# ---- design 1 ----
**Design 1: clock nets**

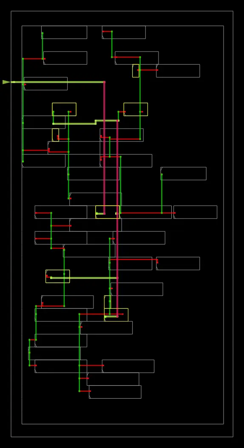

File: config.mk
export PLATFORM = sky130hd
export DESIGN_NAME = key_nibble_tx
export DESIGN_NICKNAME = d
export VERILOG_FILES = /design/src/rtl/key_link_pkg.sv /design/src/rtl/key_nibble_fifo.sv /design/src/rtl/key_nibble_tx.sv
export SDC_FILE = /design/constraint.sdc
export NUM_CORES = 1
export LEC_CHECK = 0
export CAP_MARGIN = 20
export CORE_ASPECT_RATIO = 2
export CORE_MARGIN = 2
export CORE_UTILIZATION = 40
export CTS_CLUSTER_DIAMETER = 100
export DETAILED_ROUTE_END_ITERATION = 8
export PLACE_DENSITY = 0.67
export SETUP_SLACK_MARGIN = 0.4
export SLEW_MARGIN = 40
export SYNTH_ARGS = -nofsm -noshare
export SYNTH_HDL_FRONTEND = slang
export SYNTH_SLANG_ARGS = --single-unit
File: constraint.sdc
create_clock -name clk -period 2.35 [get_ports clk]
set_clock_uncertainty 0.05 [all_clocks]
set_input_delay 0.235 -clock clk [delete_from_list [all_inputs] [get_ports clk]]
set_output_delay 0.235 -clock clk [all_outputs]
set_load 0.01 [all_outputs]
File: src/rtl/key_link_pkg.sv
// ---------------------------------------------------------------------------
// key_link_pkg
//   Constants and types shared by the key link transmitter, the nibble
//   receiver and their benches.
//   Frame on the wire: START_LVL, d0..d3 (LSB first), STOP_LVL.
//   The line rests at IDLE_LVL between frames.
// ---------------------------------------------------------------------------
package key_link_pkg;

    localparam int   DATA_BITS = 4;
    localparam logic START_LVL = 1'b0;
    localparam logic STOP_LVL  = 1'b1;
    localparam logic IDLE_LVL  = 1'b1;
    localparam int   FRAME_LEN = 6;

    // Transmitter FSM encoding.
    typedef enum logic [2:0] {
        TX_IDLE  = 3'd0,
        TX_START = 3'd1,
        TX_DATA  = 3'd2,
        TX_STOP  = 3'd3,
        TX_GAP   = 3'd4
    } tx_state_e;

endpackage

File: src/rtl/key_nibble_fifo.sv
// ---------------------------------------------------------------------------
// key_nibble_fifo
//   DEPTH x DATA_BITS synchronous FIFO with registered occupancy.
//   Ports:
//     clk, rst      clock, asynchronous active-high reset (control only)
//     push_i        write data_i at the tail (ignored while full)
//     data_i        nibble to store
//     pop_i         advance the head (ignored while empty)
//     data_o        current head entry
//     count_o       occupancy, 0..DEPTH
//     full_o        count_o == DEPTH
//     empty_o       count_o == 0
// ---------------------------------------------------------------------------
module key_nibble_fifo
    import key_link_pkg::*;
#(
    parameter int DEPTH = 4
) (
    input  logic                   clk,
    input  logic                   rst,
    input  logic                   push_i,
    input  logic [DATA_BITS-1:0]   data_i,
    input  logic                   pop_i,
    output logic [DATA_BITS-1:0]   data_o,
    output logic [$clog2(DEPTH):0] count_o,
    output logic                   full_o,
    output logic                   empty_o
);

    localparam int AW = $clog2(DEPTH);

    logic [DATA_BITS-1:0] mem_q [DEPTH];
    logic [AW-1:0]        wr_ptr_q;
    logic [AW-1:0]        rd_ptr_q;
    logic [AW:0]          count_q;
    logic                 do_push;
    logic                 do_pop;

    assign full_o  = (count_q == (AW+1)'(DEPTH));
    assign empty_o = (count_q == '0);
    assign do_push = push_i && !full_o;
    assign do_pop  = pop_i && !empty_o;
    assign data_o  = mem_q[rd_ptr_q];
    assign count_o = count_q;

    // Pointers wrap naturally because DEPTH is a power of two.
    always_ff @(posedge clk or posedge rst) begin
        if (rst) begin
            wr_ptr_q <= '0;
            rd_ptr_q <= '0;
            count_q  <= '0;
        end else begin
            if (do_push) wr_ptr_q <= wr_ptr_q + AW'(1);
            if (do_pop)  rd_ptr_q <= rd_ptr_q + AW'(1);
            case ({do_push, do_pop})
                2'b10:   count_q <= count_q + (AW+1)'(1);
                2'b01:   count_q <= count_q - (AW+1)'(1);
                default: count_q <= count_q;
            endcase
        end
    end

    // Storage carries no reset; occupancy alone says what is valid.
    always_ff @(posedge clk) begin
        if (do_push) mem_q[wr_ptr_q] <= data_i;
    end

endmodule

File: src/rtl/key_nibble_tx.sv
// ---------------------------------------------------------------------------
// key_nibble_tx
//   Buffers 4-bit key codes and serializes each one as
//   start(0), d0..d3 (LSB first), stop(1), followed by GAP idle-high cycles.
//   Back-to-back frames run without any idle bit when GAP is 0.
//   Ports:
//     clk, rst    clock, asynchronous active-high reset
//     i_valid     producer offers i_nibble
//     i_nibble    key code
//     o_ready     FIFO not full (from registered occupancy)
//     o_tx_bit    registered serial line, idles high
//     o_busy      FSM outside IDLE
//     o_count     FIFO occupancy
//     o_drop      sticky: a nibble was offered while the FIFO was full
// ---------------------------------------------------------------------------
module key_nibble_tx
    import key_link_pkg::*;
#(
    parameter int DEPTH = 4,
    parameter int GAP   = 0
) (
    input  logic                   clk,
    input  logic                   rst,
    input  logic                   i_valid,
    input  logic [3:0]             i_nibble,
    output logic                   o_ready,
    output logic                   o_tx_bit,
    output logic                   o_busy,
    output logic [$clog2(DEPTH):0] o_count,
    output logic                   o_drop
);

    localparam int IW = $clog2(DATA_BITS);
    localparam int GW = 4;

    tx_state_e            state_q;
    logic [DATA_BITS-1:0] sh_q;
    logic [IW-1:0]        bit_idx_q;
    logic [GW-1:0]        gap_cnt_q;
    logic                 tx_q;
    logic                 drop_q;

    logic [DATA_BITS-1:0] fifo_head;
    logic                 fifo_full;
    logic                 fifo_empty;
    logic                 pop;

    key_nibble_fifo #(
        .DEPTH (DEPTH)
    ) u_fifo (
        .clk     (clk),
        .rst     (rst),
        .push_i  (i_valid),
        .data_i  (i_nibble),
        .pop_i   (pop),
        .data_o  (fifo_head),
        .count_o (o_count),
        .full_o  (fifo_full),
        .empty_o (fifo_empty)
    );

    // A new frame may begin from IDLE, straight out of STOP when there is
    // no gap, or from the last GAP cycle. Occupancy is registered, so a
    // nibble pushed on this edge is never the one popped on it.
    always_comb begin
        pop = 1'b0;
        if (!fifo_empty) begin
            case (state_q)
                TX_IDLE: pop = 1'b1;
                TX_STOP: pop = (GAP == 0);
                TX_GAP:  pop = (gap_cnt_q == '0);
                default: pop = 1'b0;
            endcase
        end
    end

    always_ff @(posedge clk or posedge rst) begin
        if (rst) begin
            state_q   <= TX_IDLE;
            tx_q      <= IDLE_LVL;
            bit_idx_q <= '0;
            gap_cnt_q <= '0;
            drop_q    <= 1'b0;
        end else begin
            if (i_valid && fifo_full) drop_q <= 1'b1;

            case (state_q)
                TX_IDLE: begin
                    tx_q <= IDLE_LVL;
                    if (pop) begin
                        tx_q    <= START_LVL;
                        state_q <= TX_START;
                    end
                end
                TX_START: begin
                    tx_q      <= sh_q[0];
                    bit_idx_q <= '0;
                    state_q   <= TX_DATA;
                end
                TX_DATA: begin
                    if (bit_idx_q == IW'(DATA_BITS - 1)) begin
                        tx_q    <= STOP_LVL;
                        state_q <= TX_STOP;
                    end else begin
                        tx_q      <= sh_q[bit_idx_q + IW'(1)];
                        bit_idx_q <= bit_idx_q + IW'(1);
                    end
                end
                TX_STOP: begin
                    tx_q <= STOP_LVL;
                    if (GAP > 0) begin
                        gap_cnt_q <= GW'(GAP - 1);
                        state_q   <= TX_GAP;
                    end else if (pop) begin
                        tx_q    <= START_LVL;
                        state_q <= TX_START;
                    end else begin
                        state_q <= TX_IDLE;
                    end
                end
                TX_GAP: begin
                    tx_q <= IDLE_LVL;
                    if (gap_cnt_q == '0) begin
                        if (pop) begin
                            tx_q    <= START_LVL;
                            state_q <= TX_START;
                        end else begin
                            state_q <= TX_IDLE;
                        end
                    end else begin
                        gap_cnt_q <= gap_cnt_q - GW'(1);
                    end
                end
                default: begin
                    tx_q    <= IDLE_LVL;
                    state_q <= TX_IDLE;
                end
            endcase
        end
    end

    // Shift register is pure data: loaded with the head whenever a frame
    // begins, no reset needed.
    always_ff @(posedge clk) begin
        if (pop) sh_q <= fifo_head;
    end

    assign o_tx_bit = tx_q;
    assign o_busy   = (state_q != TX_IDLE);
    assign o_ready  = !fifo_full;
    assign o_drop   = drop_q;

endmodule

# ---- design 2 ----
<file path="config.mk">
export PLATFORM = sky130hd
export DESIGN_NAME = pipe_stage_skid
export DESIGN_NICKNAME = d
export VERILOG_FILES = /design/src/rtl/pipe_pkg.sv /design/src/rtl/pipe_skid_ctrl.sv /design/src/rtl/pipe_stage_skid.sv
export SDC_FILE = /design/constraint.sdc
export NUM_CORES = 1
export LEC_CHECK = 0
export CELL_PAD_IN_SITES_DETAIL_PLACEMENT = 1
export CELL_PAD_IN_SITES_GLOBAL_PLACEMENT = 2
export CORE_MARGIN = 2
export CORE_UTILIZATION = 31
export CTS_CLUSTER_DIAMETER = 40
export DETAILED_ROUTE_END_ITERATION = 10
export HOLD_SLACK_MARGIN = 0.08
export PLACE_DENSITY_LB_ADDON = 0.1
export SLEW_MARGIN = 30
export SYNTH_ARGS = -nofsm -noshare
export SYNTH_HDL_FRONTEND = slang
export SYNTH_SLANG_ARGS = --single-unit
</file>
<file path="constraint.sdc">
create_clock -name CLK -period 7.8 [get_ports CLK]
set_clock_uncertainty 0.15 [all_clocks]
set_input_delay 1.56 -clock CLK [delete_from_list [all_inputs] [get_ports CLK]]
set_output_delay 1.56 -clock CLK [all_outputs]
set_load 0.05 [all_outputs]
</file>
<file path="src/rtl/pipe_pkg.sv">
// rtl/pipe_pkg.sv - shared constants, control-bundle layout and state encoding for pipeline stages
package pipe_pkg;

    // Control bundle layout
    localparam int CF_S_MXSE     = 0;
    localparam int CF_OP_ALU_LSB = 1;
    localparam int CF_OP_ALU_MSB = 5;
    localparam int CF_W_DM       = 6;
    localparam int CF_S_MXRB_LSB = 7;
    localparam int CF_S_MXRB_MSB = 8;
    localparam int CF_W_RB       = 9;
    localparam int CF_W_RF_LSB   = 10;
    localparam int CF_W_RF_MSB   = 12;

    localparam int PIPE_CTRL_W = 13;

    // ALU opcode that passes operand B through unchanged
    localparam logic [4:0] OP_PASSB = 5'b10011;

    // Bubble bundle: no RF/RB/DM writes, ALU passb, S_MXSE=1
    localparam logic [PIPE_CTRL_W-1:0] PIPE_NOP_CTRL = 13'h027;

    // Encoding doubles as the occupancy count
    typedef enum logic [1:0] {
        ST_EMPTY = 2'd0,
        ST_FULL  = 2'd1,
        ST_SKID  = 2'd2
    } pipe_state_t;

endpackage

</file>
<file path="src/rtl/pipe_skid_ctrl.sv">
// rtl/pipe_skid_ctrl.sv - handshake state machine for the skid-buffered pipeline stage
//
// Ports:
//   CLK, RESET     clock (rising) and asynchronous active-high reset
//   in_valid       upstream word valid
//   out_ready      downstream accepts
//   flush          synchronous kill of all held entries
//   in_ready       registered accept indication (low only while both entries held)
//   out_valid      main register holds a valid entry
//   load_main      main register loads this edge
//   main_sel_skid  main loads from skid (1) or from input (0)
//   load_skid      skid register captures the input this edge
//   to_empty       stage becomes empty this edge; main ctrl is forced to the bubble value
//   occupancy      entries held (0..2)
module pipe_skid_ctrl
    import pipe_pkg::*;
(
    input  logic       CLK,
    input  logic       RESET,
    input  logic       in_valid,
    input  logic       out_ready,
    input  logic       flush,
    output logic       in_ready,
    output logic       out_valid,
    output logic       load_main,
    output logic       main_sel_skid,
    output logic       load_skid,
    output logic       to_empty,
    output logic [1:0] occupancy
);

    pipe_state_t state;
    pipe_state_t state_nxt;
    logic        acc;
    logic        take;

    assign out_valid = (state != ST_EMPTY);
    assign occupancy = state;
    assign acc       = in_valid & in_ready;
    assign take      = out_valid & out_ready;

    always_ff @(posedge CLK or posedge RESET) begin
        if (RESET) begin
            state    <= ST_EMPTY;
            in_ready <= 1'b1;
        end else begin
            state    <= state_nxt;
            // Registered from the next state so it never sees out_ready combinationally
            in_ready <= (state_nxt != ST_SKID);
        end
    end

    always_comb begin
        state_nxt     = state;
        load_main     = 1'b0;
        main_sel_skid = 1'b0;
        load_skid     = 1'b0;
        case (state)
            ST_EMPTY: begin
                if (acc) begin
                    load_main = 1'b1;
                    state_nxt = ST_FULL;
                end
            end
            ST_FULL: begin
                if (take && acc) begin
                    load_main = 1'b1;
                end else if (take) begin
                    state_nxt = ST_EMPTY;
                end else if (acc) begin
                    load_skid = 1'b1;
                    state_nxt = ST_SKID;
                end
            end
            ST_SKID: begin
                // in_ready is low here, so no input can be accepted
                if (take) begin
                    load_main     = 1'b1;
                    main_sel_skid = 1'b1;
                    state_nxt     = ST_FULL;
                end
            end
            default: begin
                state_nxt = ST_EMPTY;
            end
        endcase
        // Flush beats any simultaneous accept; the data registers simply hold
        if (flush) begin
            state_nxt     = ST_EMPTY;
            load_main     = 1'b0;
            main_sel_skid = 1'b0;
            load_skid     = 1'b0;
        end
    end

    assign to_empty = (state_nxt == ST_EMPTY);

endmodule

</file>
<file path="src/rtl/pipe_stage_skid.sv">
// rtl/pipe_stage_skid.sv - inter-stage pipeline register with valid/ready handshake and 2-entry skid
//
// Ports:
//   CLK, RESET          clock (rising) and asynchronous active-high reset
//   in_valid/in_ready   upstream handshake; in_ready is registered
//   in_data             NCH words of DATA_W, word k at [k*DATA_W +: DATA_W]
//   in_ctrl             control bundle
//   flush               synchronous kill of all held entries
//   out_valid/out_ready downstream handshake
//   out_data, out_ctrl  main register contents; out_ctrl is NOP_CTRL whenever out_valid=0
//   occupancy           entries held (0..2)
//   bubble_cnt          saturating count of cycles with out_valid=0
module pipe_stage_skid
    import pipe_pkg::*;
#(
    parameter int                DATA_W   = 32,
    parameter int                NCH      = 3,
    parameter int                CTRL_W   = PIPE_CTRL_W,
    parameter logic [CTRL_W-1:0] NOP_CTRL = PIPE_NOP_CTRL,
    parameter int                CNT_W    = 16
) (
    input  logic                  CLK,
    input  logic                  RESET,
    input  logic                  in_valid,
    output logic                  in_ready,
    input  logic [NCH*DATA_W-1:0] in_data,
    input  logic [CTRL_W-1:0]     in_ctrl,
    input  logic                  flush,
    output logic                  out_valid,
    input  logic                  out_ready,
    output logic [NCH*DATA_W-1:0] out_data,
    output logic [CTRL_W-1:0]     out_ctrl,
    output logic [1:0]            occupancy,
    output logic [CNT_W-1:0]      bubble_cnt
);

    logic                  load_main;
    logic                  main_sel_skid;
    logic                  load_skid;
    logic                  to_empty;
    logic [NCH*DATA_W-1:0] skid_data;
    logic [CTRL_W-1:0]     skid_ctrl;

    pipe_skid_ctrl u_ctrl (
        .CLK           (CLK),
        .RESET         (RESET),
        .in_valid      (in_valid),
        .out_ready     (out_ready),
        .flush         (flush),
        .in_ready      (in_ready),
        .out_valid     (out_valid),
        .load_main     (load_main),
        .main_sel_skid (main_sel_skid),
        .load_skid     (load_skid),
        .to_empty      (to_empty),
        .occupancy     (occupancy)
    );

    // Main register: drives the outputs directly
    always_ff @(posedge CLK or posedge RESET) begin
        if (RESET) begin
            out_data <= '0;
            out_ctrl <= NOP_CTRL;
        end else if (load_main) begin
            out_data <= main_sel_skid ? skid_data : in_data;
            out_ctrl <= main_sel_skid ? skid_ctrl : in_ctrl;
        end else if (to_empty) begin
            // Data is left alone; only the bundle is neutralised so a bubble can't write
            out_ctrl <= NOP_CTRL;
        end
    end

    // Skid register: holds the word accepted while downstream stalled
    always_ff @(posedge CLK or posedge RESET) begin
        if (RESET) begin
            skid_data <= '0;
            skid_ctrl <= '0;
        end else if (load_skid) begin
            skid_data <= in_data;
            skid_ctrl <= in_ctrl;
        end
    end

    always_ff @(posedge CLK or posedge RESET) begin
        if (RESET) begin
            bubble_cnt <= '0;
        end else if (!out_valid && (bubble_cnt != {CNT_W{1'b1}})) begin
            bubble_cnt <= bubble_cnt + 1'b1;
        end
    end

endmodule

</file>
# ---- design 3 ----
## config.mk

```make
export PLATFORM = sky130hd
export DESIGN_NAME = regfile_scoreboard
export DESIGN_NICKNAME = d
export VERILOG_FILES = /design/src/rtl/regfile_scoreboard.sv
export SDC_FILE = /design/constraint.sdc
export NUM_CORES = 2
export LEC_CHECK = 0
export ABC_AREA = 1
export CORE_MARGIN = 3
export CORE_UTILIZATION = 41
export DETAILED_ROUTE_END_ITERATION = 12
export SYNTH_ARGS = -nofsm -noshare
export SYNTH_HDL_FRONTEND = slang
export SYNTH_SLANG_ARGS = --single-unit
```

## constraint.sdc

```tcl
create_clock -name clk -period 5.45 [get_ports clk]
set_clock_uncertainty 0.15 [all_clocks]
set_input_delay 0.545 -clock clk [delete_from_list [all_inputs] [get_ports clk]]
set_output_delay 0.545 -clock clk [all_outputs]
set_load 0.01 [all_outputs]
```

## src/rtl/regfile_scoreboard.sv

```systemverilog
// Multi-read, dual-write register file with same-cycle write bypass, a per-register
// pending scoreboard for hazard detection, and a post-reset clear sequencer.
module regfile_scoreboard #(
  parameter int XLEN     = 32,
  parameter int NREGS    = 32,
  parameter int AW       = 5,
  parameter int NRD      = 2,
  parameter int ZERO_REG = 1
) (
  input  logic                clk,
  input  logic                rst,
  input  logic [NRD*AW-1:0]   rd_addr,
  output logic [NRD*XLEN-1:0] rd_data,
  output logic [NRD-1:0]      rd_busy,
  input  logic                wr0_en,
  input  logic [AW-1:0]       wr0_addr,
  input  logic [XLEN-1:0]     wr0_data,
  input  logic                wr1_en,
  input  logic [AW-1:0]       wr1_addr,
  input  logic [XLEN-1:0]     wr1_data,
  input  logic                iss_en,
  input  logic [AW-1:0]       iss_addr,
  output logic                ready
);

  typedef enum logic {CLEAR, RUN} state_t;

  state_t           r_state;
  logic [AW-1:0]    r_clrIdx;
  logic             r_ready;
  logic [XLEN-1:0]  r_mem [NREGS];
  logic [NREGS-1:0] r_pending;

  logic w_isRun;
  logic w_run;
  logic w_wr0Ok;
  logic w_wr1Ok;
  logic w_issOk;

  // Addresses that name a real, writable register (excludes hardwired x0).
  function automatic logic addrOk(input logic [AW-1:0] a);
    logic [31:0] aExt;
    aExt = 32'(a);
    return (aExt < 32'(NREGS)) && !((ZERO_REG != 0) && (a == '0));
  endfunction

  assign w_isRun = (r_state == RUN);
  assign w_run   = rst && w_isRun;
  assign w_wr0Ok = w_run && wr0_en && addrOk(wr0_addr);
  assign w_wr1Ok = w_run && wr1_en && addrOk(wr1_addr);
  assign w_issOk = w_run && iss_en && addrOk(iss_addr);
  assign ready   = r_ready;

  always_ff @(posedge clk) begin
    if (!rst) begin
      r_state  <= CLEAR;
      r_clrIdx <= '0;
      r_ready  <= 1'b0;
    end else if (r_state == CLEAR) begin
      r_clrIdx <= r_clrIdx + 1'b1;
      if (r_clrIdx == AW'(NREGS - 1)) begin
        r_state <= RUN;
        r_ready <= 1'b1;
      end
    end
  end

  // Port 1 is checked first so it wins a same-address collision.
  always_ff @(posedge clk) begin
    for (int i = 0; i < NREGS; i++) begin
      if (r_state == CLEAR) begin
        if (r_clrIdx == AW'(i)) r_mem[i] <= '0;
      end else if (w_wr1Ok && (wr1_addr == AW'(i))) begin
        r_mem[i] <= wr1_data;
      end else if (w_wr0Ok && (wr0_addr == AW'(i))) begin
        r_mem[i] <= wr0_data;
      end
    end
  end

  // A new issue outranks a retiring write: the newer producer is still in flight.
  always_ff @(posedge clk) begin
    if (!rst) begin
      r_pending <= '0;
    end else begin
      for (int i = 0; i < NREGS; i++) begin
        if (w_issOk && (iss_addr == AW'(i))) begin
          r_pending[i] <= 1'b1;
        end else if ((w_wr0Ok && (wr0_addr == AW'(i))) ||
                     (w_wr1Ok && (wr1_addr == AW'(i)))) begin
          r_pending[i] <= 1'b0;
        end
      end
    end
  end

  always_comb begin
    rd_data = '0;
    rd_busy = '0;
    for (int k = 0; k < NRD; k++) begin
      if (w_isRun && addrOk(rd_addr[k*AW +: AW])) begin
        if (w_wr1Ok && (wr1_addr == rd_addr[k*AW +: AW])) begin
          rd_data[k*XLEN +: XLEN] = wr1_data;
        end else if (w_wr0Ok && (wr0_addr == rd_addr[k*AW +: AW])) begin
          rd_data[k*XLEN +: XLEN] = wr0_data;
        end else begin
          for (int i = 0; i < NREGS; i++) begin
            if (rd_addr[k*AW +: AW] == AW'(i)) begin
              rd_data[k*XLEN +: XLEN] = r_mem[i];
              rd_busy[k]              = r_pending[i];
            end
          end
        end
      end
    end
  end

endmodule

```

# ---- design 4 ----
`config.mk`:
```
export PLATFORM = sky130hd
export DESIGN_NAME = mlblock_config_loader
export DESIGN_NICKNAME = d
export VERILOG_FILES = /design/src/rtl/mlblock_config_loader.sv
export SDC_FILE = /design/constraint.sdc
export NUM_CORES = 1
export LEC_CHECK = 0
export ABC_CLOCK_PERIOD_IN_PS = 6600
export CAP_MARGIN = 10
export CORE_AREA = 2 2 108 110
export CTS_CLUSTER_DIAMETER = 200
export DETAILED_ROUTE_END_ITERATION = 10
export DIE_AREA = 0 0 110 112
export PLACE_DENSITY = 0.82
export SLEW_MARGIN = 20
export SYNTH_ARGS = -nofsm -noshare
export SYNTH_HDL_FRONTEND = slang
export SYNTH_SLANG_ARGS = --single-unit
```
`constraint.sdc`:
```
create_clock -name clk -period 6.6 [get_ports clk]
set_clock_uncertainty 0.05 [all_clocks]
set_input_delay 1.32 -clock clk [delete_from_list [all_inputs] [get_ports clk]]
set_output_delay 1.32 -clock clk [all_outputs]
set_load 0.01 [all_outputs]
```
`src/rtl/mlblock_config_loader.sv`:
```
// ---------------------------------------------------------------------------
// mlblock_config_loader
//   Loads a parallel configuration word into the serial configuration chain
//   of one or more cascaded MLBlock tiles. The word is taken on a valid/ready
//   handshake and shifted in MSB-first. The bits that fall out of the chain
//   during that load pass are captured as readback of the previous contents.
//   An optional verify pass re-shifts the same word and checks that every
//   returned bit matches.
//
// Ports
//   clk, reset   clock, synchronous active-high reset
//   cfg_valid    request strobe (cfg_word / cfg_verify valid)
//   cfg_ready    high while idle; handshake on cfg_valid && cfg_ready
//   cfg_word     word to load, bit i lands in chain position i
//   cfg_verify   append a verify pass after the load pass
//   config_en    chain shift enable
//   config_in    serial data into the chain
//   config_out   serial data returned from the end of the chain
//   busy         operation in progress
//   done         one-cycle completion pulse
//   rd_word      previous chain contents captured during the load pass
//   verify_ok    verify result, valid with done (1 when no verify requested)
// ---------------------------------------------------------------------------
module mlblock_config_loader #(
    parameter int CHAIN_LEN = 64
) (
    input  logic                 clk,
    input  logic                 reset,
    input  logic                 cfg_valid,
    output logic                 cfg_ready,
    input  logic [CHAIN_LEN-1:0] cfg_word,
    input  logic                 cfg_verify,
    output logic                 config_en,
    output logic                 config_in,
    input  logic                 config_out,
    output logic                 busy,
    output logic                 done,
    output logic [CHAIN_LEN-1:0] rd_word,
    output logic                 verify_ok
);

    localparam int CNT_W = $clog2(CHAIN_LEN) + 1;
    localparam int IDX_W = $clog2(CHAIN_LEN);

    localparam logic [1:0] ST_IDLE   = 2'd0;
    localparam logic [1:0] ST_LOAD   = 2'd1;
    localparam logic [1:0] ST_VERIFY = 2'd2;
    localparam logic [1:0] ST_DONE   = 2'd3;

    logic [1:0]           state;
    logic [CNT_W-1:0]     cnt;
    logic [CHAIN_LEN-1:0] word_q;
    logic                 verify_q;
    logic                 match_q;

    logic                 shifting;
    logic                 last_shift;
    logic                 exp_bit;
    logic [IDX_W-1:0]     bit_idx;

    // Shift k works on bit CHAIN_LEN-1-k: MSB enters first so it travels
    // furthest and ends in the top chain position.
    assign bit_idx    = IDX_W'(CHAIN_LEN - 1) - cnt[IDX_W-1:0];
    assign shifting   = (state == ST_LOAD) || (state == ST_VERIFY);
    assign last_shift = (cnt == CNT_W'(CHAIN_LEN - 1));
    assign exp_bit    = word_q[bit_idx];

    assign config_en  = shifting;
    assign config_in  = shifting & exp_bit;
    assign cfg_ready  = (state == ST_IDLE);
    assign busy       = (state != ST_IDLE);
    assign done       = (state == ST_DONE);

    // Data capture: the word is only meaningful once a handshake has loaded it
    // and config_in is gated while idle, so it carries no reset.
    always_ff @(posedge clk) begin
        if (!reset && cfg_valid && cfg_ready)
            word_q <= cfg_word;
    end

    always_ff @(posedge clk) begin
        if (reset) begin
            state     <= ST_IDLE;
            cnt       <= '0;
            verify_q  <= 1'b0;
            match_q   <= 1'b0;
            rd_word   <= '0;
            verify_ok <= 1'b0;
        end else begin
            case (state)
                ST_IDLE: begin
                    if (cfg_valid) begin
                        verify_q <= cfg_verify;
                        match_q  <= 1'b1;
                        cnt      <= '0;
                        state    <= ST_LOAD;
                    end
                end
                ST_LOAD: begin
                    // config_out is the pre-edge last flop: the bit being
                    // pushed out by this shift belongs to the old contents.
                    rd_word[bit_idx] <= config_out;
                    if (last_shift) begin
                        cnt <= '0;
                        if (verify_q) begin
                            state <= ST_VERIFY;
                        end else begin
                            verify_ok <= 1'b1;
                            state     <= ST_DONE;
                        end
                    end else begin
                        cnt <= cnt + CNT_W'(1);
                    end
                end
                ST_VERIFY: begin
                    // After a full load the chain returns the word in the
                    // same MSB-first order it is being re-shifted in.
                    if (config_out != exp_bit)
                        match_q <= 1'b0;
                    if (last_shift) begin
                        cnt       <= '0;
                        verify_ok <= match_q & (config_out == exp_bit);
                        state     <= ST_DONE;
                    end else begin
                        cnt <= cnt + CNT_W'(1);
                    end
                end
                default: begin
                    state <= ST_IDLE;
                end
            endcase
        end
    end

endmodule

```
**Design 2: cell classes on the final placement**

Fill, decap, tap and diode cells in grey.
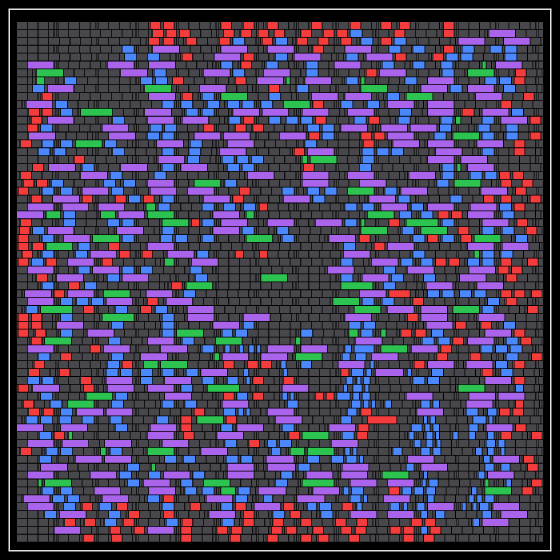
[blue] all other logic | cells: 416
[purple] flip-flops | cells: 237
[red] other buffers and delay cells | cells: 253
[green] clock drivers and dummy loads | cells: 78
Post-Route Utilization: 45.2%
Seq area share: 40.3%
Core Box Area: 32600 um2
post-route cell area: 14700 um2
Core Rows: 66

==> metrics.csv, design 2 <==
stage,metric,value,unit
finish,biggest regs,"out_data (96), skid_data (96), bubble_cnt (16)",
floorplanning,Die Ht,186,um
worst_setup_path,Crit path largest cell delay,0.76,ns
finish,Syn-to-layout area delta,43.1,%
finish,diodes inserted,1,
cts,clk latency late pin,0.52,ns
global_routing,GRT Util Overall,16.0,%
cts,CTS resizes,0,
pwr,Tot Pwr,4910,uW
worst_setup_path,critical path data arrival time,4.36,ns
cts,CTS tree,built,
cts,Clock Pin Slew Worst Setup and Hold Paths,0.05,ns
pwr,Net Sw Frac,30.8,%
synth,mean post-synth cell area,14.9,um2
synth,"Simple Share, Synth",2.52,%
worst_setup_path,crit end category,flop,
timing,RSZ-0062 raised after global routing,no,
timing,cycle use final,52.8,%
routing,via count,6721,
routing,"antenna viol nets, final",0,
finish,Gate Area,4160,um2
hold_path,WHS Endpoint,out_ctrl[11]$_DFFE_PP0P_,
synth,main flop type,dfrtp_1,
worst_setup_path,Register-to-Register Setup Slack,4.65,ns
timing,Final min period,4.12,ns
pwr,Clk network pwr share,39.5,%
pwr,Max VDD drop,0.000183,V
synth,Complex Gates by Area,2.02,%
worst_setup_path,slowest CP cell,buf_4,
placement,DP HPWL,18.5,mm
run_status,status,"complete, no violations",
finish,NonClk Buf Share,17.2,%
finish,share of cells above drive strength 1,40.1,%
finish,Final Non-Filler Cells,1427,
pwr,sw power,1510,uW
synth,Synth Seq Share,57.7,%
placement,DP Worst Slack,3.12,ns
finish,flop count,237,
cts,TritonCTS Buffers,44,
finish,fillcell total,3249,
placement,IO Port Bufs,242,
timing,final worst slack,3.68,ns
finish,logic share of the area,28.3,%
finish,most common logic cells in the final layout,"mux2_2 (305), clkdlybuf4s50_1 (242), dfrtp_1 (232), clkbuf_16 (45), nand2_1 (16)",
floorplanning,tap cells,442,
global_routing,number of global-route vias before repair,7677,
routing,violation count after the first detailed-route iteration,201,
routing,met2 wire len,14.0,mm
synth,syn_nets,806,
timing,max-slew violations,0,
placement,placed cells,1348,
routing,Remaining DRCs,0,
synth,Post-synth regs,237,
**Design 4: clock distribution**

Bar = 20 um.
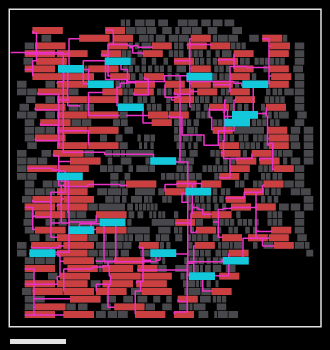
[cyan] cells driving clock nets | count: 17
[red] flip-flops | count: 140
[magenta] clock wires | length: 1610 um
flops lie: spread over the die
Clk network pwr share: 38.2%
clk latency late pin: 0.42 ns
P_clk: 920 uW

==> metrics.csv, design 4 <==
stage,metric,value,unit
routing,WL met1,6.33,mm
floorplanning,die width,110,um
synth,Dominant cell area share,33.0,%
finish,storage element area,3440,um2
timing,"Setup violations, final",0,
timing,highest clock rate,0.213,GHz
cts,hold-fix buffers at CTS,0,
worst_setup_path,worst r2r src,cnt[0]$_SDFFE_PP0P_,
placement,IO Port Bufs,138,
placement,placed cells,782,
synth,Post-synth regs,140,
finish,post-route cell area,7760,um2
synth,main flop type,dfxtp_1,
cts,clock sinks,140,
timing,cycle use final,71.2,%
finish,most common logic cells in the final layout,"clkdlybuf4s50_1 (136), nand3_1 (76), dfxtp_1 (76), a21oi_1 (75), o21ai_0 (69)",
timing,max-slew violations,0,
worst_setup_path,crit end category,primary output,
worst_setup_path,critical path data arrival time,3.33,ns
synth,Dominant comb cell,AND-OR/OR-AND gates,
placement,DP HPWL,11.0,mm
routing,final WL,16.3,mm
floorplanning,I/O pin cnt,139,
finish,clk tree area frac,7.38,%
finish,share of cells above drive strength 1,7.45,%
pwr,sw power,680,uW
cts,clk root buf,clkbuf_16,
global_routing,GRT Util Overall,27.2,%
pwr,P_comb,444,uW
placement,DP Worst Slack,2.36,ns
timing,Final Hold Viols,0,
finish,NonClk Buf Share,18.0,%
flow_run,max_cap viols,0,
timing,setup tns final,0,ns
pwr,Leakage,0.00247,uW
finish,diodes inserted,0,
global_routing,met3 usage,7.03,%
floorplanning,tap cells,143,
pwr,PwrDens,310,nW/um2
routing,"antenna viol nets, final",0,
synth,Unique masters post-synth,55,
floorplanning,Die ar.,12300,um2
run_status,status,"complete, no violations",
worst_setup_path,Worst Reg2Reg Path Length in Cells,7,
finish,# clk buffers,18,
worst_setup_path,slowest CP cell,dfxtp_1,
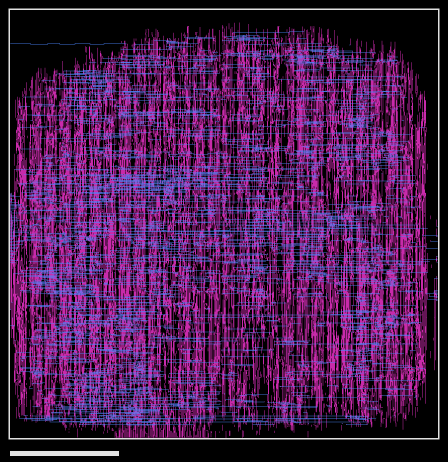
**Above:** design 3 (wiring by layer).
Bar = 100 um. Two of the layers only.
[magenta] met2 | wire length: 137 mm
[blue] met3 | wire length: 39.3 mm

**Design 3: clock distribution**

Bar = 100 um.
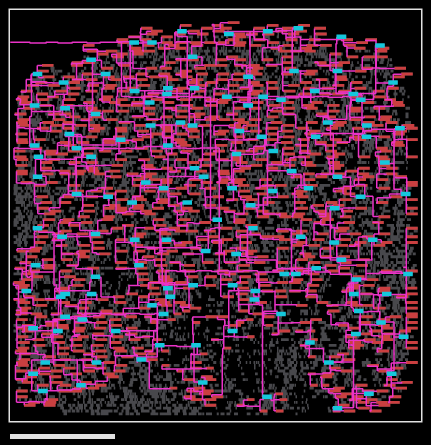
[red] flip-flops | count: 1063
[cyan] cells driving clock nets | count: 131
[magenta] clock wires | length: 16000 um
routed clock nets: 132
Clk network pwr share: 43.1%
P_clk: 8490 uW
clk latency late pin: 0.75 ns

==> metrics.csv, design 3 <==
stage,metric,value,unit
finish,storage element area,31500,um2
placement,IO Port Bufs,160,
synth,Unique masters post-synth,36,
timing,final worst slack,0.0526,ns
synth,Synth Seq Share,51.8,%
finish,Commonest Layout Cell,nand2_1,
routing,DRT Pass-1 Iters,8,
synth,main flop type,edfxtp_1,
run_status,status,"complete, no violations",
worst_setup_path,startpoint types,primary input,
global_routing,largest net degree at the start of global routing,66,
global_routing,first-pass GRT wire length,436,mm
floorplanning,I/O pin cnt,161,
finish,fin nets,8022,
worst_setup_path,crit path max fanout,15,
synth,Yosys Chip Area,60900,um2
global_routing,Top Usage Layer GRT,met2,
timing,highest clock rate,0.185,GHz
finish,Syn-to-layout area delta,19.4,%
synth,most frequent cell after synthesis,nand2_1,
timing,setup tns final,0,ns
cts,clk root buf,clkbuf_16,
finish,Signal inverters,764,
routing,WL met1,117,mm
global_routing,met1 Use GR,51.6,%
worst_setup_path,WP depth,27,
worst_setup_path,Crit path largest cell delay,0.49,ns
placement,area post-placement,68300,um2
worst_setup_path,Worst Path Buf+Inv,8,
worst_setup_path,Reg-to-Reg End,r_mem[1][11]$_SDFFCE_PN0P_,
finish,logic share of the area,33.9,%
pwr,Leakage,0.0275,uW
floorplanning,Core Rows,140,
cts,clk buf depth,3,
floorplanning,Die ar.,153000,um2
placement,GPL Wtd Cong,1.04,
pwr,Seq power,8970,uW
cts,hold-fix buffers at CTS,0,
floorplanning,Die Ht,391,um
finish,biggest regs,"r_mem (1024), r_pending (32), r_clrIdx (5)",
cts,htree depth,4,
finish,NonClk Buf Share,9.97,%
timing,max-slew violations,0,
finish,clk tree area frac,5.48,%
timing,Rel. slew slack,18.9,%
worst_setup_path,critical path data arrival time,4.70,ns
synth,Top area cell types,"edfxtp_1 (50%), nand2_1 (13%), o22ai_1 (9.9%)",
pwr,Comb pwr share,11.4,%
pwr,Tot Pwr,19700,uW
synth,# Cells Yosys,7586,
routing,highest routed layer,met5,
finish,Leading cell kind,registers,
finish,max FFs per register,1024,
flow_run,OpenROAD warning count,32,
hold_path,min-delay worst type,reg -> reg,
global_routing,met2 GRT Util,60.6,%
synth,Syn Std Cell Area,60900,um2
worst_setup_path,slowest CP cell,clkdlybuf4s50_1,
finish,diodes inserted,7,
synth,MUX area fraction,0,%
placement,DP Worst Slack,-0.540,ns
synth,Post-synth regs,1063,
placement,placed cells,9703,
pwr,P_comb,2240,uW
routing,final WL,315,mm
floorplanning,tap cells,1917,
**Design 1: clock distribution**

Bar = 10 um.
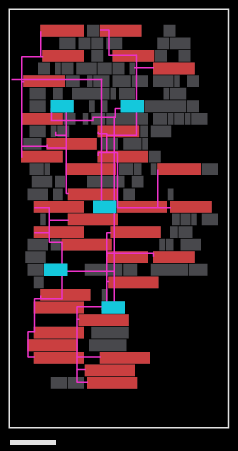
[magenta] clock wires | length: 398 um
[cyan] cells driving clock nets | count: 5
[red] flip-flops | count: 33
routed clock nets: 6

About 'clock nets' of design 1:
P_clk: 393 uW
clock sinks: 33

==> metrics.csv, design 1 <==
stage,metric,value,unit
worst_setup_path,crit path DRT,2.50,ns
floorplanning,I/O pin cnt,14,
synth,"Simple Share, Synth",6.74,%
global_routing,met3 usage,4.42,%
synth,MUX area fraction,9.77,%
placement,IO Port Bufs,13,
worst_setup_path,CP Cell Sequence,inv_2 > ha_4 > nor2_4 > ha_4 > inv_1 > fa_2 > xor2_1 > nor2_1 > xor2_1,
synth,Gate Count Post-Synth,98,
synth,Top area cell types,"edfxtp_1 (40%), dfrtp_1 (20%), ha_1 (8.4%)",
synth,mean post-synth cell area,15.2,um2
floorplanning,Die ar.,4250,um2
routing,post-detailed-route via-to-cell ratio,4.69,
flow_run,max_cap viols,0,
routing,violation count after the first detailed-route iteration,18,
routing,final WL,2.53,mm
run_status,status,"complete, no violations",
cts,htree depth,2,
finish,share of cells above drive strength 1,28.6,%
worst_setup_path,critical path data arrival time,2.02,ns
synth,Adder Area Share,9.77,%
synth,Unique masters post-synth,29,
global_routing,met2 GRT Util,25.6,%
worst_setup_path,Worst Path Buf+Inv,2,
finish,flop count,33,

==> screenshots <==
Sequential cells coloured by netlist name.
shot_01.png
Bar = 20 um.
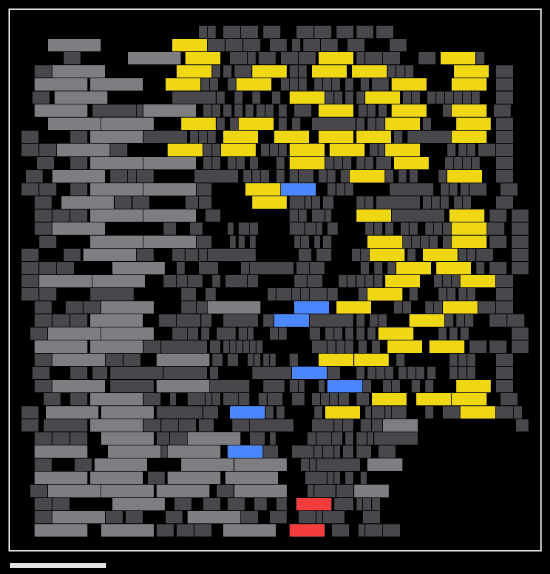
shot_02.png
Bar = 100 um.
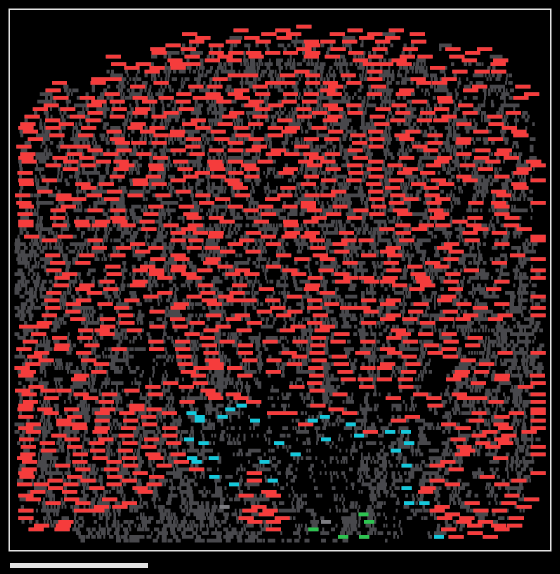
shot_03.png
Bar = 10 um.
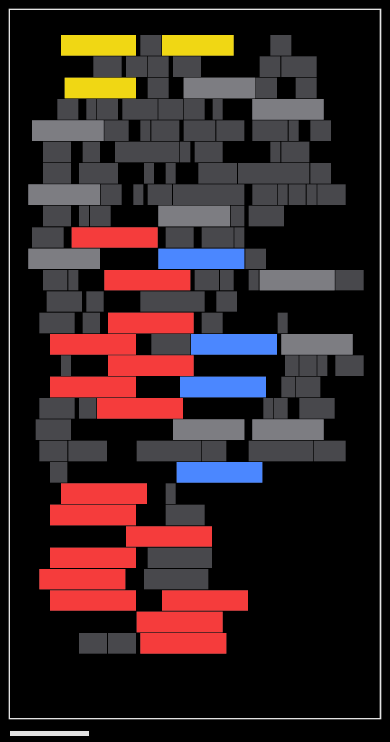
shot_04.png
Bar = 50 um.
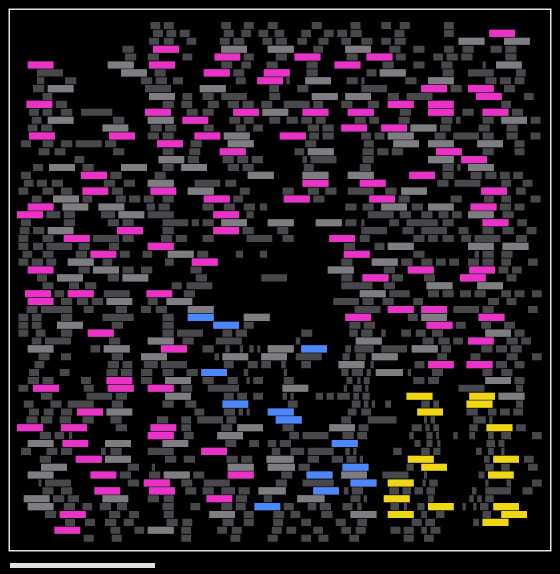
| picture | from |
|---|---|
| shot_03.png | design 1 |
| shot_01.png | design 4 |
| shot_04.png | design 2 |
| shot_02.png | design 3 |
Of these, smallest die: shot_03.png


# ---- design 5 ----
===== src/rtl/uart_rx.sv =====
// uart_rx: oversampling UART receiver with optional parity and registered one-cycle outcome pulses.
// Define UART_RX_MAJORITY_EN to decide each bit by 2-of-3 vote around mid-bit.
module uart_rx #(
   parameter int DATA_WIDTH = 8
) (
   input  logic                  clk,
   input  logic                  rst,
   input  logic                  rx_in,
   input  logic [5:0]            prescale,
   input  logic                  par_en,
   input  logic                  par_typ,
   output logic [DATA_WIDTH-1:0] p_data,
   output logic                  data_valid,
   output logic                  par_err,
   output logic                  stp_err,
   output logic                  busy
);
   localparam int BW = DATA_WIDTH > 1 ? $clog2(DATA_WIDTH) : 1;
   typedef enum logic [2:0] {IDLE, START, DATA, PARITY, STOP} state_t;
   state_t state;
   logic rx_s1, rx;
   logic [5:0] pre_eff, pre_l, half, edge_cnt;
   logic [BW-1:0] bit_cnt;
   logic [DATA_WIDTH-1:0] shift;
   logic par_en_l, par_typ_l, par_bad, brk, s_mid, vote, wrap, decide;
   always_ff @(posedge clk or posedge rst)
      if (rst) {rx_s1, rx} <= 2'b11;
      else {rx_s1, rx} <= {rx_in, rx_s1};
   always_comb begin
      pre_eff = prescale < 6'd8 ? 6'd8 : {prescale[5:1], 1'b0};
      half = {1'b0, pre_l[5:1]};
      wrap = edge_cnt == pre_l - 6'd1;
      decide = edge_cnt == half + 6'd1;
   end
`ifdef UART_RX_MAJORITY_EN
   logic s_lo;
   always_ff @(posedge clk or posedge rst)
      if (rst) s_lo <= 1'b1;
      else if (edge_cnt == half - 6'd1) s_lo <= rx;
   always_comb vote = (s_lo & s_mid) | (s_lo & rx) | (s_mid & rx);
`else
   always_comb vote = s_mid;
`endif
   // Bit decisions land one cycle after the mid-bit sample (edge count half+1) in both builds.
   always_ff @(posedge clk or posedge rst)
      if (rst) begin
         state <= IDLE;
         edge_cnt <= '0;
         bit_cnt <= '0;
         shift <= '0;
         pre_l <= 6'd8;
         par_en_l <= 1'b0;
         par_typ_l <= 1'b0;
         par_bad <= 1'b0;
         brk <= 1'b0;
         s_mid <= 1'b1;
         p_data <= '0;
         data_valid <= 1'b0;
         par_err <= 1'b0;
         stp_err <= 1'b0;
         busy <= 1'b0;
      end else begin
         data_valid <= 1'b0;
         par_err <= 1'b0;
         stp_err <= 1'b0;
         if (rx) brk <= 1'b0;
         if (state != IDLE) begin
            edge_cnt <= wrap ? '0 : edge_cnt + 6'd1;
            if (edge_cnt == half) s_mid <= rx;
         end
         case (state)
            IDLE:
               if (!rx && !brk) begin
                  state <= START;
                  busy <= 1'b1;
                  edge_cnt <= '0;
                  bit_cnt <= '0;
                  par_bad <= 1'b0;
                  pre_l <= pre_eff;
                  par_en_l <= par_en;
                  par_typ_l <= par_typ;
               end
            START:
               if (decide && vote) begin
                  state <= IDLE;
                  busy <= 1'b0;
               end else if (wrap) state <= DATA;
            DATA: begin
               if (decide) shift <= {vote, shift[DATA_WIDTH-1:1]};
               if (wrap) begin
                  bit_cnt <= bit_cnt + BW'(1);
                  if (bit_cnt == BW'(DATA_WIDTH - 1)) state <= par_en_l ? PARITY : STOP;
               end
            end
            PARITY: begin
               if (decide) par_bad <= vote != (^shift ^ par_typ_l);
               if (wrap) state <= STOP;
            end
            STOP:
               if (decide) begin
                  data_valid <= vote && !par_bad;
                  par_err <= par_bad;
                  stp_err <= !vote;
                  if (vote && !par_bad) p_data <= shift;
                  if (!vote) brk <= 1'b1;
               end else if (edge_cnt == half + 6'd2) begin
                  state <= IDLE;
                  busy <= 1'b0;
               end
            default: begin
               state <= IDLE;
               busy <= 1'b0;
            end
         endcase
      end
endmodule


===== config.mk =====
export PLATFORM = sky130hd
export DESIGN_NAME = uart_rx
export DESIGN_NICKNAME = d
export VERILOG_FILES = /design/src/rtl/uart_rx.sv
export SDC_FILE = /design/constraint.sdc
export NUM_CORES = 1
export LEC_CHECK = 0
export CORE_AREA = 2 2 75 77
export CTS_CLUSTER_DIAMETER = 80
export DETAILED_ROUTE_END_ITERATION = 10
export DIE_AREA = 0 0 77 79
export PLACE_DENSITY = 0.73
export SLEW_MARGIN = 20
export SYNTH_ARGS = -nofsm -noshare
export SYNTH_HDL_FRONTEND = slang
export SYNTH_SLANG_ARGS = --single-unit

===== constraint.sdc =====
create_clock -name clk -period 3 [get_ports clk]
set_input_delay 0.6 -clock clk [delete_from_list [all_inputs] [get_ports clk]]
set_output_delay 0.6 -clock clk [all_outputs]
set_load 0.005 [all_outputs]

# ---- design 6 ----
==> config.mk <==
export PLATFORM = sky130hd
export DESIGN_NAME = seq_divider
export DESIGN_NICKNAME = d
export VERILOG_FILES = /design/src/rtl/seq_divider_pkg.sv /design/src/rtl/div_step.sv /design/src/rtl/seq_divider.sv
export SDC_FILE = /design/constraint.sdc
export NUM_CORES = 1
export LEC_CHECK = 0
export CORE_MARGIN = 10
export CORE_UTILIZATION = 50
export DETAILED_ROUTE_END_ITERATION = 10
export PLACE_DENSITY = 0.76
export SYNTH_ARGS = -nofsm -noshare
export SYNTH_HDL_FRONTEND = slang
export SYNTH_SLANG_ARGS = --single-unit
==> constraint.sdc <==
create_clock -name clk -period 3.2 [get_ports clk]
set_clock_uncertainty 0.05 [all_clocks]
set_input_delay 0.32 -clock clk [delete_from_list [all_inputs] [get_ports clk]]
set_output_delay 0.32 -clock clk [all_outputs]
set_load 0.01 [all_outputs]
==> src/rtl/seq_divider_pkg.sv <==
// seq_divider_pkg: shared constants and types for the sequential divider.
// Holds the default operand width, the iteration-counter width helper and the FSM state type.
// Used by seq_divider and div_step; build option SEQ_DIVIDER_EARLY_EXIT_EN lives in seq_divider.
package seq_divider_pkg;

  // Default operand width: dividend is 2*DEF_W bits, divisor/quotient/remainder DEF_W bits.
  localparam int DEF_W = 32;

  // Iteration counter must hold 0..W-1 with headroom, hence clog2(W)+1 bits.
  function automatic int cnt_width(input int w);
    return $clog2(w) + 1;
  endfunction

  localparam int DEF_CNT_W = cnt_width(DEF_W);

  // Controller states.
  typedef enum logic [1:0] {
    IDLE = 2'd0,
    RUN  = 2'd1,
    DONE = 2'd2
  } state_t;

endpackage

==> src/rtl/div_step.sv <==
// div_step: one radix-2 restoring division step (shift, trial subtract, select).
// Latency: purely combinational, no state.
// Backpressure: none; the caller decides when to register the result.
module div_step
  import seq_divider_pkg::*;
#(
  parameter int W = DEF_W
) (
  input  logic [W-1:0] rem_i,
  input  logic [W-1:0] quo_i,
  input  logic [W-1:0] divisor_i,
  output logic [W-1:0] rem_o,
  output logic [W-1:0] quo_o
);

  logic [W:0]   shifted;
  logic [W-1:0] diff;
  logic         fits;

  // Shift the next dividend bit into the partial remainder and trial-subtract the divisor.
  // The partial remainder stays below the divisor, so the shifted value is < 2*divisor and
  // a successful subtraction always fits in W bits; only the compare needs the extra bit.
  always_comb begin
    shifted = {rem_i, quo_i[W-1]};
    fits    = (shifted >= {1'b0, divisor_i});
    diff    = shifted[W-1:0] - divisor_i;
  end

  // Restore on a negative trial result, otherwise keep the difference and set the quotient bit.
  always_comb begin
    rem_o = shifted[W-1:0];
    quo_o = {quo_i[W-2:0], 1'b0};
    if (fits) begin
      rem_o = diff;
      quo_o = {quo_i[W-2:0], 1'b1};
    end
  end

endmodule

==> src/rtl/seq_divider.sv <==
// seq_divider: unsigned 2W/W sequential restoring divider with div-by-zero and overflow flags.
// Latency: W+1 edges from the accept edge (inclusive) to out_valid; errors take 1 edge when
// SEQ_DIVIDER_EARLY_EXIT_EN is defined. Backpressure: result held in DONE until out_ready.
module seq_divider
  import seq_divider_pkg::*;
#(
  parameter int W = DEF_W
) (
  input  logic           clk,
  input  logic           rst_n,
  input  logic           in_valid,
  output logic           in_ready,
  input  logic [2*W-1:0] dividend,
  input  logic [W-1:0]   divisor,
  output logic           out_valid,
  input  logic           out_ready,
  output logic [W-1:0]   quotient,
  output logic [W-1:0]   remainder,
  output logic           div_by_zero,
  output logic           overflow
);

  localparam int CNT_W = cnt_width(W);
  localparam logic [CNT_W-1:0] LAST_CNT = CNT_W'(W - 1);

  state_t           state_q;
  logic [CNT_W-1:0] cnt_q;

  // Working registers: acc_hi_q is the partial remainder, acc_lo_q shifts out dividend bits
  // and shifts in quotient bits.
  logic [W-1:0]     acc_hi_q;
  logic [W-1:0]     acc_lo_q;
  logic [W-1:0]     dvsr_q;
  logic             pend_dbz_q;
  logic             pend_ovf_q;

  // Result registers, only written when a result is produced.
  logic [W-1:0]     quo_q;
  logic [W-1:0]     rem_q;
  logic             dbz_q;
  logic             ovf_q;

  logic             dbz_d;
  logic             ovf_d;
  logic [W-1:0]     step_rem_d;
  logic [W-1:0]     step_quo_d;
  logic             pend_err;
  logic             last_step;

  // Classify the request at accept time; div-by-zero masks overflow so the flags never coexist.
  always_comb begin
    dbz_d = (divisor == '0);
    ovf_d = !dbz_d && (dividend[2*W-1:W] >= divisor);
  end

  assign pend_err  = pend_dbz_q | pend_ovf_q;
  assign last_step = (cnt_q == LAST_CNT);

  div_step #(
    .W (W)
  ) u_div_step (
    .rem_i     (acc_hi_q),
    .quo_i     (acc_lo_q),
    .divisor_i (dvsr_q),
    .rem_o     (step_rem_d),
    .quo_o     (step_quo_d)
  );

  // Controller FSM plus all datapath and result registers.
  always_ff @(posedge clk) begin
    if (!rst_n) begin
      state_q    <= IDLE;
      cnt_q      <= '0;
      acc_hi_q   <= '0;
      acc_lo_q   <= '0;
      dvsr_q     <= '0;
      pend_dbz_q <= 1'b0;
      pend_ovf_q <= 1'b0;
      quo_q      <= '0;
      rem_q      <= '0;
      dbz_q      <= 1'b0;
      ovf_q      <= 1'b0;
    end else begin
      case (state_q)
        IDLE: begin
          if (in_valid) begin
            acc_hi_q   <= dividend[2*W-1:W];
            acc_lo_q   <= dividend[W-1:0];
            dvsr_q     <= divisor;
            cnt_q      <= '0;
            pend_dbz_q <= dbz_d;
            pend_ovf_q <= ovf_d;
`ifdef SEQ_DIVIDER_EARLY_EXIT_EN
            // Erroring requests skip the iterations; the forced result is known right now.
            if (dbz_d || ovf_d) begin
              state_q <= DONE;
              quo_q   <= '1;
              rem_q   <= dividend[W-1:0];
              dbz_q   <= dbz_d;
              ovf_q   <= ovf_d;
            end else begin
              state_q <= RUN;
            end
`else
            state_q <= RUN;
`endif
          end
        end

        RUN: begin
          cnt_q <= cnt_q + CNT_W'(1);
          // Freeze the accumulator on error so acc_lo_q still holds dividend[W-1:0] at the end.
          if (!pend_err) begin
            acc_hi_q <= step_rem_d;
            acc_lo_q <= step_quo_d;
          end
          if (last_step) begin
            state_q <= DONE;
            dbz_q   <= pend_dbz_q;
            ovf_q   <= pend_ovf_q;
            if (pend_err) begin
              quo_q <= '1;
              rem_q <= acc_lo_q;
            end else begin
              quo_q <= step_quo_d;
              rem_q <= step_rem_d;
            end
          end
        end

        DONE: begin
          if (out_ready) begin
            state_q <= IDLE;
          end
        end

        default: begin
          state_q <= IDLE;
        end
      endcase
    end
  end

  assign in_ready    = (state_q == IDLE);
  assign out_valid   = (state_q == DONE);
  assign quotient    = quo_q;
  assign remainder   = rem_q;
  assign div_by_zero = dbz_q;
  assign overflow    = ovf_q;

endmodule

# ---- design 7 ----
### src/rtl/bus_slave_mem.sv
// Word-addressed bus slave memory with a programmable wait-state FSM.
// Define BUS_SLAVE_MEM_STATS_EN to add saturating read/write grant counters.
module bus_slave_mem #(
  parameter int DEPTH       = 64,
  parameter int WAIT_CYCLES = 2
) (
  input  logic        clk,
  input  logic        rst_n,
  input  logic        req,
  input  logic [7:0]  addr,
  input  logic [31:0] wdata,
  input  logic        wr_en,
  output logic        gnt,
  output logic [31:0] rdata
`ifdef BUS_SLAVE_MEM_STATS_EN
  ,
  output logic [15:0] rd_cnt,
  output logic [15:0] wr_cnt
`endif
);

  localparam logic [1:0] IDLE  = 2'd0;
  localparam logic [1:0] WAIT  = 2'd1;
  localparam logic [1:0] GRANT = 2'd2;

  localparam int AW = (DEPTH > 1) ? $clog2(DEPTH) : 1;
  localparam logic [3:0] WC = 4'(WAIT_CYCLES);
  localparam logic [31:0] OOR_DATA = 32'hDEAD_BEEF;

  logic [1:0]    state_q, state_d;
  logic [3:0]    cnt_q, cnt_d;
  logic [31:0]   rdata_q, rdata_d;
  logic [31:0]   mem_q [DEPTH];
  logic          take;
  logic          in_rng;
  logic [AW-1:0] idx;

  assign in_rng = ({24'd0, addr} < 32'(DEPTH));
  assign idx    = addr[AW-1:0];

  // take marks the edge that enters GRANT: the single commit point
  always_comb begin
    state_d = state_q;
    cnt_d   = cnt_q;
    take    = 1'b0;
    unique case (1'b1)
      (state_q == IDLE): begin
        if (req) begin
          if (WC == 4'd0) begin
            state_d = GRANT;
            take    = 1'b1;
          end else begin
            state_d = WAIT;
            cnt_d   = WC;
          end
        end
      end
      (state_q == WAIT): begin
        if (!req) begin
          state_d = IDLE;
        end else if (cnt_q == 4'd1) begin
          state_d = GRANT;
          cnt_d   = 4'd0;
          take    = 1'b1;
        end else begin
          cnt_d = cnt_q - 4'd1;
        end
      end
      (state_q == GRANT): begin
        state_d = IDLE;
      end
      default: begin
        state_d = IDLE;
      end
    endcase
  end

  always_comb begin
    rdata_d = rdata_q;
    if (take && !wr_en) begin
      rdata_d = in_rng ? mem_q[idx] : OOR_DATA;
    end
  end

  always_ff @(posedge clk or negedge rst_n) begin
    if (!rst_n) begin
      state_q <= IDLE;
      cnt_q   <= 4'd0;
      rdata_q <= 32'd0;
    end else begin
      state_q <= state_d;
      cnt_q   <= cnt_d;
      rdata_q <= rdata_d;
    end
  end

  always_ff @(posedge clk or negedge rst_n) begin
    if (!rst_n) begin
      for (int i = 0; i < DEPTH; i++) begin
        mem_q[i] <= 32'd0;
      end
    end else if (take && wr_en && in_rng) begin
      mem_q[idx] <= wdata;
    end
  end

  assign gnt   = (state_q == GRANT);
  assign rdata = rdata_q;

`ifdef BUS_SLAVE_MEM_STATS_EN
  logic [15:0] rd_cnt_q, rd_cnt_d;
  logic [15:0] wr_cnt_q, wr_cnt_d;

  always_comb begin
    rd_cnt_d = rd_cnt_q;
    wr_cnt_d = wr_cnt_q;
    if (take && !wr_en && rd_cnt_q != 16'hFFFF) begin
      rd_cnt_d = rd_cnt_q + 16'd1;
    end
    if (take && wr_en && wr_cnt_q != 16'hFFFF) begin
      wr_cnt_d = wr_cnt_q + 16'd1;
    end
  end

  always_ff @(posedge clk or negedge rst_n) begin
    if (!rst_n) begin
      rd_cnt_q <= 16'd0;
      wr_cnt_q <= 16'd0;
    end else begin
      rd_cnt_q <= rd_cnt_d;
      wr_cnt_q <= wr_cnt_d;
    end
  end

  assign rd_cnt = rd_cnt_q;
  assign wr_cnt = wr_cnt_q;
`endif

endmodule

### config.mk
export PLATFORM = sky130hd
export DESIGN_NAME = bus_slave_mem
export DESIGN_NICKNAME = d
export VERILOG_FILES = /design/src/rtl/bus_slave_mem.sv
export SDC_FILE = /design/constraint.sdc
export NUM_CORES = 2
export LEC_CHECK = 0
export CAP_MARGIN = 10
export CORE_ASPECT_RATIO = 0.7
export CORE_MARGIN = 4
export CORE_UTILIZATION = 50
export DETAILED_ROUTE_END_ITERATION = 8
export PLACE_DENSITY = 0.8
export SLEW_MARGIN = 30
export SYNTH_ARGS = -nofsm -noshare
export SYNTH_HDL_FRONTEND = slang
export SYNTH_SLANG_ARGS = --single-unit
### constraint.sdc
create_clock -name clk -period 2.1 [get_ports clk]
set_input_delay 0.63 -clock clk [delete_from_list [all_inputs] [get_ports clk]]
set_output_delay 0.63 -clock clk [all_outputs]
set_load 0.02 [all_outputs]
# ---- design 8 ----
===== src/rtl/mdc_rx_pkg.sv =====
// Shared types and helpers for the multi_dataflow stream receiver.
// Holds the FSM state type, configuration IDs and the ID-to-frame-size mapping.
package mdc_rx_pkg;

    typedef enum logic [1:0] {
        ST_IDLE  = 2'd0,
        ST_FLUSH = 2'd1,
        ST_RUN   = 2'd2
    } state_t;

    localparam logic [7:0] CFG_NONE = 8'd0;
    localparam logic [7:0] CFG_TOP  = 8'd1;
    localparam logic [7:0] CFG_TOP1 = 8'd2;

    function automatic logic cfg_valid(input logic [7:0] id);
        return (id == CFG_TOP) || (id == CFG_TOP1);
    endfunction

    // A size of zero means "no frame", so out_last can never assert.
    function automatic logic [15:0] frame_size(input logic [7:0] id,
                                               input logic [15:0] f1,
                                               input logic [15:0] f2);
        case (id)
            CFG_TOP:  return f1;
            CFG_TOP1: return f2;
            default:  return 16'd0;
        endcase
    endfunction

endpackage


===== src/rtl/mdc_rx_fifo.sv =====
// DEPTH x DATA_W first-word-fall-through FIFO with synchronous clear and
// synchronous active-low reset; the head is forced to zero while empty.
module mdc_rx_fifo #(
    parameter int DATA_W = 32,
    parameter int DEPTH  = 16
) (
    input  logic                      i_clk,
    input  logic                      i_rst_n,
    input  logic                      i_clr,
    input  logic                      i_wr,
    input  logic [DATA_W-1:0]         i_wr_data,
    input  logic                      i_rd,
    output logic [DATA_W-1:0]         o_rd_data,
    output logic [$clog2(DEPTH):0]    o_count,
    output logic                      o_empty_n
);
    localparam int AW = $clog2(DEPTH);

    logic [DATA_W-1:0] r_mem [DEPTH];
    logic [AW-1:0]     r_wr_ptr;
    logic [AW-1:0]     r_rd_ptr;
    logic [AW:0]       r_count;
    logic              w_wr;
    logic              w_rd;

    assign w_wr      = i_wr && (r_count != (AW+1)'(DEPTH));
    assign w_rd      = i_rd && (r_count != '0);
    assign o_count   = r_count;
    assign o_empty_n = (r_count != '0);
    assign o_rd_data = o_empty_n ? r_mem[r_rd_ptr] : '0;

    always_ff @(posedge i_clk) begin
        if (!i_rst_n || i_clr) begin
            r_wr_ptr <= '0;
            r_rd_ptr <= '0;
            r_count  <= '0;
        end else begin
            if (w_wr) r_wr_ptr <= r_wr_ptr + AW'(1);
            if (w_rd) r_rd_ptr <= r_rd_ptr + AW'(1);
            r_count <= r_count + (AW+1)'(w_wr) - (AW+1)'(w_rd);
        end
    end

    always_ff @(posedge i_clk) begin
        if (w_wr) r_mem[r_wr_ptr] <= i_wr_data;
    end

endmodule


===== src/rtl/mdc_stream_receiver.sv =====
// Reader end of a multi_dataflow output port: FIFO buffering, frame delimiting per ID.
// Optional per-frame checksum ports are enabled by defining MDC_RX_CHECKSUM_EN.
module mdc_stream_receiver
    import mdc_rx_pkg::*;
#(
    parameter int DATA_W     = 32,
    parameter int DEPTH      = 16,
    parameter int FRAME_CFG1 = 64,
    parameter int FRAME_CFG2 = 64
) (
    input  logic              ap_clk,
    input  logic              ap_rst,
    input  logic [7:0]        ID,
    input  logic [DATA_W-1:0] in_data,
    input  logic              in_write,
    output logic              in_full_n,
    output logic [DATA_W-1:0] out_data,
    output logic              out_empty_n,
    input  logic              out_read,
    output logic              out_last,
    output logic [15:0]       frame_cnt,
    output logic              overflow
`ifdef MDC_RX_CHECKSUM_EN
    ,
    output logic [DATA_W-1:0] chk_sum,
    output logic              chk_valid
`endif
);
    localparam int CW = $clog2(DEPTH) + 1;

    state_t        r_state;
    state_t        w_state_nxt;
    logic [7:0]    r_id;
    logic          r_full_n;
    logic [15:0]   r_tok_cnt;
    logic [15:0]   r_frame_cnt;
    logic          r_overflow;
    logic [15:0]   w_frame;
    logic          w_clear;
    logic          w_wr;
    logic          w_rd;
    logic          w_last;
    logic [CW-1:0] w_count;
    logic [CW-1:0] w_cnt_nxt;

    always_comb begin
        w_state_nxt = r_state;
        case (r_state)
            ST_IDLE:  if (cfg_valid(ID)) w_state_nxt = ST_FLUSH;
            ST_FLUSH: w_state_nxt = ST_RUN;
            ST_RUN: begin
                if (!cfg_valid(ID))   w_state_nxt = ST_IDLE;
                else if (ID != r_id)  w_state_nxt = ST_FLUSH;
            end
            default:  w_state_nxt = ST_IDLE;
        endcase
    end

    // Clearing on the edge into FLUSH as well as the edge out of it keeps the FIFO empty for the whole FLUSH cycle.
    assign w_clear   = (w_state_nxt == ST_FLUSH) || (r_state == ST_FLUSH);
    assign w_wr      = in_write && r_full_n && !w_clear;
    assign w_rd      = out_read && out_empty_n && !w_clear;
    assign w_cnt_nxt = w_clear ? '0 : (w_count + CW'(w_wr) - CW'(w_rd));
    assign w_frame   = frame_size(r_id, FRAME_CFG1[15:0], FRAME_CFG2[15:0]);
    assign w_last    = out_empty_n && (w_frame != 16'd0) && (r_tok_cnt == w_frame - 16'd1);

    mdc_rx_fifo #(
        .DATA_W (DATA_W),
        .DEPTH  (DEPTH)
    ) u_fifo (
        .i_clk     (ap_clk),
        .i_rst_n   (ap_rst),
        .i_clr     (w_clear),
        .i_wr      (w_wr),
        .i_wr_data (in_data),
        .i_rd      (w_rd),
        .o_rd_data (out_data),
        .o_count   (w_count),
        .o_empty_n (out_empty_n)
    );

    always_ff @(posedge ap_clk) begin
        if (!ap_rst) begin
            r_state     <= ST_IDLE;
            r_id        <= CFG_NONE;
            r_full_n    <= 1'b0;
            r_tok_cnt   <= 16'd0;
            r_frame_cnt <= 16'd0;
            r_overflow  <= 1'b0;
        end else begin
            r_state  <= w_state_nxt;
            r_full_n <= (w_state_nxt == ST_RUN) && (w_cnt_nxt != CW'(DEPTH));
            if (w_state_nxt == ST_FLUSH && r_state != ST_FLUSH) r_id <= ID;
            // A read freeing a slot this cycle does not rescue a write seen while full.
            if (r_state == ST_RUN && in_write && !r_full_n) r_overflow <= 1'b1;
            if (w_clear) begin
                r_tok_cnt   <= 16'd0;
                r_frame_cnt <= 16'd0;
            end else if (w_rd) begin
                if (w_last) begin
                    r_tok_cnt   <= 16'd0;
                    r_frame_cnt <= r_frame_cnt + 16'd1;
                end else begin
                    r_tok_cnt   <= r_tok_cnt + 16'd1;
                end
            end
        end
    end

    assign in_full_n = r_full_n;
    assign out_last  = w_last;
    assign frame_cnt = r_frame_cnt;
    assign overflow  = r_overflow;

`ifdef MDC_RX_CHECKSUM_EN
    logic [DATA_W-1:0] r_acc;
    logic [DATA_W-1:0] r_chk_sum;
    logic              r_chk_valid;
    logic [DATA_W-1:0] w_sum;

    assign w_sum = r_acc + out_data;

    always_ff @(posedge ap_clk) begin
        if (!ap_rst || w_clear) begin
            r_acc       <= '0;
            r_chk_sum   <= '0;
            r_chk_valid <= 1'b0;
        end else begin
            r_chk_valid <= w_rd && w_last;
            if (w_rd) begin
                r_chk_sum <= w_sum;
                r_acc     <= w_last ? '0 : w_sum;
            end
        end
    end

    assign chk_sum   = r_chk_sum;
    assign chk_valid = r_chk_valid;
`endif

endmodule


===== config.mk =====
export PLATFORM = sky130hd
export DESIGN_NAME = mdc_stream_receiver
export DESIGN_NICKNAME = d
export VERILOG_FILES = /design/src/rtl/mdc_rx_pkg.sv /design/src/rtl/mdc_rx_fifo.sv /design/src/rtl/mdc_stream_receiver.sv
export SDC_FILE = /design/constraint.sdc
export NUM_CORES = 1
export LEC_CHECK = 0
export CORE_MARGIN = 2
export CORE_UTILIZATION = 25
export DETAILED_ROUTE_END_ITERATION = 10
export GPL_ROUTABILITY_DRIVEN = 0
export HOLD_SLACK_MARGIN = 0.03
export SYNTH_ARGS = -nofsm -noshare
export SYNTH_HDL_FRONTEND = slang
export SYNTH_SLANG_ARGS = --single-unit
export TNS_END_PERCENT = 5

===== constraint.sdc =====
create_clock -name ap_clk -period 4.2 [get_ports ap_clk]
set_input_delay 0.84 -clock ap_clk [delete_from_list [all_inputs] [get_ports ap_clk]]
set_output_delay 0.84 -clock ap_clk [all_outputs]
set_load 0.01 [all_outputs]

# ---- design 9 ----
[src/rtl/neuron_argmax_reader.sv]
// Argmax reader for the neuron array: it captures all outputs on the done rising edge,
// scans them one per cycle, and presents the winning class on a valid/ready handshake.

module neuron_argmax_slot #(
    parameter int W = 26
) (
    input  logic         clk,
    input  logic         rst,
    input  logic         load,
    input  logic [W-1:0] d,
    output logic [W-1:0] q
);
    always_ff @(posedge clk) begin
        if (rst)       q <= '0;
        else if (load) q <= d;
    end
endmodule

module neuron_argmax_reader #(
    parameter int NUM_NEURONS  = 10,
    parameter int OUTPUT_WIDTH = 26,
    parameter int INDEX_WIDTH  = 4
) (
    input  logic                                clk,
    input  logic                                rst,
    input  logic [NUM_NEURONS*OUTPUT_WIDTH-1:0] NEURON_OUTS,
    input  logic [NUM_NEURONS-1:0]              NEURON_DONE,
    input  logic                                ready,
    output logic [INDEX_WIDTH-1:0]              CLASS_OUT,
    output logic [OUTPUT_WIDTH-1:0]             MAX_VALUE,
    output logic                                valid,
    output logic                                busy,
    output logic                                overrun
);
    localparam logic [1:0] ST_IDLE = 2'd0;
    localparam logic [1:0] ST_SCAN = 2'd1;
    localparam logic [1:0] ST_HOLD = 2'd2;
    localparam logic [INDEX_WIDTH-1:0] LAST_IDX = INDEX_WIDTH'(NUM_NEURONS - 1);

    logic [1:0]                                   state;
    logic [INDEX_WIDTH-1:0]                       scan_idx;
    logic [OUTPUT_WIDTH-1:0]                      best_val;
    logic [INDEX_WIDTH-1:0]                       best_idx;
    logic                                         done_prev;
    logic [NUM_NEURONS-1:0][OUTPUT_WIDTH-1:0]     cap;

    logic                    all_done;
    logic                    start;
    logic                    handshake;
    logic                    cap_load;
    logic [OUTPUT_WIDTH-1:0] entry;
    logic                    take;
    logic [OUTPUT_WIDTH-1:0] next_val;
    logic [INDEX_WIDTH-1:0]  next_idx;

    assign all_done  = &NEURON_DONE;
    assign start     = all_done & ~done_prev;
    assign handshake = (state == ST_HOLD) & ready;
    // The capture array may only be refreshed when no scan depends on it.
    assign cap_load  = start & ((state == ST_IDLE) | handshake);

    genvar k;
    generate
        for (k = 0; k < NUM_NEURONS; k++) begin : g_slot
            neuron_argmax_slot #(.W(OUTPUT_WIDTH)) u_slot (
                .clk  (clk),
                .rst  (rst),
                .load (cap_load),
                .d    (NEURON_OUTS[k*OUTPUT_WIDTH +: OUTPUT_WIDTH]),
                .q    (cap[k])
            );
        end
    endgenerate

    // Strict greater-than keeps the lowest index on ties; entry 0 always seeds the best.
    always_comb begin
        entry    = cap[scan_idx];
        take     = (scan_idx == '0) || ($signed(entry) > $signed(best_val));
        next_val = best_val;
        next_idx = best_idx;
        if (take) begin
            next_val = entry;
            next_idx = scan_idx;
        end
    end

    always_ff @(posedge clk) begin
        if (rst) begin
            state     <= ST_IDLE;
            scan_idx  <= '0;
            best_val  <= '0;
            best_idx  <= '0;
            done_prev <= 1'b0;
            CLASS_OUT <= '0;
            MAX_VALUE <= '0;
            valid     <= 1'b0;
            busy      <= 1'b0;
            overrun   <= 1'b0;
        end else begin
            done_prev <= all_done;
            case (state)
                ST_IDLE: begin
                    if (start) begin
                        state    <= ST_SCAN;
                        scan_idx <= '0;
                        busy     <= 1'b1;
                    end
                end
                ST_SCAN: begin
                    best_val <= next_val;
                    best_idx <= next_idx;
                    scan_idx <= scan_idx + INDEX_WIDTH'(1);
                    if (start) overrun <= 1'b1;
                    if (scan_idx == LAST_IDX) begin
                        state     <= ST_HOLD;
                        CLASS_OUT <= next_idx;
                        MAX_VALUE <= next_val;
                        valid     <= 1'b1;
                    end
                end
                ST_HOLD: begin
                    if (ready) begin
                        valid <= 1'b0;
                        if (start) begin
                            state    <= ST_SCAN;
                            scan_idx <= '0;
                        end else begin
                            state <= ST_IDLE;
                            busy  <= 1'b0;
                        end
                    end else if (start) begin
                        overrun <= 1'b1;
                    end
                end
                default: begin
                    state <= ST_IDLE;
                    busy  <= 1'b0;
                    valid <= 1'b0;
                end
            endcase
        end
    end
endmodule

[config.mk]
export PLATFORM = sky130hd
export DESIGN_NAME = neuron_argmax_reader
export DESIGN_NICKNAME = d
export VERILOG_FILES = /design/src/rtl/neuron_argmax_reader.sv
export SDC_FILE = /design/constraint.sdc
export NUM_CORES = 1
export LEC_CHECK = 0
export ABC_AREA = 1
export CAP_MARGIN = 10
export CORE_ASPECT_RATIO = 1.75
export CORE_MARGIN = 2
export CORE_UTILIZATION = 45
export DETAILED_ROUTE_END_ITERATION = 10
export GPL_TIMING_DRIVEN = 1
export PLACE_DENSITY_LB_ADDON = 0.3
export SLEW_MARGIN = 20
export SYNTH_ARGS = -nofsm -noshare
export SYNTH_HDL_FRONTEND = slang
export SYNTH_SLANG_ARGS = --single-unit
[constraint.sdc]
create_clock -name clk -period 3.58 [get_ports clk]
set_input_delay 0.716 -clock clk [delete_from_list [all_inputs] [get_ports clk]]
set_output_delay 0.716 -clock clk [all_outputs]
set_load 0.01 [all_outputs]

## Gallery

Clock distribution.
image #1
Bar = 50 um.
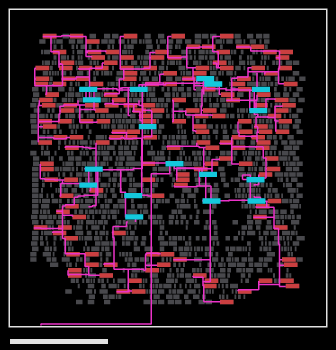
image #2
Bar = 50 um.
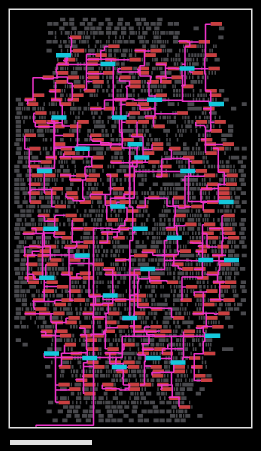
image #3
Bar = 200 um.
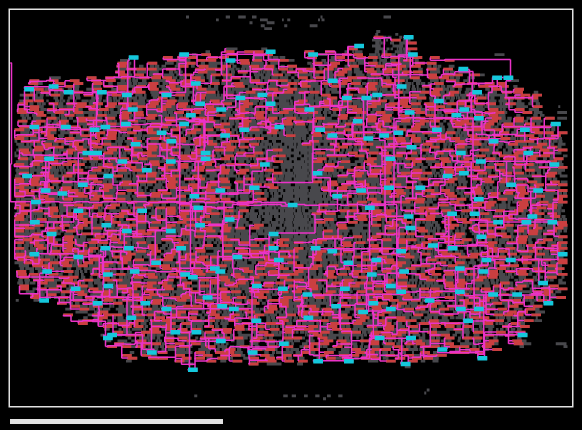
image #4
Bar = 100 um.
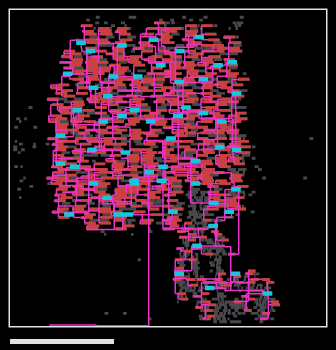
image #5
Bar = 20 um.
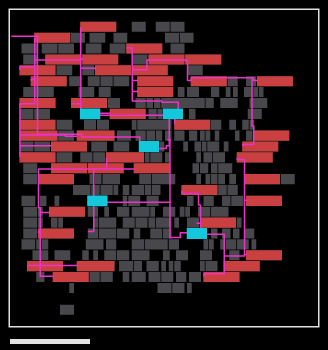
| picture | from |
|---|---|
| image #4 | design 8 |
| image #1 | design 6 |
| image #2 | design 9 |
| image #5 | design 5 |
| image #3 | design 7 |
Of these, most sequential cells: image #3
Of these, fewest sequential cells: image #5

Key to image #3:
[magenta] clock wires | length: 24.2 mm
[cyan] cells driving clock nets | count: 193
[red] flip-flops | count: 2086
routed clock nets: 194

**Design 9: clock nets**

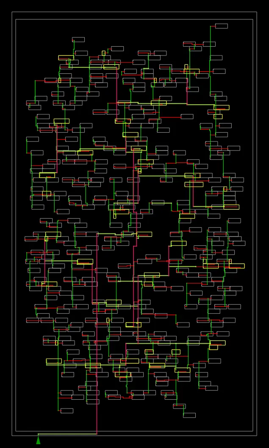
TritonCTS Buffers: 30
final worst clock skew: 0.0117 ns
# clk buffers: 44
clock sinks: 330
flop count: 330

==> metrics.csv, design 9 <==
stage,metric,value,unit
pwr,sw power,1600,uW
routing,post-detailed-route via-to-cell ratio,5.24,
synth,synth cell count leaders,"inv_1 (374), nor2_1 (351), dfxtp_1 (330)",
finish,fin nets,2730,
pwr,Top Consumer,sequential cells,
synth,Adder Area Share,2.25,%
floorplanning,Core Rows,91,
finish,Final Non-Filler Cells,2918,
timing,highest clock rate,0.292,GHz
run_status,status,"complete, no violations",
finish,biggest regs,"g_slot.u_slot.q (260), MAX_VALUE (26), best_val (26)",
cts,CTS tree,built,
pwr,Net Sw Frac,21.5,%
hold_path,min-delay worst type,reg -> reg,
global_routing,met3 usage,2.43,%
global_routing,initial antenna violation count,6,
worst_setup_path,startpoint types,flop,
finish,number of logic gates,1327,
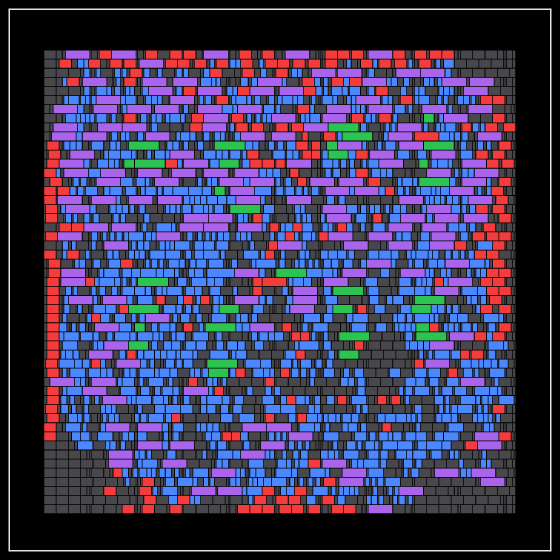
**Above:** design 6 (cell classes on the final placement).
Fill, decap, tap and diode cells in grey.
[blue] all other logic | cells: 1049
[purple] flip-flops | cells: 172
[green] clock drivers and dummy loads | cells: 32
[red] other buffers and delay cells | cells: 224

==> metrics.csv, design 6 <==
stage,metric,value,unit
run_status,status,"complete, no violations",
finish,share of cells above drive strength 1,8.87,%
finish,number of logic gates,976,
worst_setup_path,WP depth,11,
finish,Syn-to-layout area delta,27.3,%
pwr,Max VDD drop,0.000374,V
synth,"Simple Share, Synth",21.9,%
pwr,PwrDens,587,nW/um2
global_routing,met2 GRT Util,42.1,%
synth,Complex Gates by Area,23.3,%
worst_setup_path,Reg-to-Reg End,acc_hi_q[29]$_SDFFE_PN0P_,
global_routing,GRT Util Overall,25.7,%
floorplanning,I/O pin cnt,168,
synth,main flop type,dfxtp_1,
synth,# Cells Yosys,1313,
floorplanning,Core Rows,51,
routing,via count,10400,
pwr,Seq power,2400,uW
synth,Async SR Flop Fraction,0,%
pwr,Net Sw Frac,39.1,%
cts,clk latency late pin,0.44,ns
worst_setup_path,Crit path top cell by count,a21oi_2,
worst_setup_path,Worst Path Buf+Inv,1,
synth,most frequent cell after synthesis,nand2_1,
finish,post-route cell area,12800,um2
synth,Gate Count Post-Synth,1313,
timing,Final Hold Viols,0,
worst_setup_path,worst r2r src,dvsr_q[12]$_SDFFE_PN0P_,
synth,syn_nets,1479,
pwr,P_comb,2970,uW
global_routing,total grt overflow,0,
finish,Seq area share,27.0,%
finish,Non-clk bufs,224,
timing,max-slew violations,0,
finish,storage element area,3440,um2
routing,WL met1,14.9,mm
worst_setup_path,critical path data arrival time,3.31,ns
global_routing,first-pass GRT wire length,54.6,mm
timing,final worst slack,0.169,ns
timing,Tightest Pin Transition,1.11,ns
synth,Dominant cell area share,34.3,%
finish,flop count,172,
timing,highest clock rate,0.330,GHz
synth,Synth Warn #,0,
flow_run,max_cap viols,0,
routing,Routed WL per cell,20.2,um
floorplanning,tap cells,265,
timing,RSZ-0062 raised after global routing,no,
placement,placed cells,1708,
cts,CTS tree,built,
pwr,Tot Pwr,7490,uW
flow_run,OpenROAD warning count,26,
global_routing,number of global-route vias before repair,9916,
worst_setup_path,crit path DRT,3.48,ns
worst_setup_path,end point of the critical path,acc_hi_q[29]$_SDFFE_PN0P_,
finish,fin nets,1630,
routing,Remaining DRCs,0,
finish,Leading cell kind,multi-input combinational cells,
finish,Signal inverters,73,
finish,fillcell total,1784,
cts,htree depth,4,
pwr,sw power,2930,uW
floorplanning,die width,162,um
cts,Setup Buffers After CTS,0,
pwr,P_clk,2120,uW
global_routing,largest net degree at the start of global routing,76,
worst_setup_path,critical path's top delay family,AND-OR/OR-AND gates,
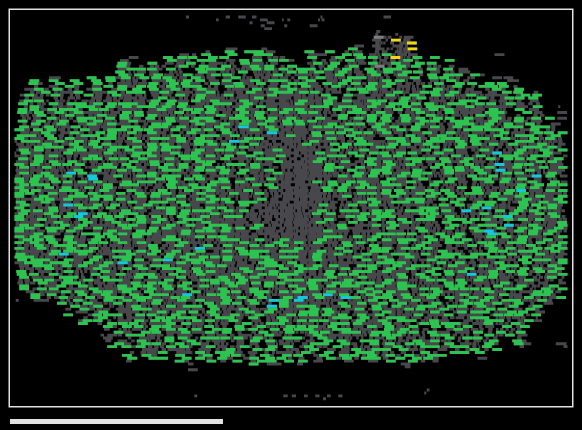
**Above:** design 7 (sequential cells coloured by netlist name).
Bar = 200 um.
[green] mem_q | sequential cells: 2048
[cyan] rdata | sequential cells: 32
[yellow] cnt_q | sequential cells: 4

**Design 7: clock nets**

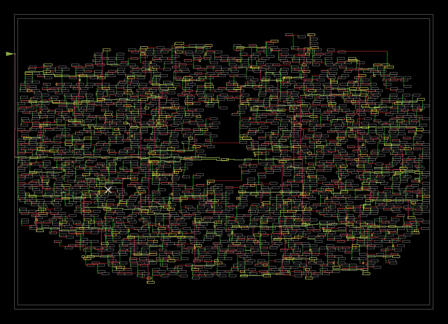
TritonCTS Buffers: 193
final worst clock skew: 0.0717 ns
# clk buffers: 276

==> metrics.csv, design 7 <==
stage,metric,value,unit
floorplanning,Core Box Area,188000,um2
global_routing,met3 usage,14.8,%
routing,final WL,360,mm
routing,violation count after the first detailed-route iteration,9993,
finish,Post-Route Utilization,61.7,%
finish,logic share of the area,35.6,%
cts,Clock Pin Slew Worst Setup and Hold Paths,0.07,ns
worst_setup_path,slowest CP cell,dfrtp_1,
pwr,sw power,21000,uW
worst_setup_path,Crit path largest cell delay,0.40,ns
timing,Final min period,2.75,ns
worst_setup_path,worst r2r src,cnt_q[1]$_DFFE_PN0P_,
pwr,Seq power,41000,uW
placement,GPL Wtd Cong,0.982,
pwr,Net Sw Frac,24.8,%
synth,"area leader, netlist",dfrtp_1,
finish,Gate Area,41300,um2
global_routing,GRT Util Overall,34.8,%
synth,Dominant comb cell,multiplexers,
worst_setup_path,crit path DRT,2.81,ns
worst_setup_path,crit path max fanout,19,
routing,DRT Pass-1 Iters,9,
global_routing,Top Usage Layer GRT,met2,
global_routing,number of global-route vias before repair,70500,
timing,Tightest Pin Transition,0.923,ns
timing,final worst slack,-0.646,ns
hold_path,min-delay worst type,in -> async,
timing,RSZ-0062 raised after global routing,yes,
routing,Remaining DRCs,5,
timing,"Setup violations, final",2106,
finish,Seq area share,45.0,%
finish,most common logic cells in the final layout,"dfrtp_1 (2076), mux2_2 (1616), buf_4 (644), mux2_4 (411), buf_12 (304)",
pwr,Top Consumer,sequential cells,
timing,Min Hold Slack,0.336,ns
timing,max-slew violations,0,
cts,CTS tree,built,
pwr,Clk network pwr share,43.1,%
timing,Final Hold Viols,0,
finish,storage element area,52200,um2
run_status,failing checks,"design-rule violations, negative setup slack",
finish,diodes inserted,17,
placement,DP Worst Slack,-1.12,ns
timing,Rel. slew slack,38.4,%
synth,Synth Warn #,0,
global_routing,met2 GRT Util,48.1,%
cts,Setup Buffers After CTS,30,
global_routing,total grt overflow,0,
global_routing,met1 Use GR,46.4,%
routing,met2 wire len,144,mm
synth,yosys xor share,0,%
floorplanning,Core Rows,133,
flow_run,max_cap viols,0,
pwr,PwrDens,728,nW/um2
placement,area post-placement,106000,um2
finish,max FFs per register,2048,
run_status,status,"complete, but fails checks",
timing,cycle use final,131,%
worst_setup_path,end point of the critical path,mem_q[187]$_DFFE_PN0P_,
finish,share of cells above drive strength 1,48.4,%
worst_setup_path,WP depth,11,
flow_run,OpenROAD warning count,34,
synth,most frequent cell after synthesis,dfrtp_1,
synth,Yosys Chip Area,94900,um2
finish,Signal inverters,5,
routing,routed length on met3,61.0,mm
synth,MUX area fraction,30.6,%
global_routing,initial antenna violation count,22,
global_routing,first-pass GRT wire length,502,mm
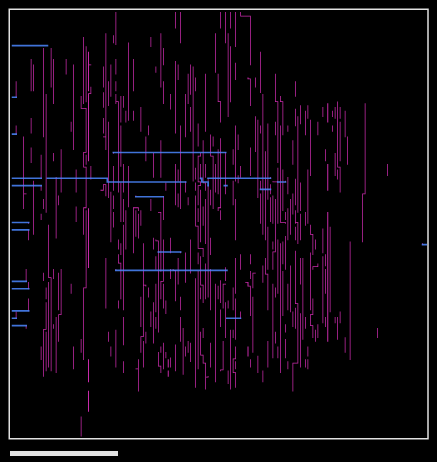
**Above:** design 5 (wiring by layer).
Bar = 20 um. Two of the layers only.
[blue] met3 | wire length: 134 um
[magenta] met2 | wire length: 2170 um

==> metrics.csv, design 5 <==
stage,metric,value,unit
run_status,status,"complete, no violations",
hold_path,WHS Path Cells,0,
finish,clk tree area frac,3.97,%
routing,highest routed layer,met4,
worst_setup_path,Worst Reg2Reg Path Length in Cells,6,
global_routing,met2 GRT Util,27.4,%
placement,GPL Wtd Cong,0.864,
worst_setup_path,crit path max fanout,9,
synth,MUX area fraction,10.1,%
timing,final worst slack,0.506,ns
hold_path,WHS Endpoint,rx$_DFF_PP1_,
finish,Seq area share,38.1,%
placement,area post-placement,2790,um2
synth,most frequent cell after synthesis,dfrtp_1,
synth,Dominant cell area share,39.6,%
floorplanning,starting density of the core,47.4,%
pwr,P_clk,461,uW
synth,Adder Area Share,3.96,%
floorplanning,tap cells,72,
timing,highest clock rate,0.401,GHz
synth,Top area cell types,"dfrtp_1 (40%), mux2_2 (9.4%), xnor2_1 (6.6%)",
cts,Clock Pin Slew Worst Setup and Hold Paths,0.09,ns
hold_path,Hold Startpoint,rx_s1$_DFF_PP1_,
routing,WL met1,2.17,mm
worst_setup_path,critical path's top delay family,simple AND/OR/NAND/NOR gates,
global_routing,met1 Use GR,21.7,%
synth,"Simple Share, Synth",15.9,%
global_routing,largest net degree at the start of global routing,23,
finish,fillcell total,487,
flow_run,max_cap viols,0,
finish,Final Non-Filler Cells,333,
synth,mean post-synth cell area,10.5,um2
finish,NonClk Buf Share,8.54,%
routing,Remaining DRCs,0,
worst_setup_path,Setup crit start,pre_l[3]$_DFFE_PP1P_,
worst_setup_path,Register-to-Register Setup Slack,0.51,ns
pwr,sw power,954,uW
cts,clk root buf,clkbuf_8,
global_routing,initial antenna violation count,0,
timing,Final min period,2.49,ns
global_routing,Top Usage Layer GRT,met2,
flow_run,OpenROAD warning count,30,
synth,Gate Count Post-Synth,240,
cts,CTS tree,built,
routing,"antenna viol nets, final",0,
synth,"EDFF count, synth",0,
routing,DRT Pass-1 Iters,4,
worst_setup_path,crit end category,flop,
floorplanning,Core Box Area,5340,um2
finish,biggest regs,"p_data (8), shift (8), edge_cnt (6)",
pwr,Clk network pwr share,18.9,%
routing,final WL,4.52,mm
finish,Post-Route Utilization,54.3,%
global_routing,GRT Util Overall,16.4,%
floorplanning,Die Ht,79,um
finish,Syn-to-layout area delta,14.8,%
worst_setup_path,Worst Path Buf+Inv,0,
synth,synth cell count leaders,"dfrtp_1 (40), mux2_2 (21), xnor2_1 (19)",
finish,share of cells above drive strength 1,21.1,%
pwr,PwrDens,841,nW/um2
**Design 8: clock nets**

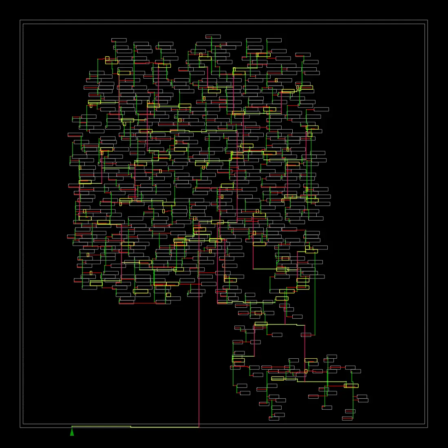
# clk buffers: 69
P_clk: 4680 uW

**Design 8: wiring by layer**

Bar = 100 um. Two of the layers only.
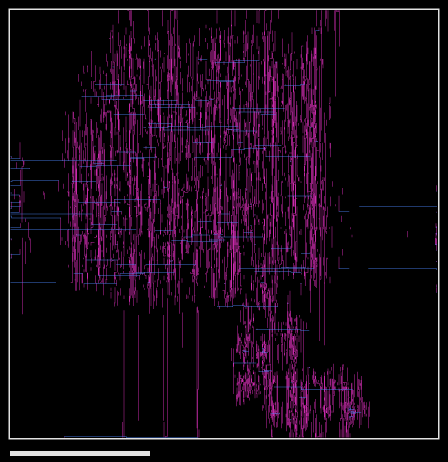
[blue] met3 | wire length: 2150 um
[magenta] met2 | wire length: 25.9 mm
final WL: 50.6 mm
via count: 11100

==> metrics.csv, design 8 <==
stage,metric,value,unit
timing,final worst slack,0.140,ns
finish,Final Non-Filler Cells,2482,
finish,post-route cell area,27100,um2
routing,Routed WL per cell,20.4,um
global_routing,total grt overflow,0,
synth,"EDFF count, synth",512,
timing,setup tns final,0,ns
worst_setup_path,crit path max fanout,30,
finish,Gate Area,5860,um2
placement,area post-placement,25400,um2
cts,clk buf depth,3,
finish,storage element area,16600,um2
finish,flop count,573,
flow_run,OpenROAD warning count,31,
pwr,Seq power,6320,uW
cts,CTS resizes,0,
timing,Tightest Pin Transition,1.19,ns
worst_setup_path,Reg-to-Reg End,u_fifo.o_count[4]$_SDFF_PP0_,
pwr,Net Sw Frac,24.7,%
hold_path,WHS Path Cells,2,
routing,WL met1,21.4,mm
run_status,status,"complete, no violations",
placement,DP Worst Slack,-0.0108,ns
routing,violation count after the first detailed-route iteration,809,
global_routing,met1 Use GR,13.5,%
worst_setup_path,critical path data arrival time,3.22,ns
hold_path,WHS Endpoint,frame_cnt[15]$_SDFFE_PP0P_,
pwr,Comb pwr share,18.6,%
finish,Seq area share,61.2,%
synth,Yosys Chip Area,22600,um2
synth,Dominant cell area share,68.0,%
cts,Clock Pin Slew Worst Setup and Hold Paths,0.06,ns
global_routing,GRT Util Overall,10.8,%
worst_setup_path,crit end category,primary output,
synth,Adder Area Share,1.01,%
cts,TritonCTS Buffers,56,
synth,Async SR Flop Fraction,0,%
placement,IO Port Bufs,95,
synth,Synth Seq Share,73.4,%
placement,placed cells,2383,
floorplanning,die width,305,um
timing,Min Hold Slack,0.487,ns
finish,logic share of the area,21.6,%
routing,Remaining DRCs,0,
timing,"Setup violations, final",0,
cts,Setup Buffers After CTS,0,
finish,Signal inverters,14,
synth,Unique masters post-synth,49,
hold_path,Hold Startpoint,frame_cnt[15]$_SDFFE_PP0P_,
finish,Syn-to-layout area delta,19.9,%
finish,share of cells above drive strength 1,23.1,%
global_routing,met2 GRT Util,19.0,%
synth,mean post-synth cell area,20.0,um2
global_routing,met3 usage,2.06,%
synth,# Cells Yosys,1129,
worst_setup_path,WP depth,5,
global_routing,number of global-route vias before repair,11800,
worst_setup_path,CP Cell Sequence,buf_12 > mux4_2 > mux4_2 > and2_1 > clkdlybuf4s50_1,

# ---- design 10 ----
**Design 10: wiring by layer**

Bar = 20 um. Two of the layers only.
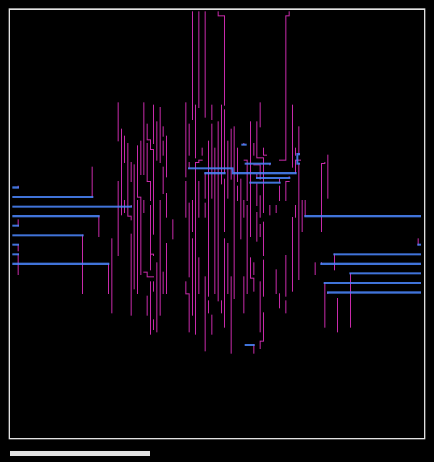

File: config.mk
export PLATFORM = sky130hd
export DESIGN_NAME = mdu_issue_ctrl_flat
export DESIGN_NICKNAME = d
export VERILOG_FILES = /design/src/rtl/mdu_issue_ctrl_if.sv /design/src/rtl/mdu_issue_ctrl.sv /design/src/flat_wrapper.sv
export SDC_FILE = /design/constraint.sdc
export NUM_CORES = 1
export LEC_CHECK = 0
export CAP_MARGIN = 20
export CORE_AREA = 10 10 49 51
export DETAILED_ROUTE_END_ITERATION = 6
export DIE_AREA = 0 0 59 61
export PLACE_DENSITY = 0.8
export RECOVER_POWER = 50
export REMOVE_ABC_BUFFERS = 1
export SYNTH_ARGS = -nofsm -noshare
export SYNTH_HDL_FRONTEND = slang
export SYNTH_SLANG_ARGS = --single-unit
File: constraint.sdc
create_clock -name clk -period 1.61 [get_ports clk]
set_input_delay 0.161 -clock clk [delete_from_list [all_inputs] [get_ports clk]]
set_output_delay 0.161 -clock clk [all_outputs]
set_load 0.01 [all_outputs]
File: src/rtl/mdu_issue_ctrl_if.sv
// Handshake bundle between the ID/EX stage, the MDU and the hazard unit.
// The controller sits on the slave side; the pipeline side drives the ex_* fields.
interface mdu_issue_ctrl_if;
    logic       ex_valid;
    logic       ex_flush;
    logic [3:0] ex_mdu_op;
    logic       ex_rt_zero;

    logic       mdu_start;
    logic [1:0] mdu_op;
    logic       mdu_madd;
    logic       mdu_we;
    logic       mdu_hilo;
    logic       rd_en;
    logic       stall;
    logic       busy;
    logic       busy_div;
    logic       div_zero;
    logic       illegal;

    modport master (
        output ex_valid, ex_flush, ex_mdu_op, ex_rt_zero,
        input  mdu_start, mdu_op, mdu_madd, mdu_we, mdu_hilo, rd_en,
               stall, busy, busy_div, div_zero, illegal
    );

    modport slave (
        input  ex_valid, ex_flush, ex_mdu_op, ex_rt_zero,
        output mdu_start, mdu_op, mdu_madd, mdu_we, mdu_hilo, rd_en,
               stall, busy, busy_div, div_zero, illegal
    );
endinterface

File: src/rtl/mdu_issue_ctrl.sv
// EX-stage sequencer for the multiply/divide unit: decodes the MDU op class,
// drives the MDU strobes and stalls the pipeline while the unit is counting down.
module mdu_issue_ctrl #(
    parameter int MUL_LAT = 5,
    parameter int DIV_LAT = 10,
    parameter int CNT_W   = 4
) (
    input  logic                clk,
    input  logic                rst,
    mdu_issue_ctrl_if.slave     bus
);

    typedef enum logic [1:0] {
        IDLE  = 2'd0,
        MBUSY = 2'd1,
        DBUSY = 2'd2
    } state_t;

    localparam logic [3:0] OP_MULT  = 4'd1;
    localparam logic [3:0] OP_MULTU = 4'd2;
    localparam logic [3:0] OP_DIV   = 4'd3;
    localparam logic [3:0] OP_DIVU  = 4'd4;
    localparam logic [3:0] OP_MADD  = 4'd5;
    localparam logic [3:0] OP_MTHI  = 4'd6;
    localparam logic [3:0] OP_MTLO  = 4'd7;
    localparam logic [3:0] OP_MFHI  = 4'd8;
    localparam logic [3:0] OP_MFLO  = 4'd9;

    state_t             r_state;
    logic [CNT_W-1:0]   r_cnt;
    logic               r_div_zero;
    logic               r_illegal;

    logic               w_busy;
    logic               w_live;
    logic               w_is_mdu;
    logic               w_is_illegal;
    logic               w_req;
    logic               w_accept;
    logic               w_mul_issue;
    logic               w_div_issue;

    logic               w_start;
    logic [1:0]         w_op;
    logic               w_madd;
    logic               w_we;
    logic               w_hilo;
    logic               w_rd_en;

    assign w_busy       = (r_state != IDLE);
    // Gating with rst keeps every combinational strobe quiet while reset is held.
    assign w_live       = bus.ex_valid & ~bus.ex_flush & rst;
    assign w_is_mdu     = (bus.ex_mdu_op >= OP_MULT) && (bus.ex_mdu_op <= OP_MFLO);
    assign w_is_illegal = (bus.ex_mdu_op > OP_MFLO);
    assign w_req        = w_live & w_is_mdu;
    assign w_accept     = w_req & ~w_busy;

    // NOTE: every output of this block gets a default first so no path can infer a latch.
    always_comb begin
        w_start     = 1'b0;
        w_op        = 2'b00;
        w_madd      = 1'b0;
        w_we        = 1'b0;
        w_hilo      = 1'b0;
        w_rd_en     = 1'b0;
        w_mul_issue = 1'b0;
        w_div_issue = 1'b0;
        if (w_accept) begin
            case (bus.ex_mdu_op)
                OP_MULT:  begin w_start = 1'b1; w_op = 2'b01; w_mul_issue = 1'b1; end
                OP_MULTU: begin w_start = 1'b1; w_op = 2'b00; w_mul_issue = 1'b1; end
                OP_DIV:   begin w_start = 1'b1; w_op = 2'b11; w_div_issue = 1'b1; end
                OP_DIVU:  begin w_start = 1'b1; w_op = 2'b10; w_div_issue = 1'b1; end
                OP_MADD:  begin
                    w_start     = 1'b1;
                    w_madd      = 1'b1;
                    w_op        = 2'b01;
                    w_mul_issue = 1'b1;
                end
                OP_MTHI:  begin w_we    = 1'b1; w_hilo = 1'b0; end
                OP_MTLO:  begin w_we    = 1'b1; w_hilo = 1'b1; end
                OP_MFHI:  begin w_rd_en = 1'b1; w_hilo = 1'b0; end
                OP_MFLO:  begin w_rd_en = 1'b1; w_hilo = 1'b1; end
                default:  ;
            endcase
        end
    end

    // NOTE: sequential state uses non-blocking assignments so every register samples pre-edge values.
    always_ff @(posedge clk or negedge rst) begin
        if (!rst) begin
            r_state    <= IDLE;
            r_cnt      <= '0;
            r_div_zero <= 1'b0;
            r_illegal  <= 1'b0;
        end else begin
            r_illegal <= w_live & w_is_illegal;
            if (w_div_issue) begin
                r_state    <= DBUSY;
                r_cnt      <= CNT_W'(DIV_LAT);
                r_div_zero <= bus.ex_rt_zero;
            end else if (w_mul_issue) begin
                r_state <= MBUSY;
                r_cnt   <= CNT_W'(MUL_LAT);
            end else if (w_busy) begin
                // Flushes and idle cycles never interrupt an in-flight operation.
                r_cnt <= r_cnt - CNT_W'(1);
                if (r_cnt == CNT_W'(1)) begin
                    r_state <= IDLE;
                end
            end
        end
    end

    assign bus.mdu_start = w_start;
    assign bus.mdu_op    = w_op;
    assign bus.mdu_madd  = w_madd;
    assign bus.mdu_we    = w_we;
    assign bus.mdu_hilo  = w_hilo;
    assign bus.rd_en     = w_rd_en;
    assign bus.stall     = w_req & w_busy;
    assign bus.busy      = w_busy;
    assign bus.busy_div  = (r_state == DBUSY);
    assign bus.div_zero  = r_div_zero;
    assign bus.illegal   = r_illegal;

endmodule
File: src/flat_wrapper.sv
// flat-port wrapper written by rule: the top's interface ports become plain ports
module mdu_issue_ctrl_flat 
#(
    parameter int MUL_LAT = 5,
    parameter int DIV_LAT = 10,
    parameter int CNT_W   = 4
)
  (clk, rst, bus_ex_valid, bus_ex_flush, bus_ex_mdu_op, bus_ex_rt_zero, bus_mdu_start, bus_mdu_op, bus_mdu_madd, bus_mdu_we, bus_mdu_hilo, bus_rd_en, bus_stall, bus_busy, bus_busy_div, bus_div_zero, bus_illegal);
  mdu_issue_ctrl_if bus_i ();
  input  logic clk;
  input  logic rst;
  input wire logic [$bits(bus_i.ex_valid)-1:0] bus_ex_valid;
  input wire logic [$bits(bus_i.ex_flush)-1:0] bus_ex_flush;
  input wire logic [$bits(bus_i.ex_mdu_op)-1:0] bus_ex_mdu_op;
  input wire logic [$bits(bus_i.ex_rt_zero)-1:0] bus_ex_rt_zero;
  output wire logic [$bits(bus_i.mdu_start)-1:0] bus_mdu_start;
  output wire logic [$bits(bus_i.mdu_op)-1:0] bus_mdu_op;
  output wire logic [$bits(bus_i.mdu_madd)-1:0] bus_mdu_madd;
  output wire logic [$bits(bus_i.mdu_we)-1:0] bus_mdu_we;
  output wire logic [$bits(bus_i.mdu_hilo)-1:0] bus_mdu_hilo;
  output wire logic [$bits(bus_i.rd_en)-1:0] bus_rd_en;
  output wire logic [$bits(bus_i.stall)-1:0] bus_stall;
  output wire logic [$bits(bus_i.busy)-1:0] bus_busy;
  output wire logic [$bits(bus_i.busy_div)-1:0] bus_busy_div;
  output wire logic [$bits(bus_i.div_zero)-1:0] bus_div_zero;
  output wire logic [$bits(bus_i.illegal)-1:0] bus_illegal;
  assign bus_i.ex_valid = bus_ex_valid;
  assign bus_i.ex_flush = bus_ex_flush;
  assign bus_i.ex_mdu_op = bus_ex_mdu_op;
  assign bus_i.ex_rt_zero = bus_ex_rt_zero;
  assign bus_mdu_start = bus_i.mdu_start;
  assign bus_mdu_op = bus_i.mdu_op;
  assign bus_mdu_madd = bus_i.mdu_madd;
  assign bus_mdu_we = bus_i.mdu_we;
  assign bus_mdu_hilo = bus_i.mdu_hilo;
  assign bus_rd_en = bus_i.rd_en;
  assign bus_stall = bus_i.stall;
  assign bus_busy = bus_i.busy;
  assign bus_busy_div = bus_i.busy_div;
  assign bus_div_zero = bus_i.div_zero;
  assign bus_illegal = bus_i.illegal;
  mdu_issue_ctrl #(.MUL_LAT(MUL_LAT), .DIV_LAT(DIV_LAT), .CNT_W(CNT_W)) u_core (.clk(clk), .rst(rst), .bus(bus_i));
endmodule
# ---- design 11 ----
==> src/rtl/if_fetch_stage.sv <==
// Purpose: instruction-fetch stage + IF/ID register of the 32-bit mini-MIPS pipeline; owns the PC.
// Latency: one cycle from imem_ack to IF/ID; zero-wait memory sustains one instruction per cycle.
// Backpressure: pcw_control/if_id_reg_control stall the stage; a word acked under stall parks in a hold buffer.
//
// Ports:
//   clk, reset_n                 rising-edge clock, asynchronous active-low reset
//   pcw_control                  1 = PC may advance
//   if_id_reg_control            1 = IF/ID may load
//   pc_src, branch_target        taken-branch redirect (target bits [1:0] forced to 00)
//   imem_req/imem_addr           fetch request and word address
//   imem_ack/imem_rdata          fetch response
//   if_id_inst/if_id_pc4/if_id_valid  IF/ID register contents to decode
//   fetch_busy                   1 whenever the stage is not in REQ
// Optional: define IF_PERF_CNT_EN to add perf_fetch_cnt / perf_stall_cnt outputs.
module if_fetch_stage #(
  parameter logic [31:0] RESET_PC = 32'h0000_0000,
  parameter logic [31:0] NOP_INST = 32'h0000_0000
) (
  input  logic        clk,
  input  logic        reset_n,
  input  logic        pcw_control,
  input  logic        if_id_reg_control,
  input  logic        pc_src,
  input  logic [31:0] branch_target,
  output logic        imem_req,
  output logic [31:0] imem_addr,
  input  logic        imem_ack,
  input  logic [31:0] imem_rdata,
  output logic [31:0] if_id_inst,
  output logic [31:0] if_id_pc4,
  output logic        if_id_valid,
  output logic        fetch_busy
`ifdef IF_PERF_CNT_EN
  ,
  output logic [31:0] perf_fetch_cnt,
  output logic [31:0] perf_stall_cnt
`endif
);

  typedef enum logic [1:0] {S_IDLE, S_REQ, S_HOLD, S_DRAIN} state_t;

  state_t      state, state_nxt;
  logic [31:0] pc, pc_nxt;
  logic [31:0] pc_plus4;
  logic [31:0] redirect_pc;
  logic [31:0] drain_addr, drain_addr_nxt;
  logic [31:0] hold_inst, hold_inst_nxt;
  logic [31:0] hold_pc4, hold_pc4_nxt;
  logic [31:0] inst_nxt, pc4_nxt;
  logic        valid_nxt;
  logic        advance;
  logic        fetch_load;
  logic        unused_bt;

  assign advance     = pcw_control & if_id_reg_control;
  assign pc_plus4    = pc + 32'd4;  // wraps modulo 2^32
  assign redirect_pc = {branch_target[31:2], 2'b00};
  assign unused_bt   = ^branch_target[1:0];

  assign imem_req   = (state == S_REQ) || (state == S_DRAIN);
  // While draining, the PC already points at the redirect target, so the
  // outstanding request's address is replayed from drain_addr to keep it stable.
  assign imem_addr  = (state == S_DRAIN) ? drain_addr : pc;
  assign fetch_busy = (state != S_REQ);

  always_comb begin
    state_nxt      = state;
    pc_nxt         = pc;
    drain_addr_nxt = drain_addr;
    hold_inst_nxt  = hold_inst;
    hold_pc4_nxt   = hold_pc4;
    inst_nxt       = if_id_inst;
    pc4_nxt        = if_id_pc4;
    valid_nxt      = if_id_valid;
    fetch_load     = 1'b0;

    if (pc_src) begin
      // Redirect beats stalls and any response arriving this cycle.
      inst_nxt      = NOP_INST;
      valid_nxt     = 1'b0;
      pc_nxt        = redirect_pc;
      hold_inst_nxt = 32'h0;
      hold_pc4_nxt  = 32'h0;
      case (state)
        S_REQ: begin
          if (imem_ack) begin
            state_nxt = S_REQ;
          end else begin
            // Request still in flight: remember its address and drain it.
            state_nxt      = S_DRAIN;
            drain_addr_nxt = pc;
          end
        end
        S_DRAIN: state_nxt = S_DRAIN;
        default: state_nxt = S_REQ;
      endcase
    end else begin
      case (state)
        S_IDLE: state_nxt = S_REQ;
        S_REQ: begin
          if (!imem_ack) begin
            if (if_id_reg_control) begin
              inst_nxt  = NOP_INST;
              valid_nxt = 1'b0;
            end
          end else if (advance) begin
            inst_nxt   = imem_rdata;
            pc4_nxt    = pc_plus4;
            valid_nxt  = 1'b1;
            pc_nxt     = pc_plus4;
            fetch_load = 1'b1;
          end else begin
            hold_inst_nxt = imem_rdata;
            hold_pc4_nxt  = pc_plus4;
            state_nxt     = S_HOLD;
            if (if_id_reg_control) begin
              inst_nxt  = NOP_INST;
              valid_nxt = 1'b0;
            end
          end
        end
        S_HOLD: begin
          if (advance) begin
            inst_nxt   = hold_inst;
            pc4_nxt    = hold_pc4;
            valid_nxt  = 1'b1;
            pc_nxt     = pc_plus4;
            fetch_load = 1'b1;
            state_nxt  = S_REQ;
          end
        end
        default: begin  // S_DRAIN: response is for a squashed fetch
          if (if_id_reg_control) begin
            inst_nxt  = NOP_INST;
            valid_nxt = 1'b0;
          end
          if (imem_ack) state_nxt = S_REQ;
        end
      endcase
    end
  end

  always_ff @(posedge clk or negedge reset_n) begin
    if (!reset_n) begin
      state       <= S_IDLE;
      pc          <= RESET_PC;
      drain_addr  <= 32'h0;
      hold_inst   <= 32'h0;
      hold_pc4    <= 32'h0;
      if_id_inst  <= NOP_INST;
      if_id_pc4   <= 32'h0;
      if_id_valid <= 1'b0;
    end else begin
      state       <= state_nxt;
      pc          <= pc_nxt;
      drain_addr  <= drain_addr_nxt;
      hold_inst   <= hold_inst_nxt;
      hold_pc4    <= hold_pc4_nxt;
      if_id_inst  <= inst_nxt;
      if_id_pc4   <= pc4_nxt;
      if_id_valid <= valid_nxt;
    end
  end

`ifdef IF_PERF_CNT_EN
  logic stall_cycle;
  assign stall_cycle = (state != S_IDLE) && !advance && !pc_src;

  always_ff @(posedge clk or negedge reset_n) begin
    if (!reset_n) begin
      perf_fetch_cnt <= 32'h0;
      perf_stall_cnt <= 32'h0;
    end else begin
      if (fetch_load)  perf_fetch_cnt <= perf_fetch_cnt + 32'd1;
      if (stall_cycle) perf_stall_cnt <= perf_stall_cnt + 32'd1;
    end
  end
`endif

endmodule

==> config.mk <==
export PLATFORM = sky130hd
export DESIGN_NAME = if_fetch_stage
export DESIGN_NICKNAME = d
export VERILOG_FILES = /design/src/rtl/if_fetch_stage.sv
export SDC_FILE = /design/constraint.sdc
export NUM_CORES = 1
export LEC_CHECK = 0
export CORE_MARGIN = 1
export CORE_UTILIZATION = 28
export DETAILED_ROUTE_END_ITERATION = 10
export PLACE_DENSITY_LB_ADDON = 0.25
export RECOVER_POWER = 100
export SLEW_MARGIN = 20
export SYNTH_ARGS = -nofsm -noshare
export SYNTH_HDL_FRONTEND = slang
export SYNTH_SLANG_ARGS = --single-unit
export TNS_END_PERCENT = 10
==> constraint.sdc <==
create_clock -name clk -period 2.7 [get_ports clk]
set_input_delay 0.54 -clock clk [delete_from_list [all_inputs] [get_ports clk]]
set_output_delay 0.54 -clock clk [all_outputs]
set_load 0.005 [all_outputs]
**Design 11: wiring by layer**

Bar = 50 um. Two of the layers only.
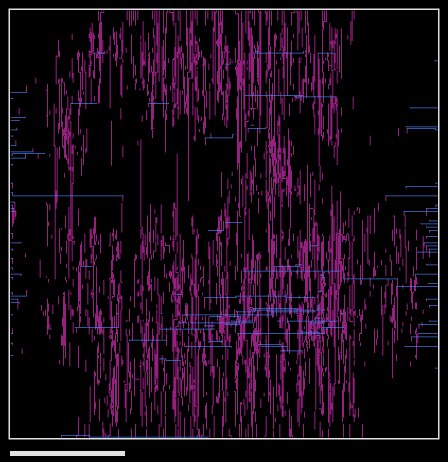
[magenta] met2 | wire length: 13300 um
[blue] met3 | wire length: 1110 um
GRT Util Overall: 16.8%
via count: 7870
Routed WL per cell: 17.8 um
final WL: 28.1 mm

**Design 11: clock nets**

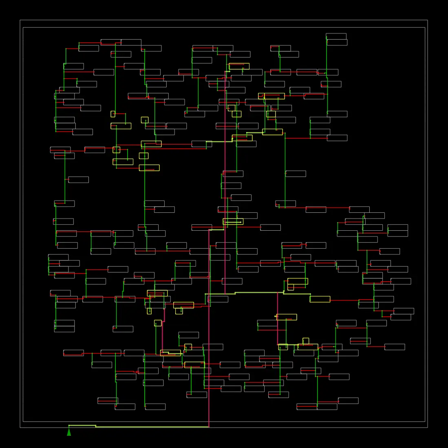
clock sinks: 189
clk latency late pin: 0.44 ns
P_clk: 2440 uW
# clk buffers: 17
final worst clock skew: 0.00798 ns

==> metrics.csv, design 11 <==
stage,metric,value,unit
run_status,status,"complete, no violations",
synth,"area leader, netlist",dfrtp_1,
floorplanning,tap cells,442,
finish,Final Non-Filler Cells,1579,
synth,Complex Gates by Area,16.0,%
finish,diodes inserted,1,
synth,yosys xor share,4.08,%
finish,Leading cell kind,registers,
pwr,P_comb,3980,uW
global_routing,number of global-route vias before repair,7823,
routing,Remaining DRCs,0,
worst_setup_path,worst r2r src,state[1]$_DFFE_PN0P_,
pwr,Pint,6700,uW
timing,cycle use final,97.6,%
pwr,PwrDens,838,nW/um2
synth,# Cells Yosys,975,
synth,synth cell count leaders,"dfrtp_1 (189), nand2_1 (161), clkbuf_1 (64)",
synth,Synth Seq Share,50.1,%
timing,final worst slack,0.0661,ns
finish,Post-Route Utilization,37.3,%
synth,most frequent cell after synthesis,dfrtp_1,
routing,met2 wire len,13.3,mm
timing,Final min period,2.63,ns
floorplanning,Die ar.,34500,um2
worst_setup_path,critical path data arrival time,2.09,ns
pwr,Seq power,3860,uW
synth,Async SR Flop Fraction,100,%
floorplanning,die width,186,um
synth,Syn Std Cell Area,9440,um2
worst_setup_path,Setup crit start,state[1]$_DFFE_PN0P_,
finish,NonClk Buf Share,16.8,%
placement,GPL Wtd Cong,0.879,
**Design 10: clock distribution**

Bar = 20 um.
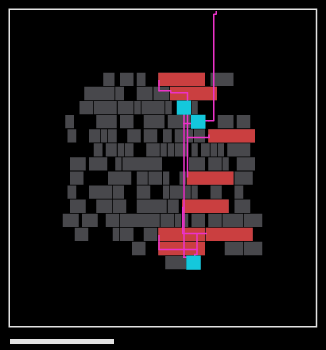
[cyan] cells driving clock nets | count: 3
[red] flip-flops | count: 8
[magenta] clock wires | length: 117 um
routed clock nets: 4
Clk network pwr share: 11.3%
clk latency late pin: 0.26 ns
P_clk: 153 uW
final worst clock skew: 0.00347 ns

Notes on 'wiring by layer' of design 10 above:
[magenta] met2 | wire length: 904 um
[blue] met3 | wire length: 180 um
GRT Util Overall: 10.6%
final WL: 1.75 mm
Routed WL per cell: 14.4 um

==> metrics.csv, design 10 <==
stage,metric,value,unit
run_status,status,"complete, no violations",
global_routing,largest net degree at the start of global routing,11,
routing,post-detailed-route via-to-cell ratio,5.32,
finish,number of logic gates,51,
finish,Commonest Layout Cell,buf_4,
synth,Complex Gates by Area,17.7,%
synth,mean post-synth cell area,9.12,um2
timing,final worst slack,0.00786,ns
global_routing,initial antenna violation count,0,
finish,Syn-to-layout area delta,59.9,%
synth,Dominant cell area share,33.3,%
global_routing,met1 Use GR,11.0,%
worst_setup_path,Reg-to-Reg End,u_core.r_cnt[3]$_DFFE_PN0P_,
synth,"Simple Share, Synth",35.8,%
timing,Final min period,1.60,ns
placement,IO Port Bufs,20,


==> screenshots <==
Clock nets.
picture 1
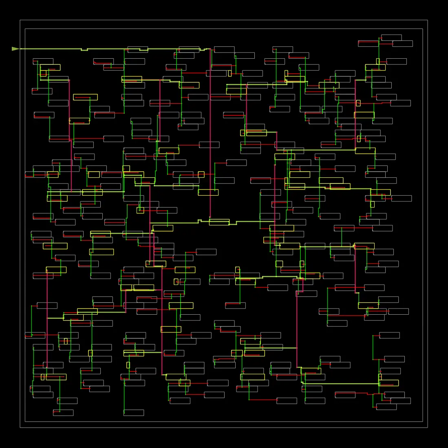
picture 2
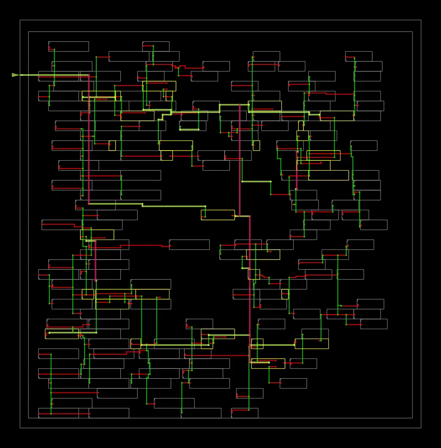
picture 3
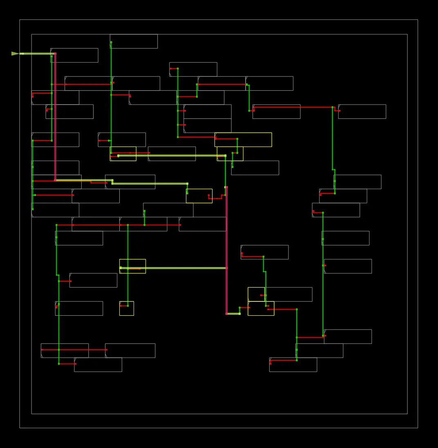
picture 4
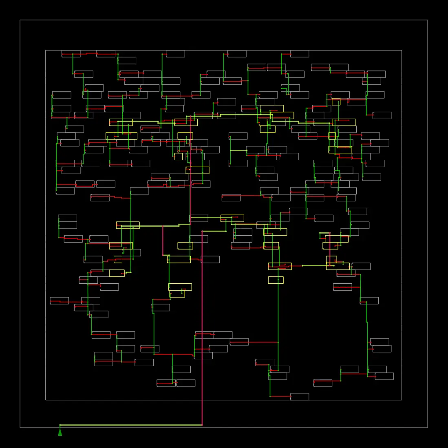
picture 5
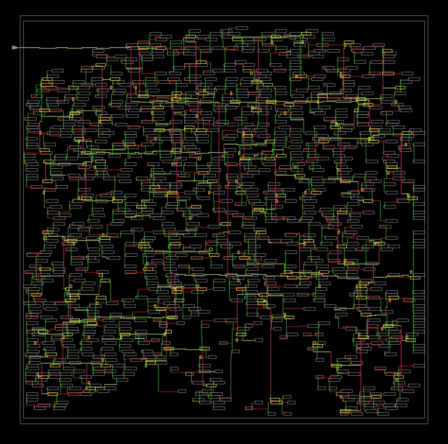
Picture 3 is design 5.
Picture 1 is design 2.
Picture 2 is design 4.
Picture 5 is design 3.
Picture 4 is design 6.


==> screenshots <==
Cell classes on the final placement.
Fill, decap, tap and diode cells in grey.
panel A
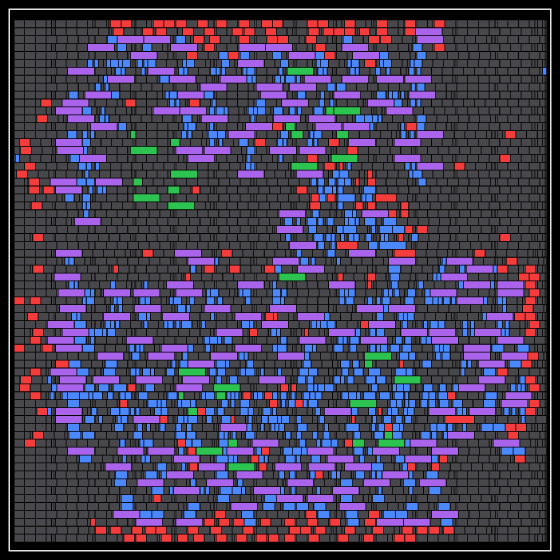
panel B
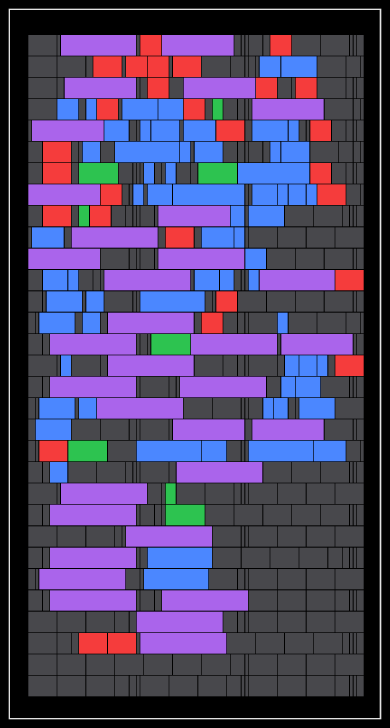
panel C
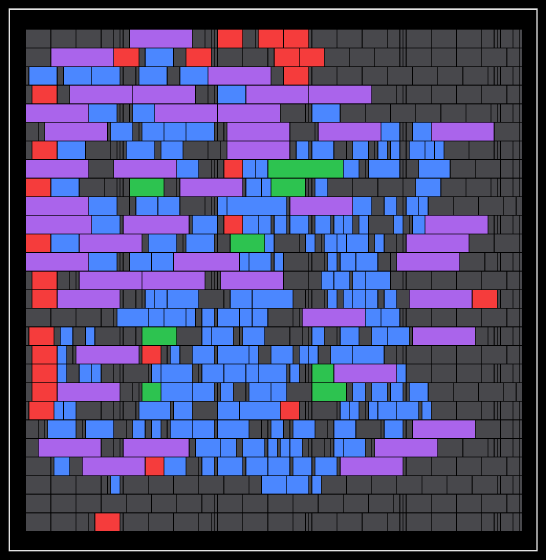
panel D
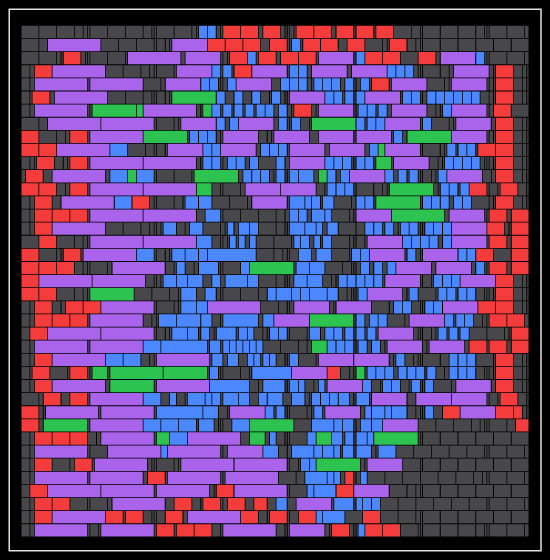
panel E
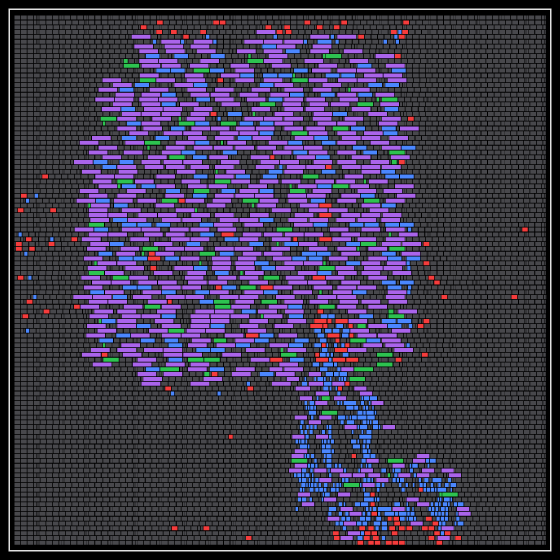
panel F
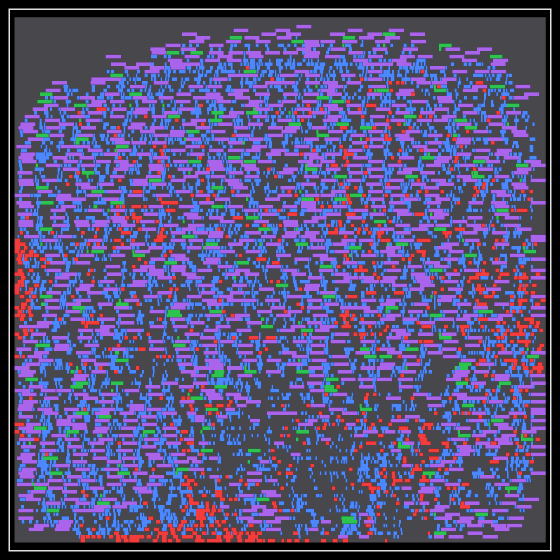
design 3: panel F
design 11: panel A
design 5: panel C
design 8: panel E
design 4: panel D
design 1: panel B

Key to panel C:
[green] clock drivers and dummy loads | cells: 8
[purple] flip-flops | cells: 44
[blue] all other logic | cells: 183
[red] other buffers and delay cells | cells: 26

Power figures rest on the tool's default switching activity, not on a simulated workload.
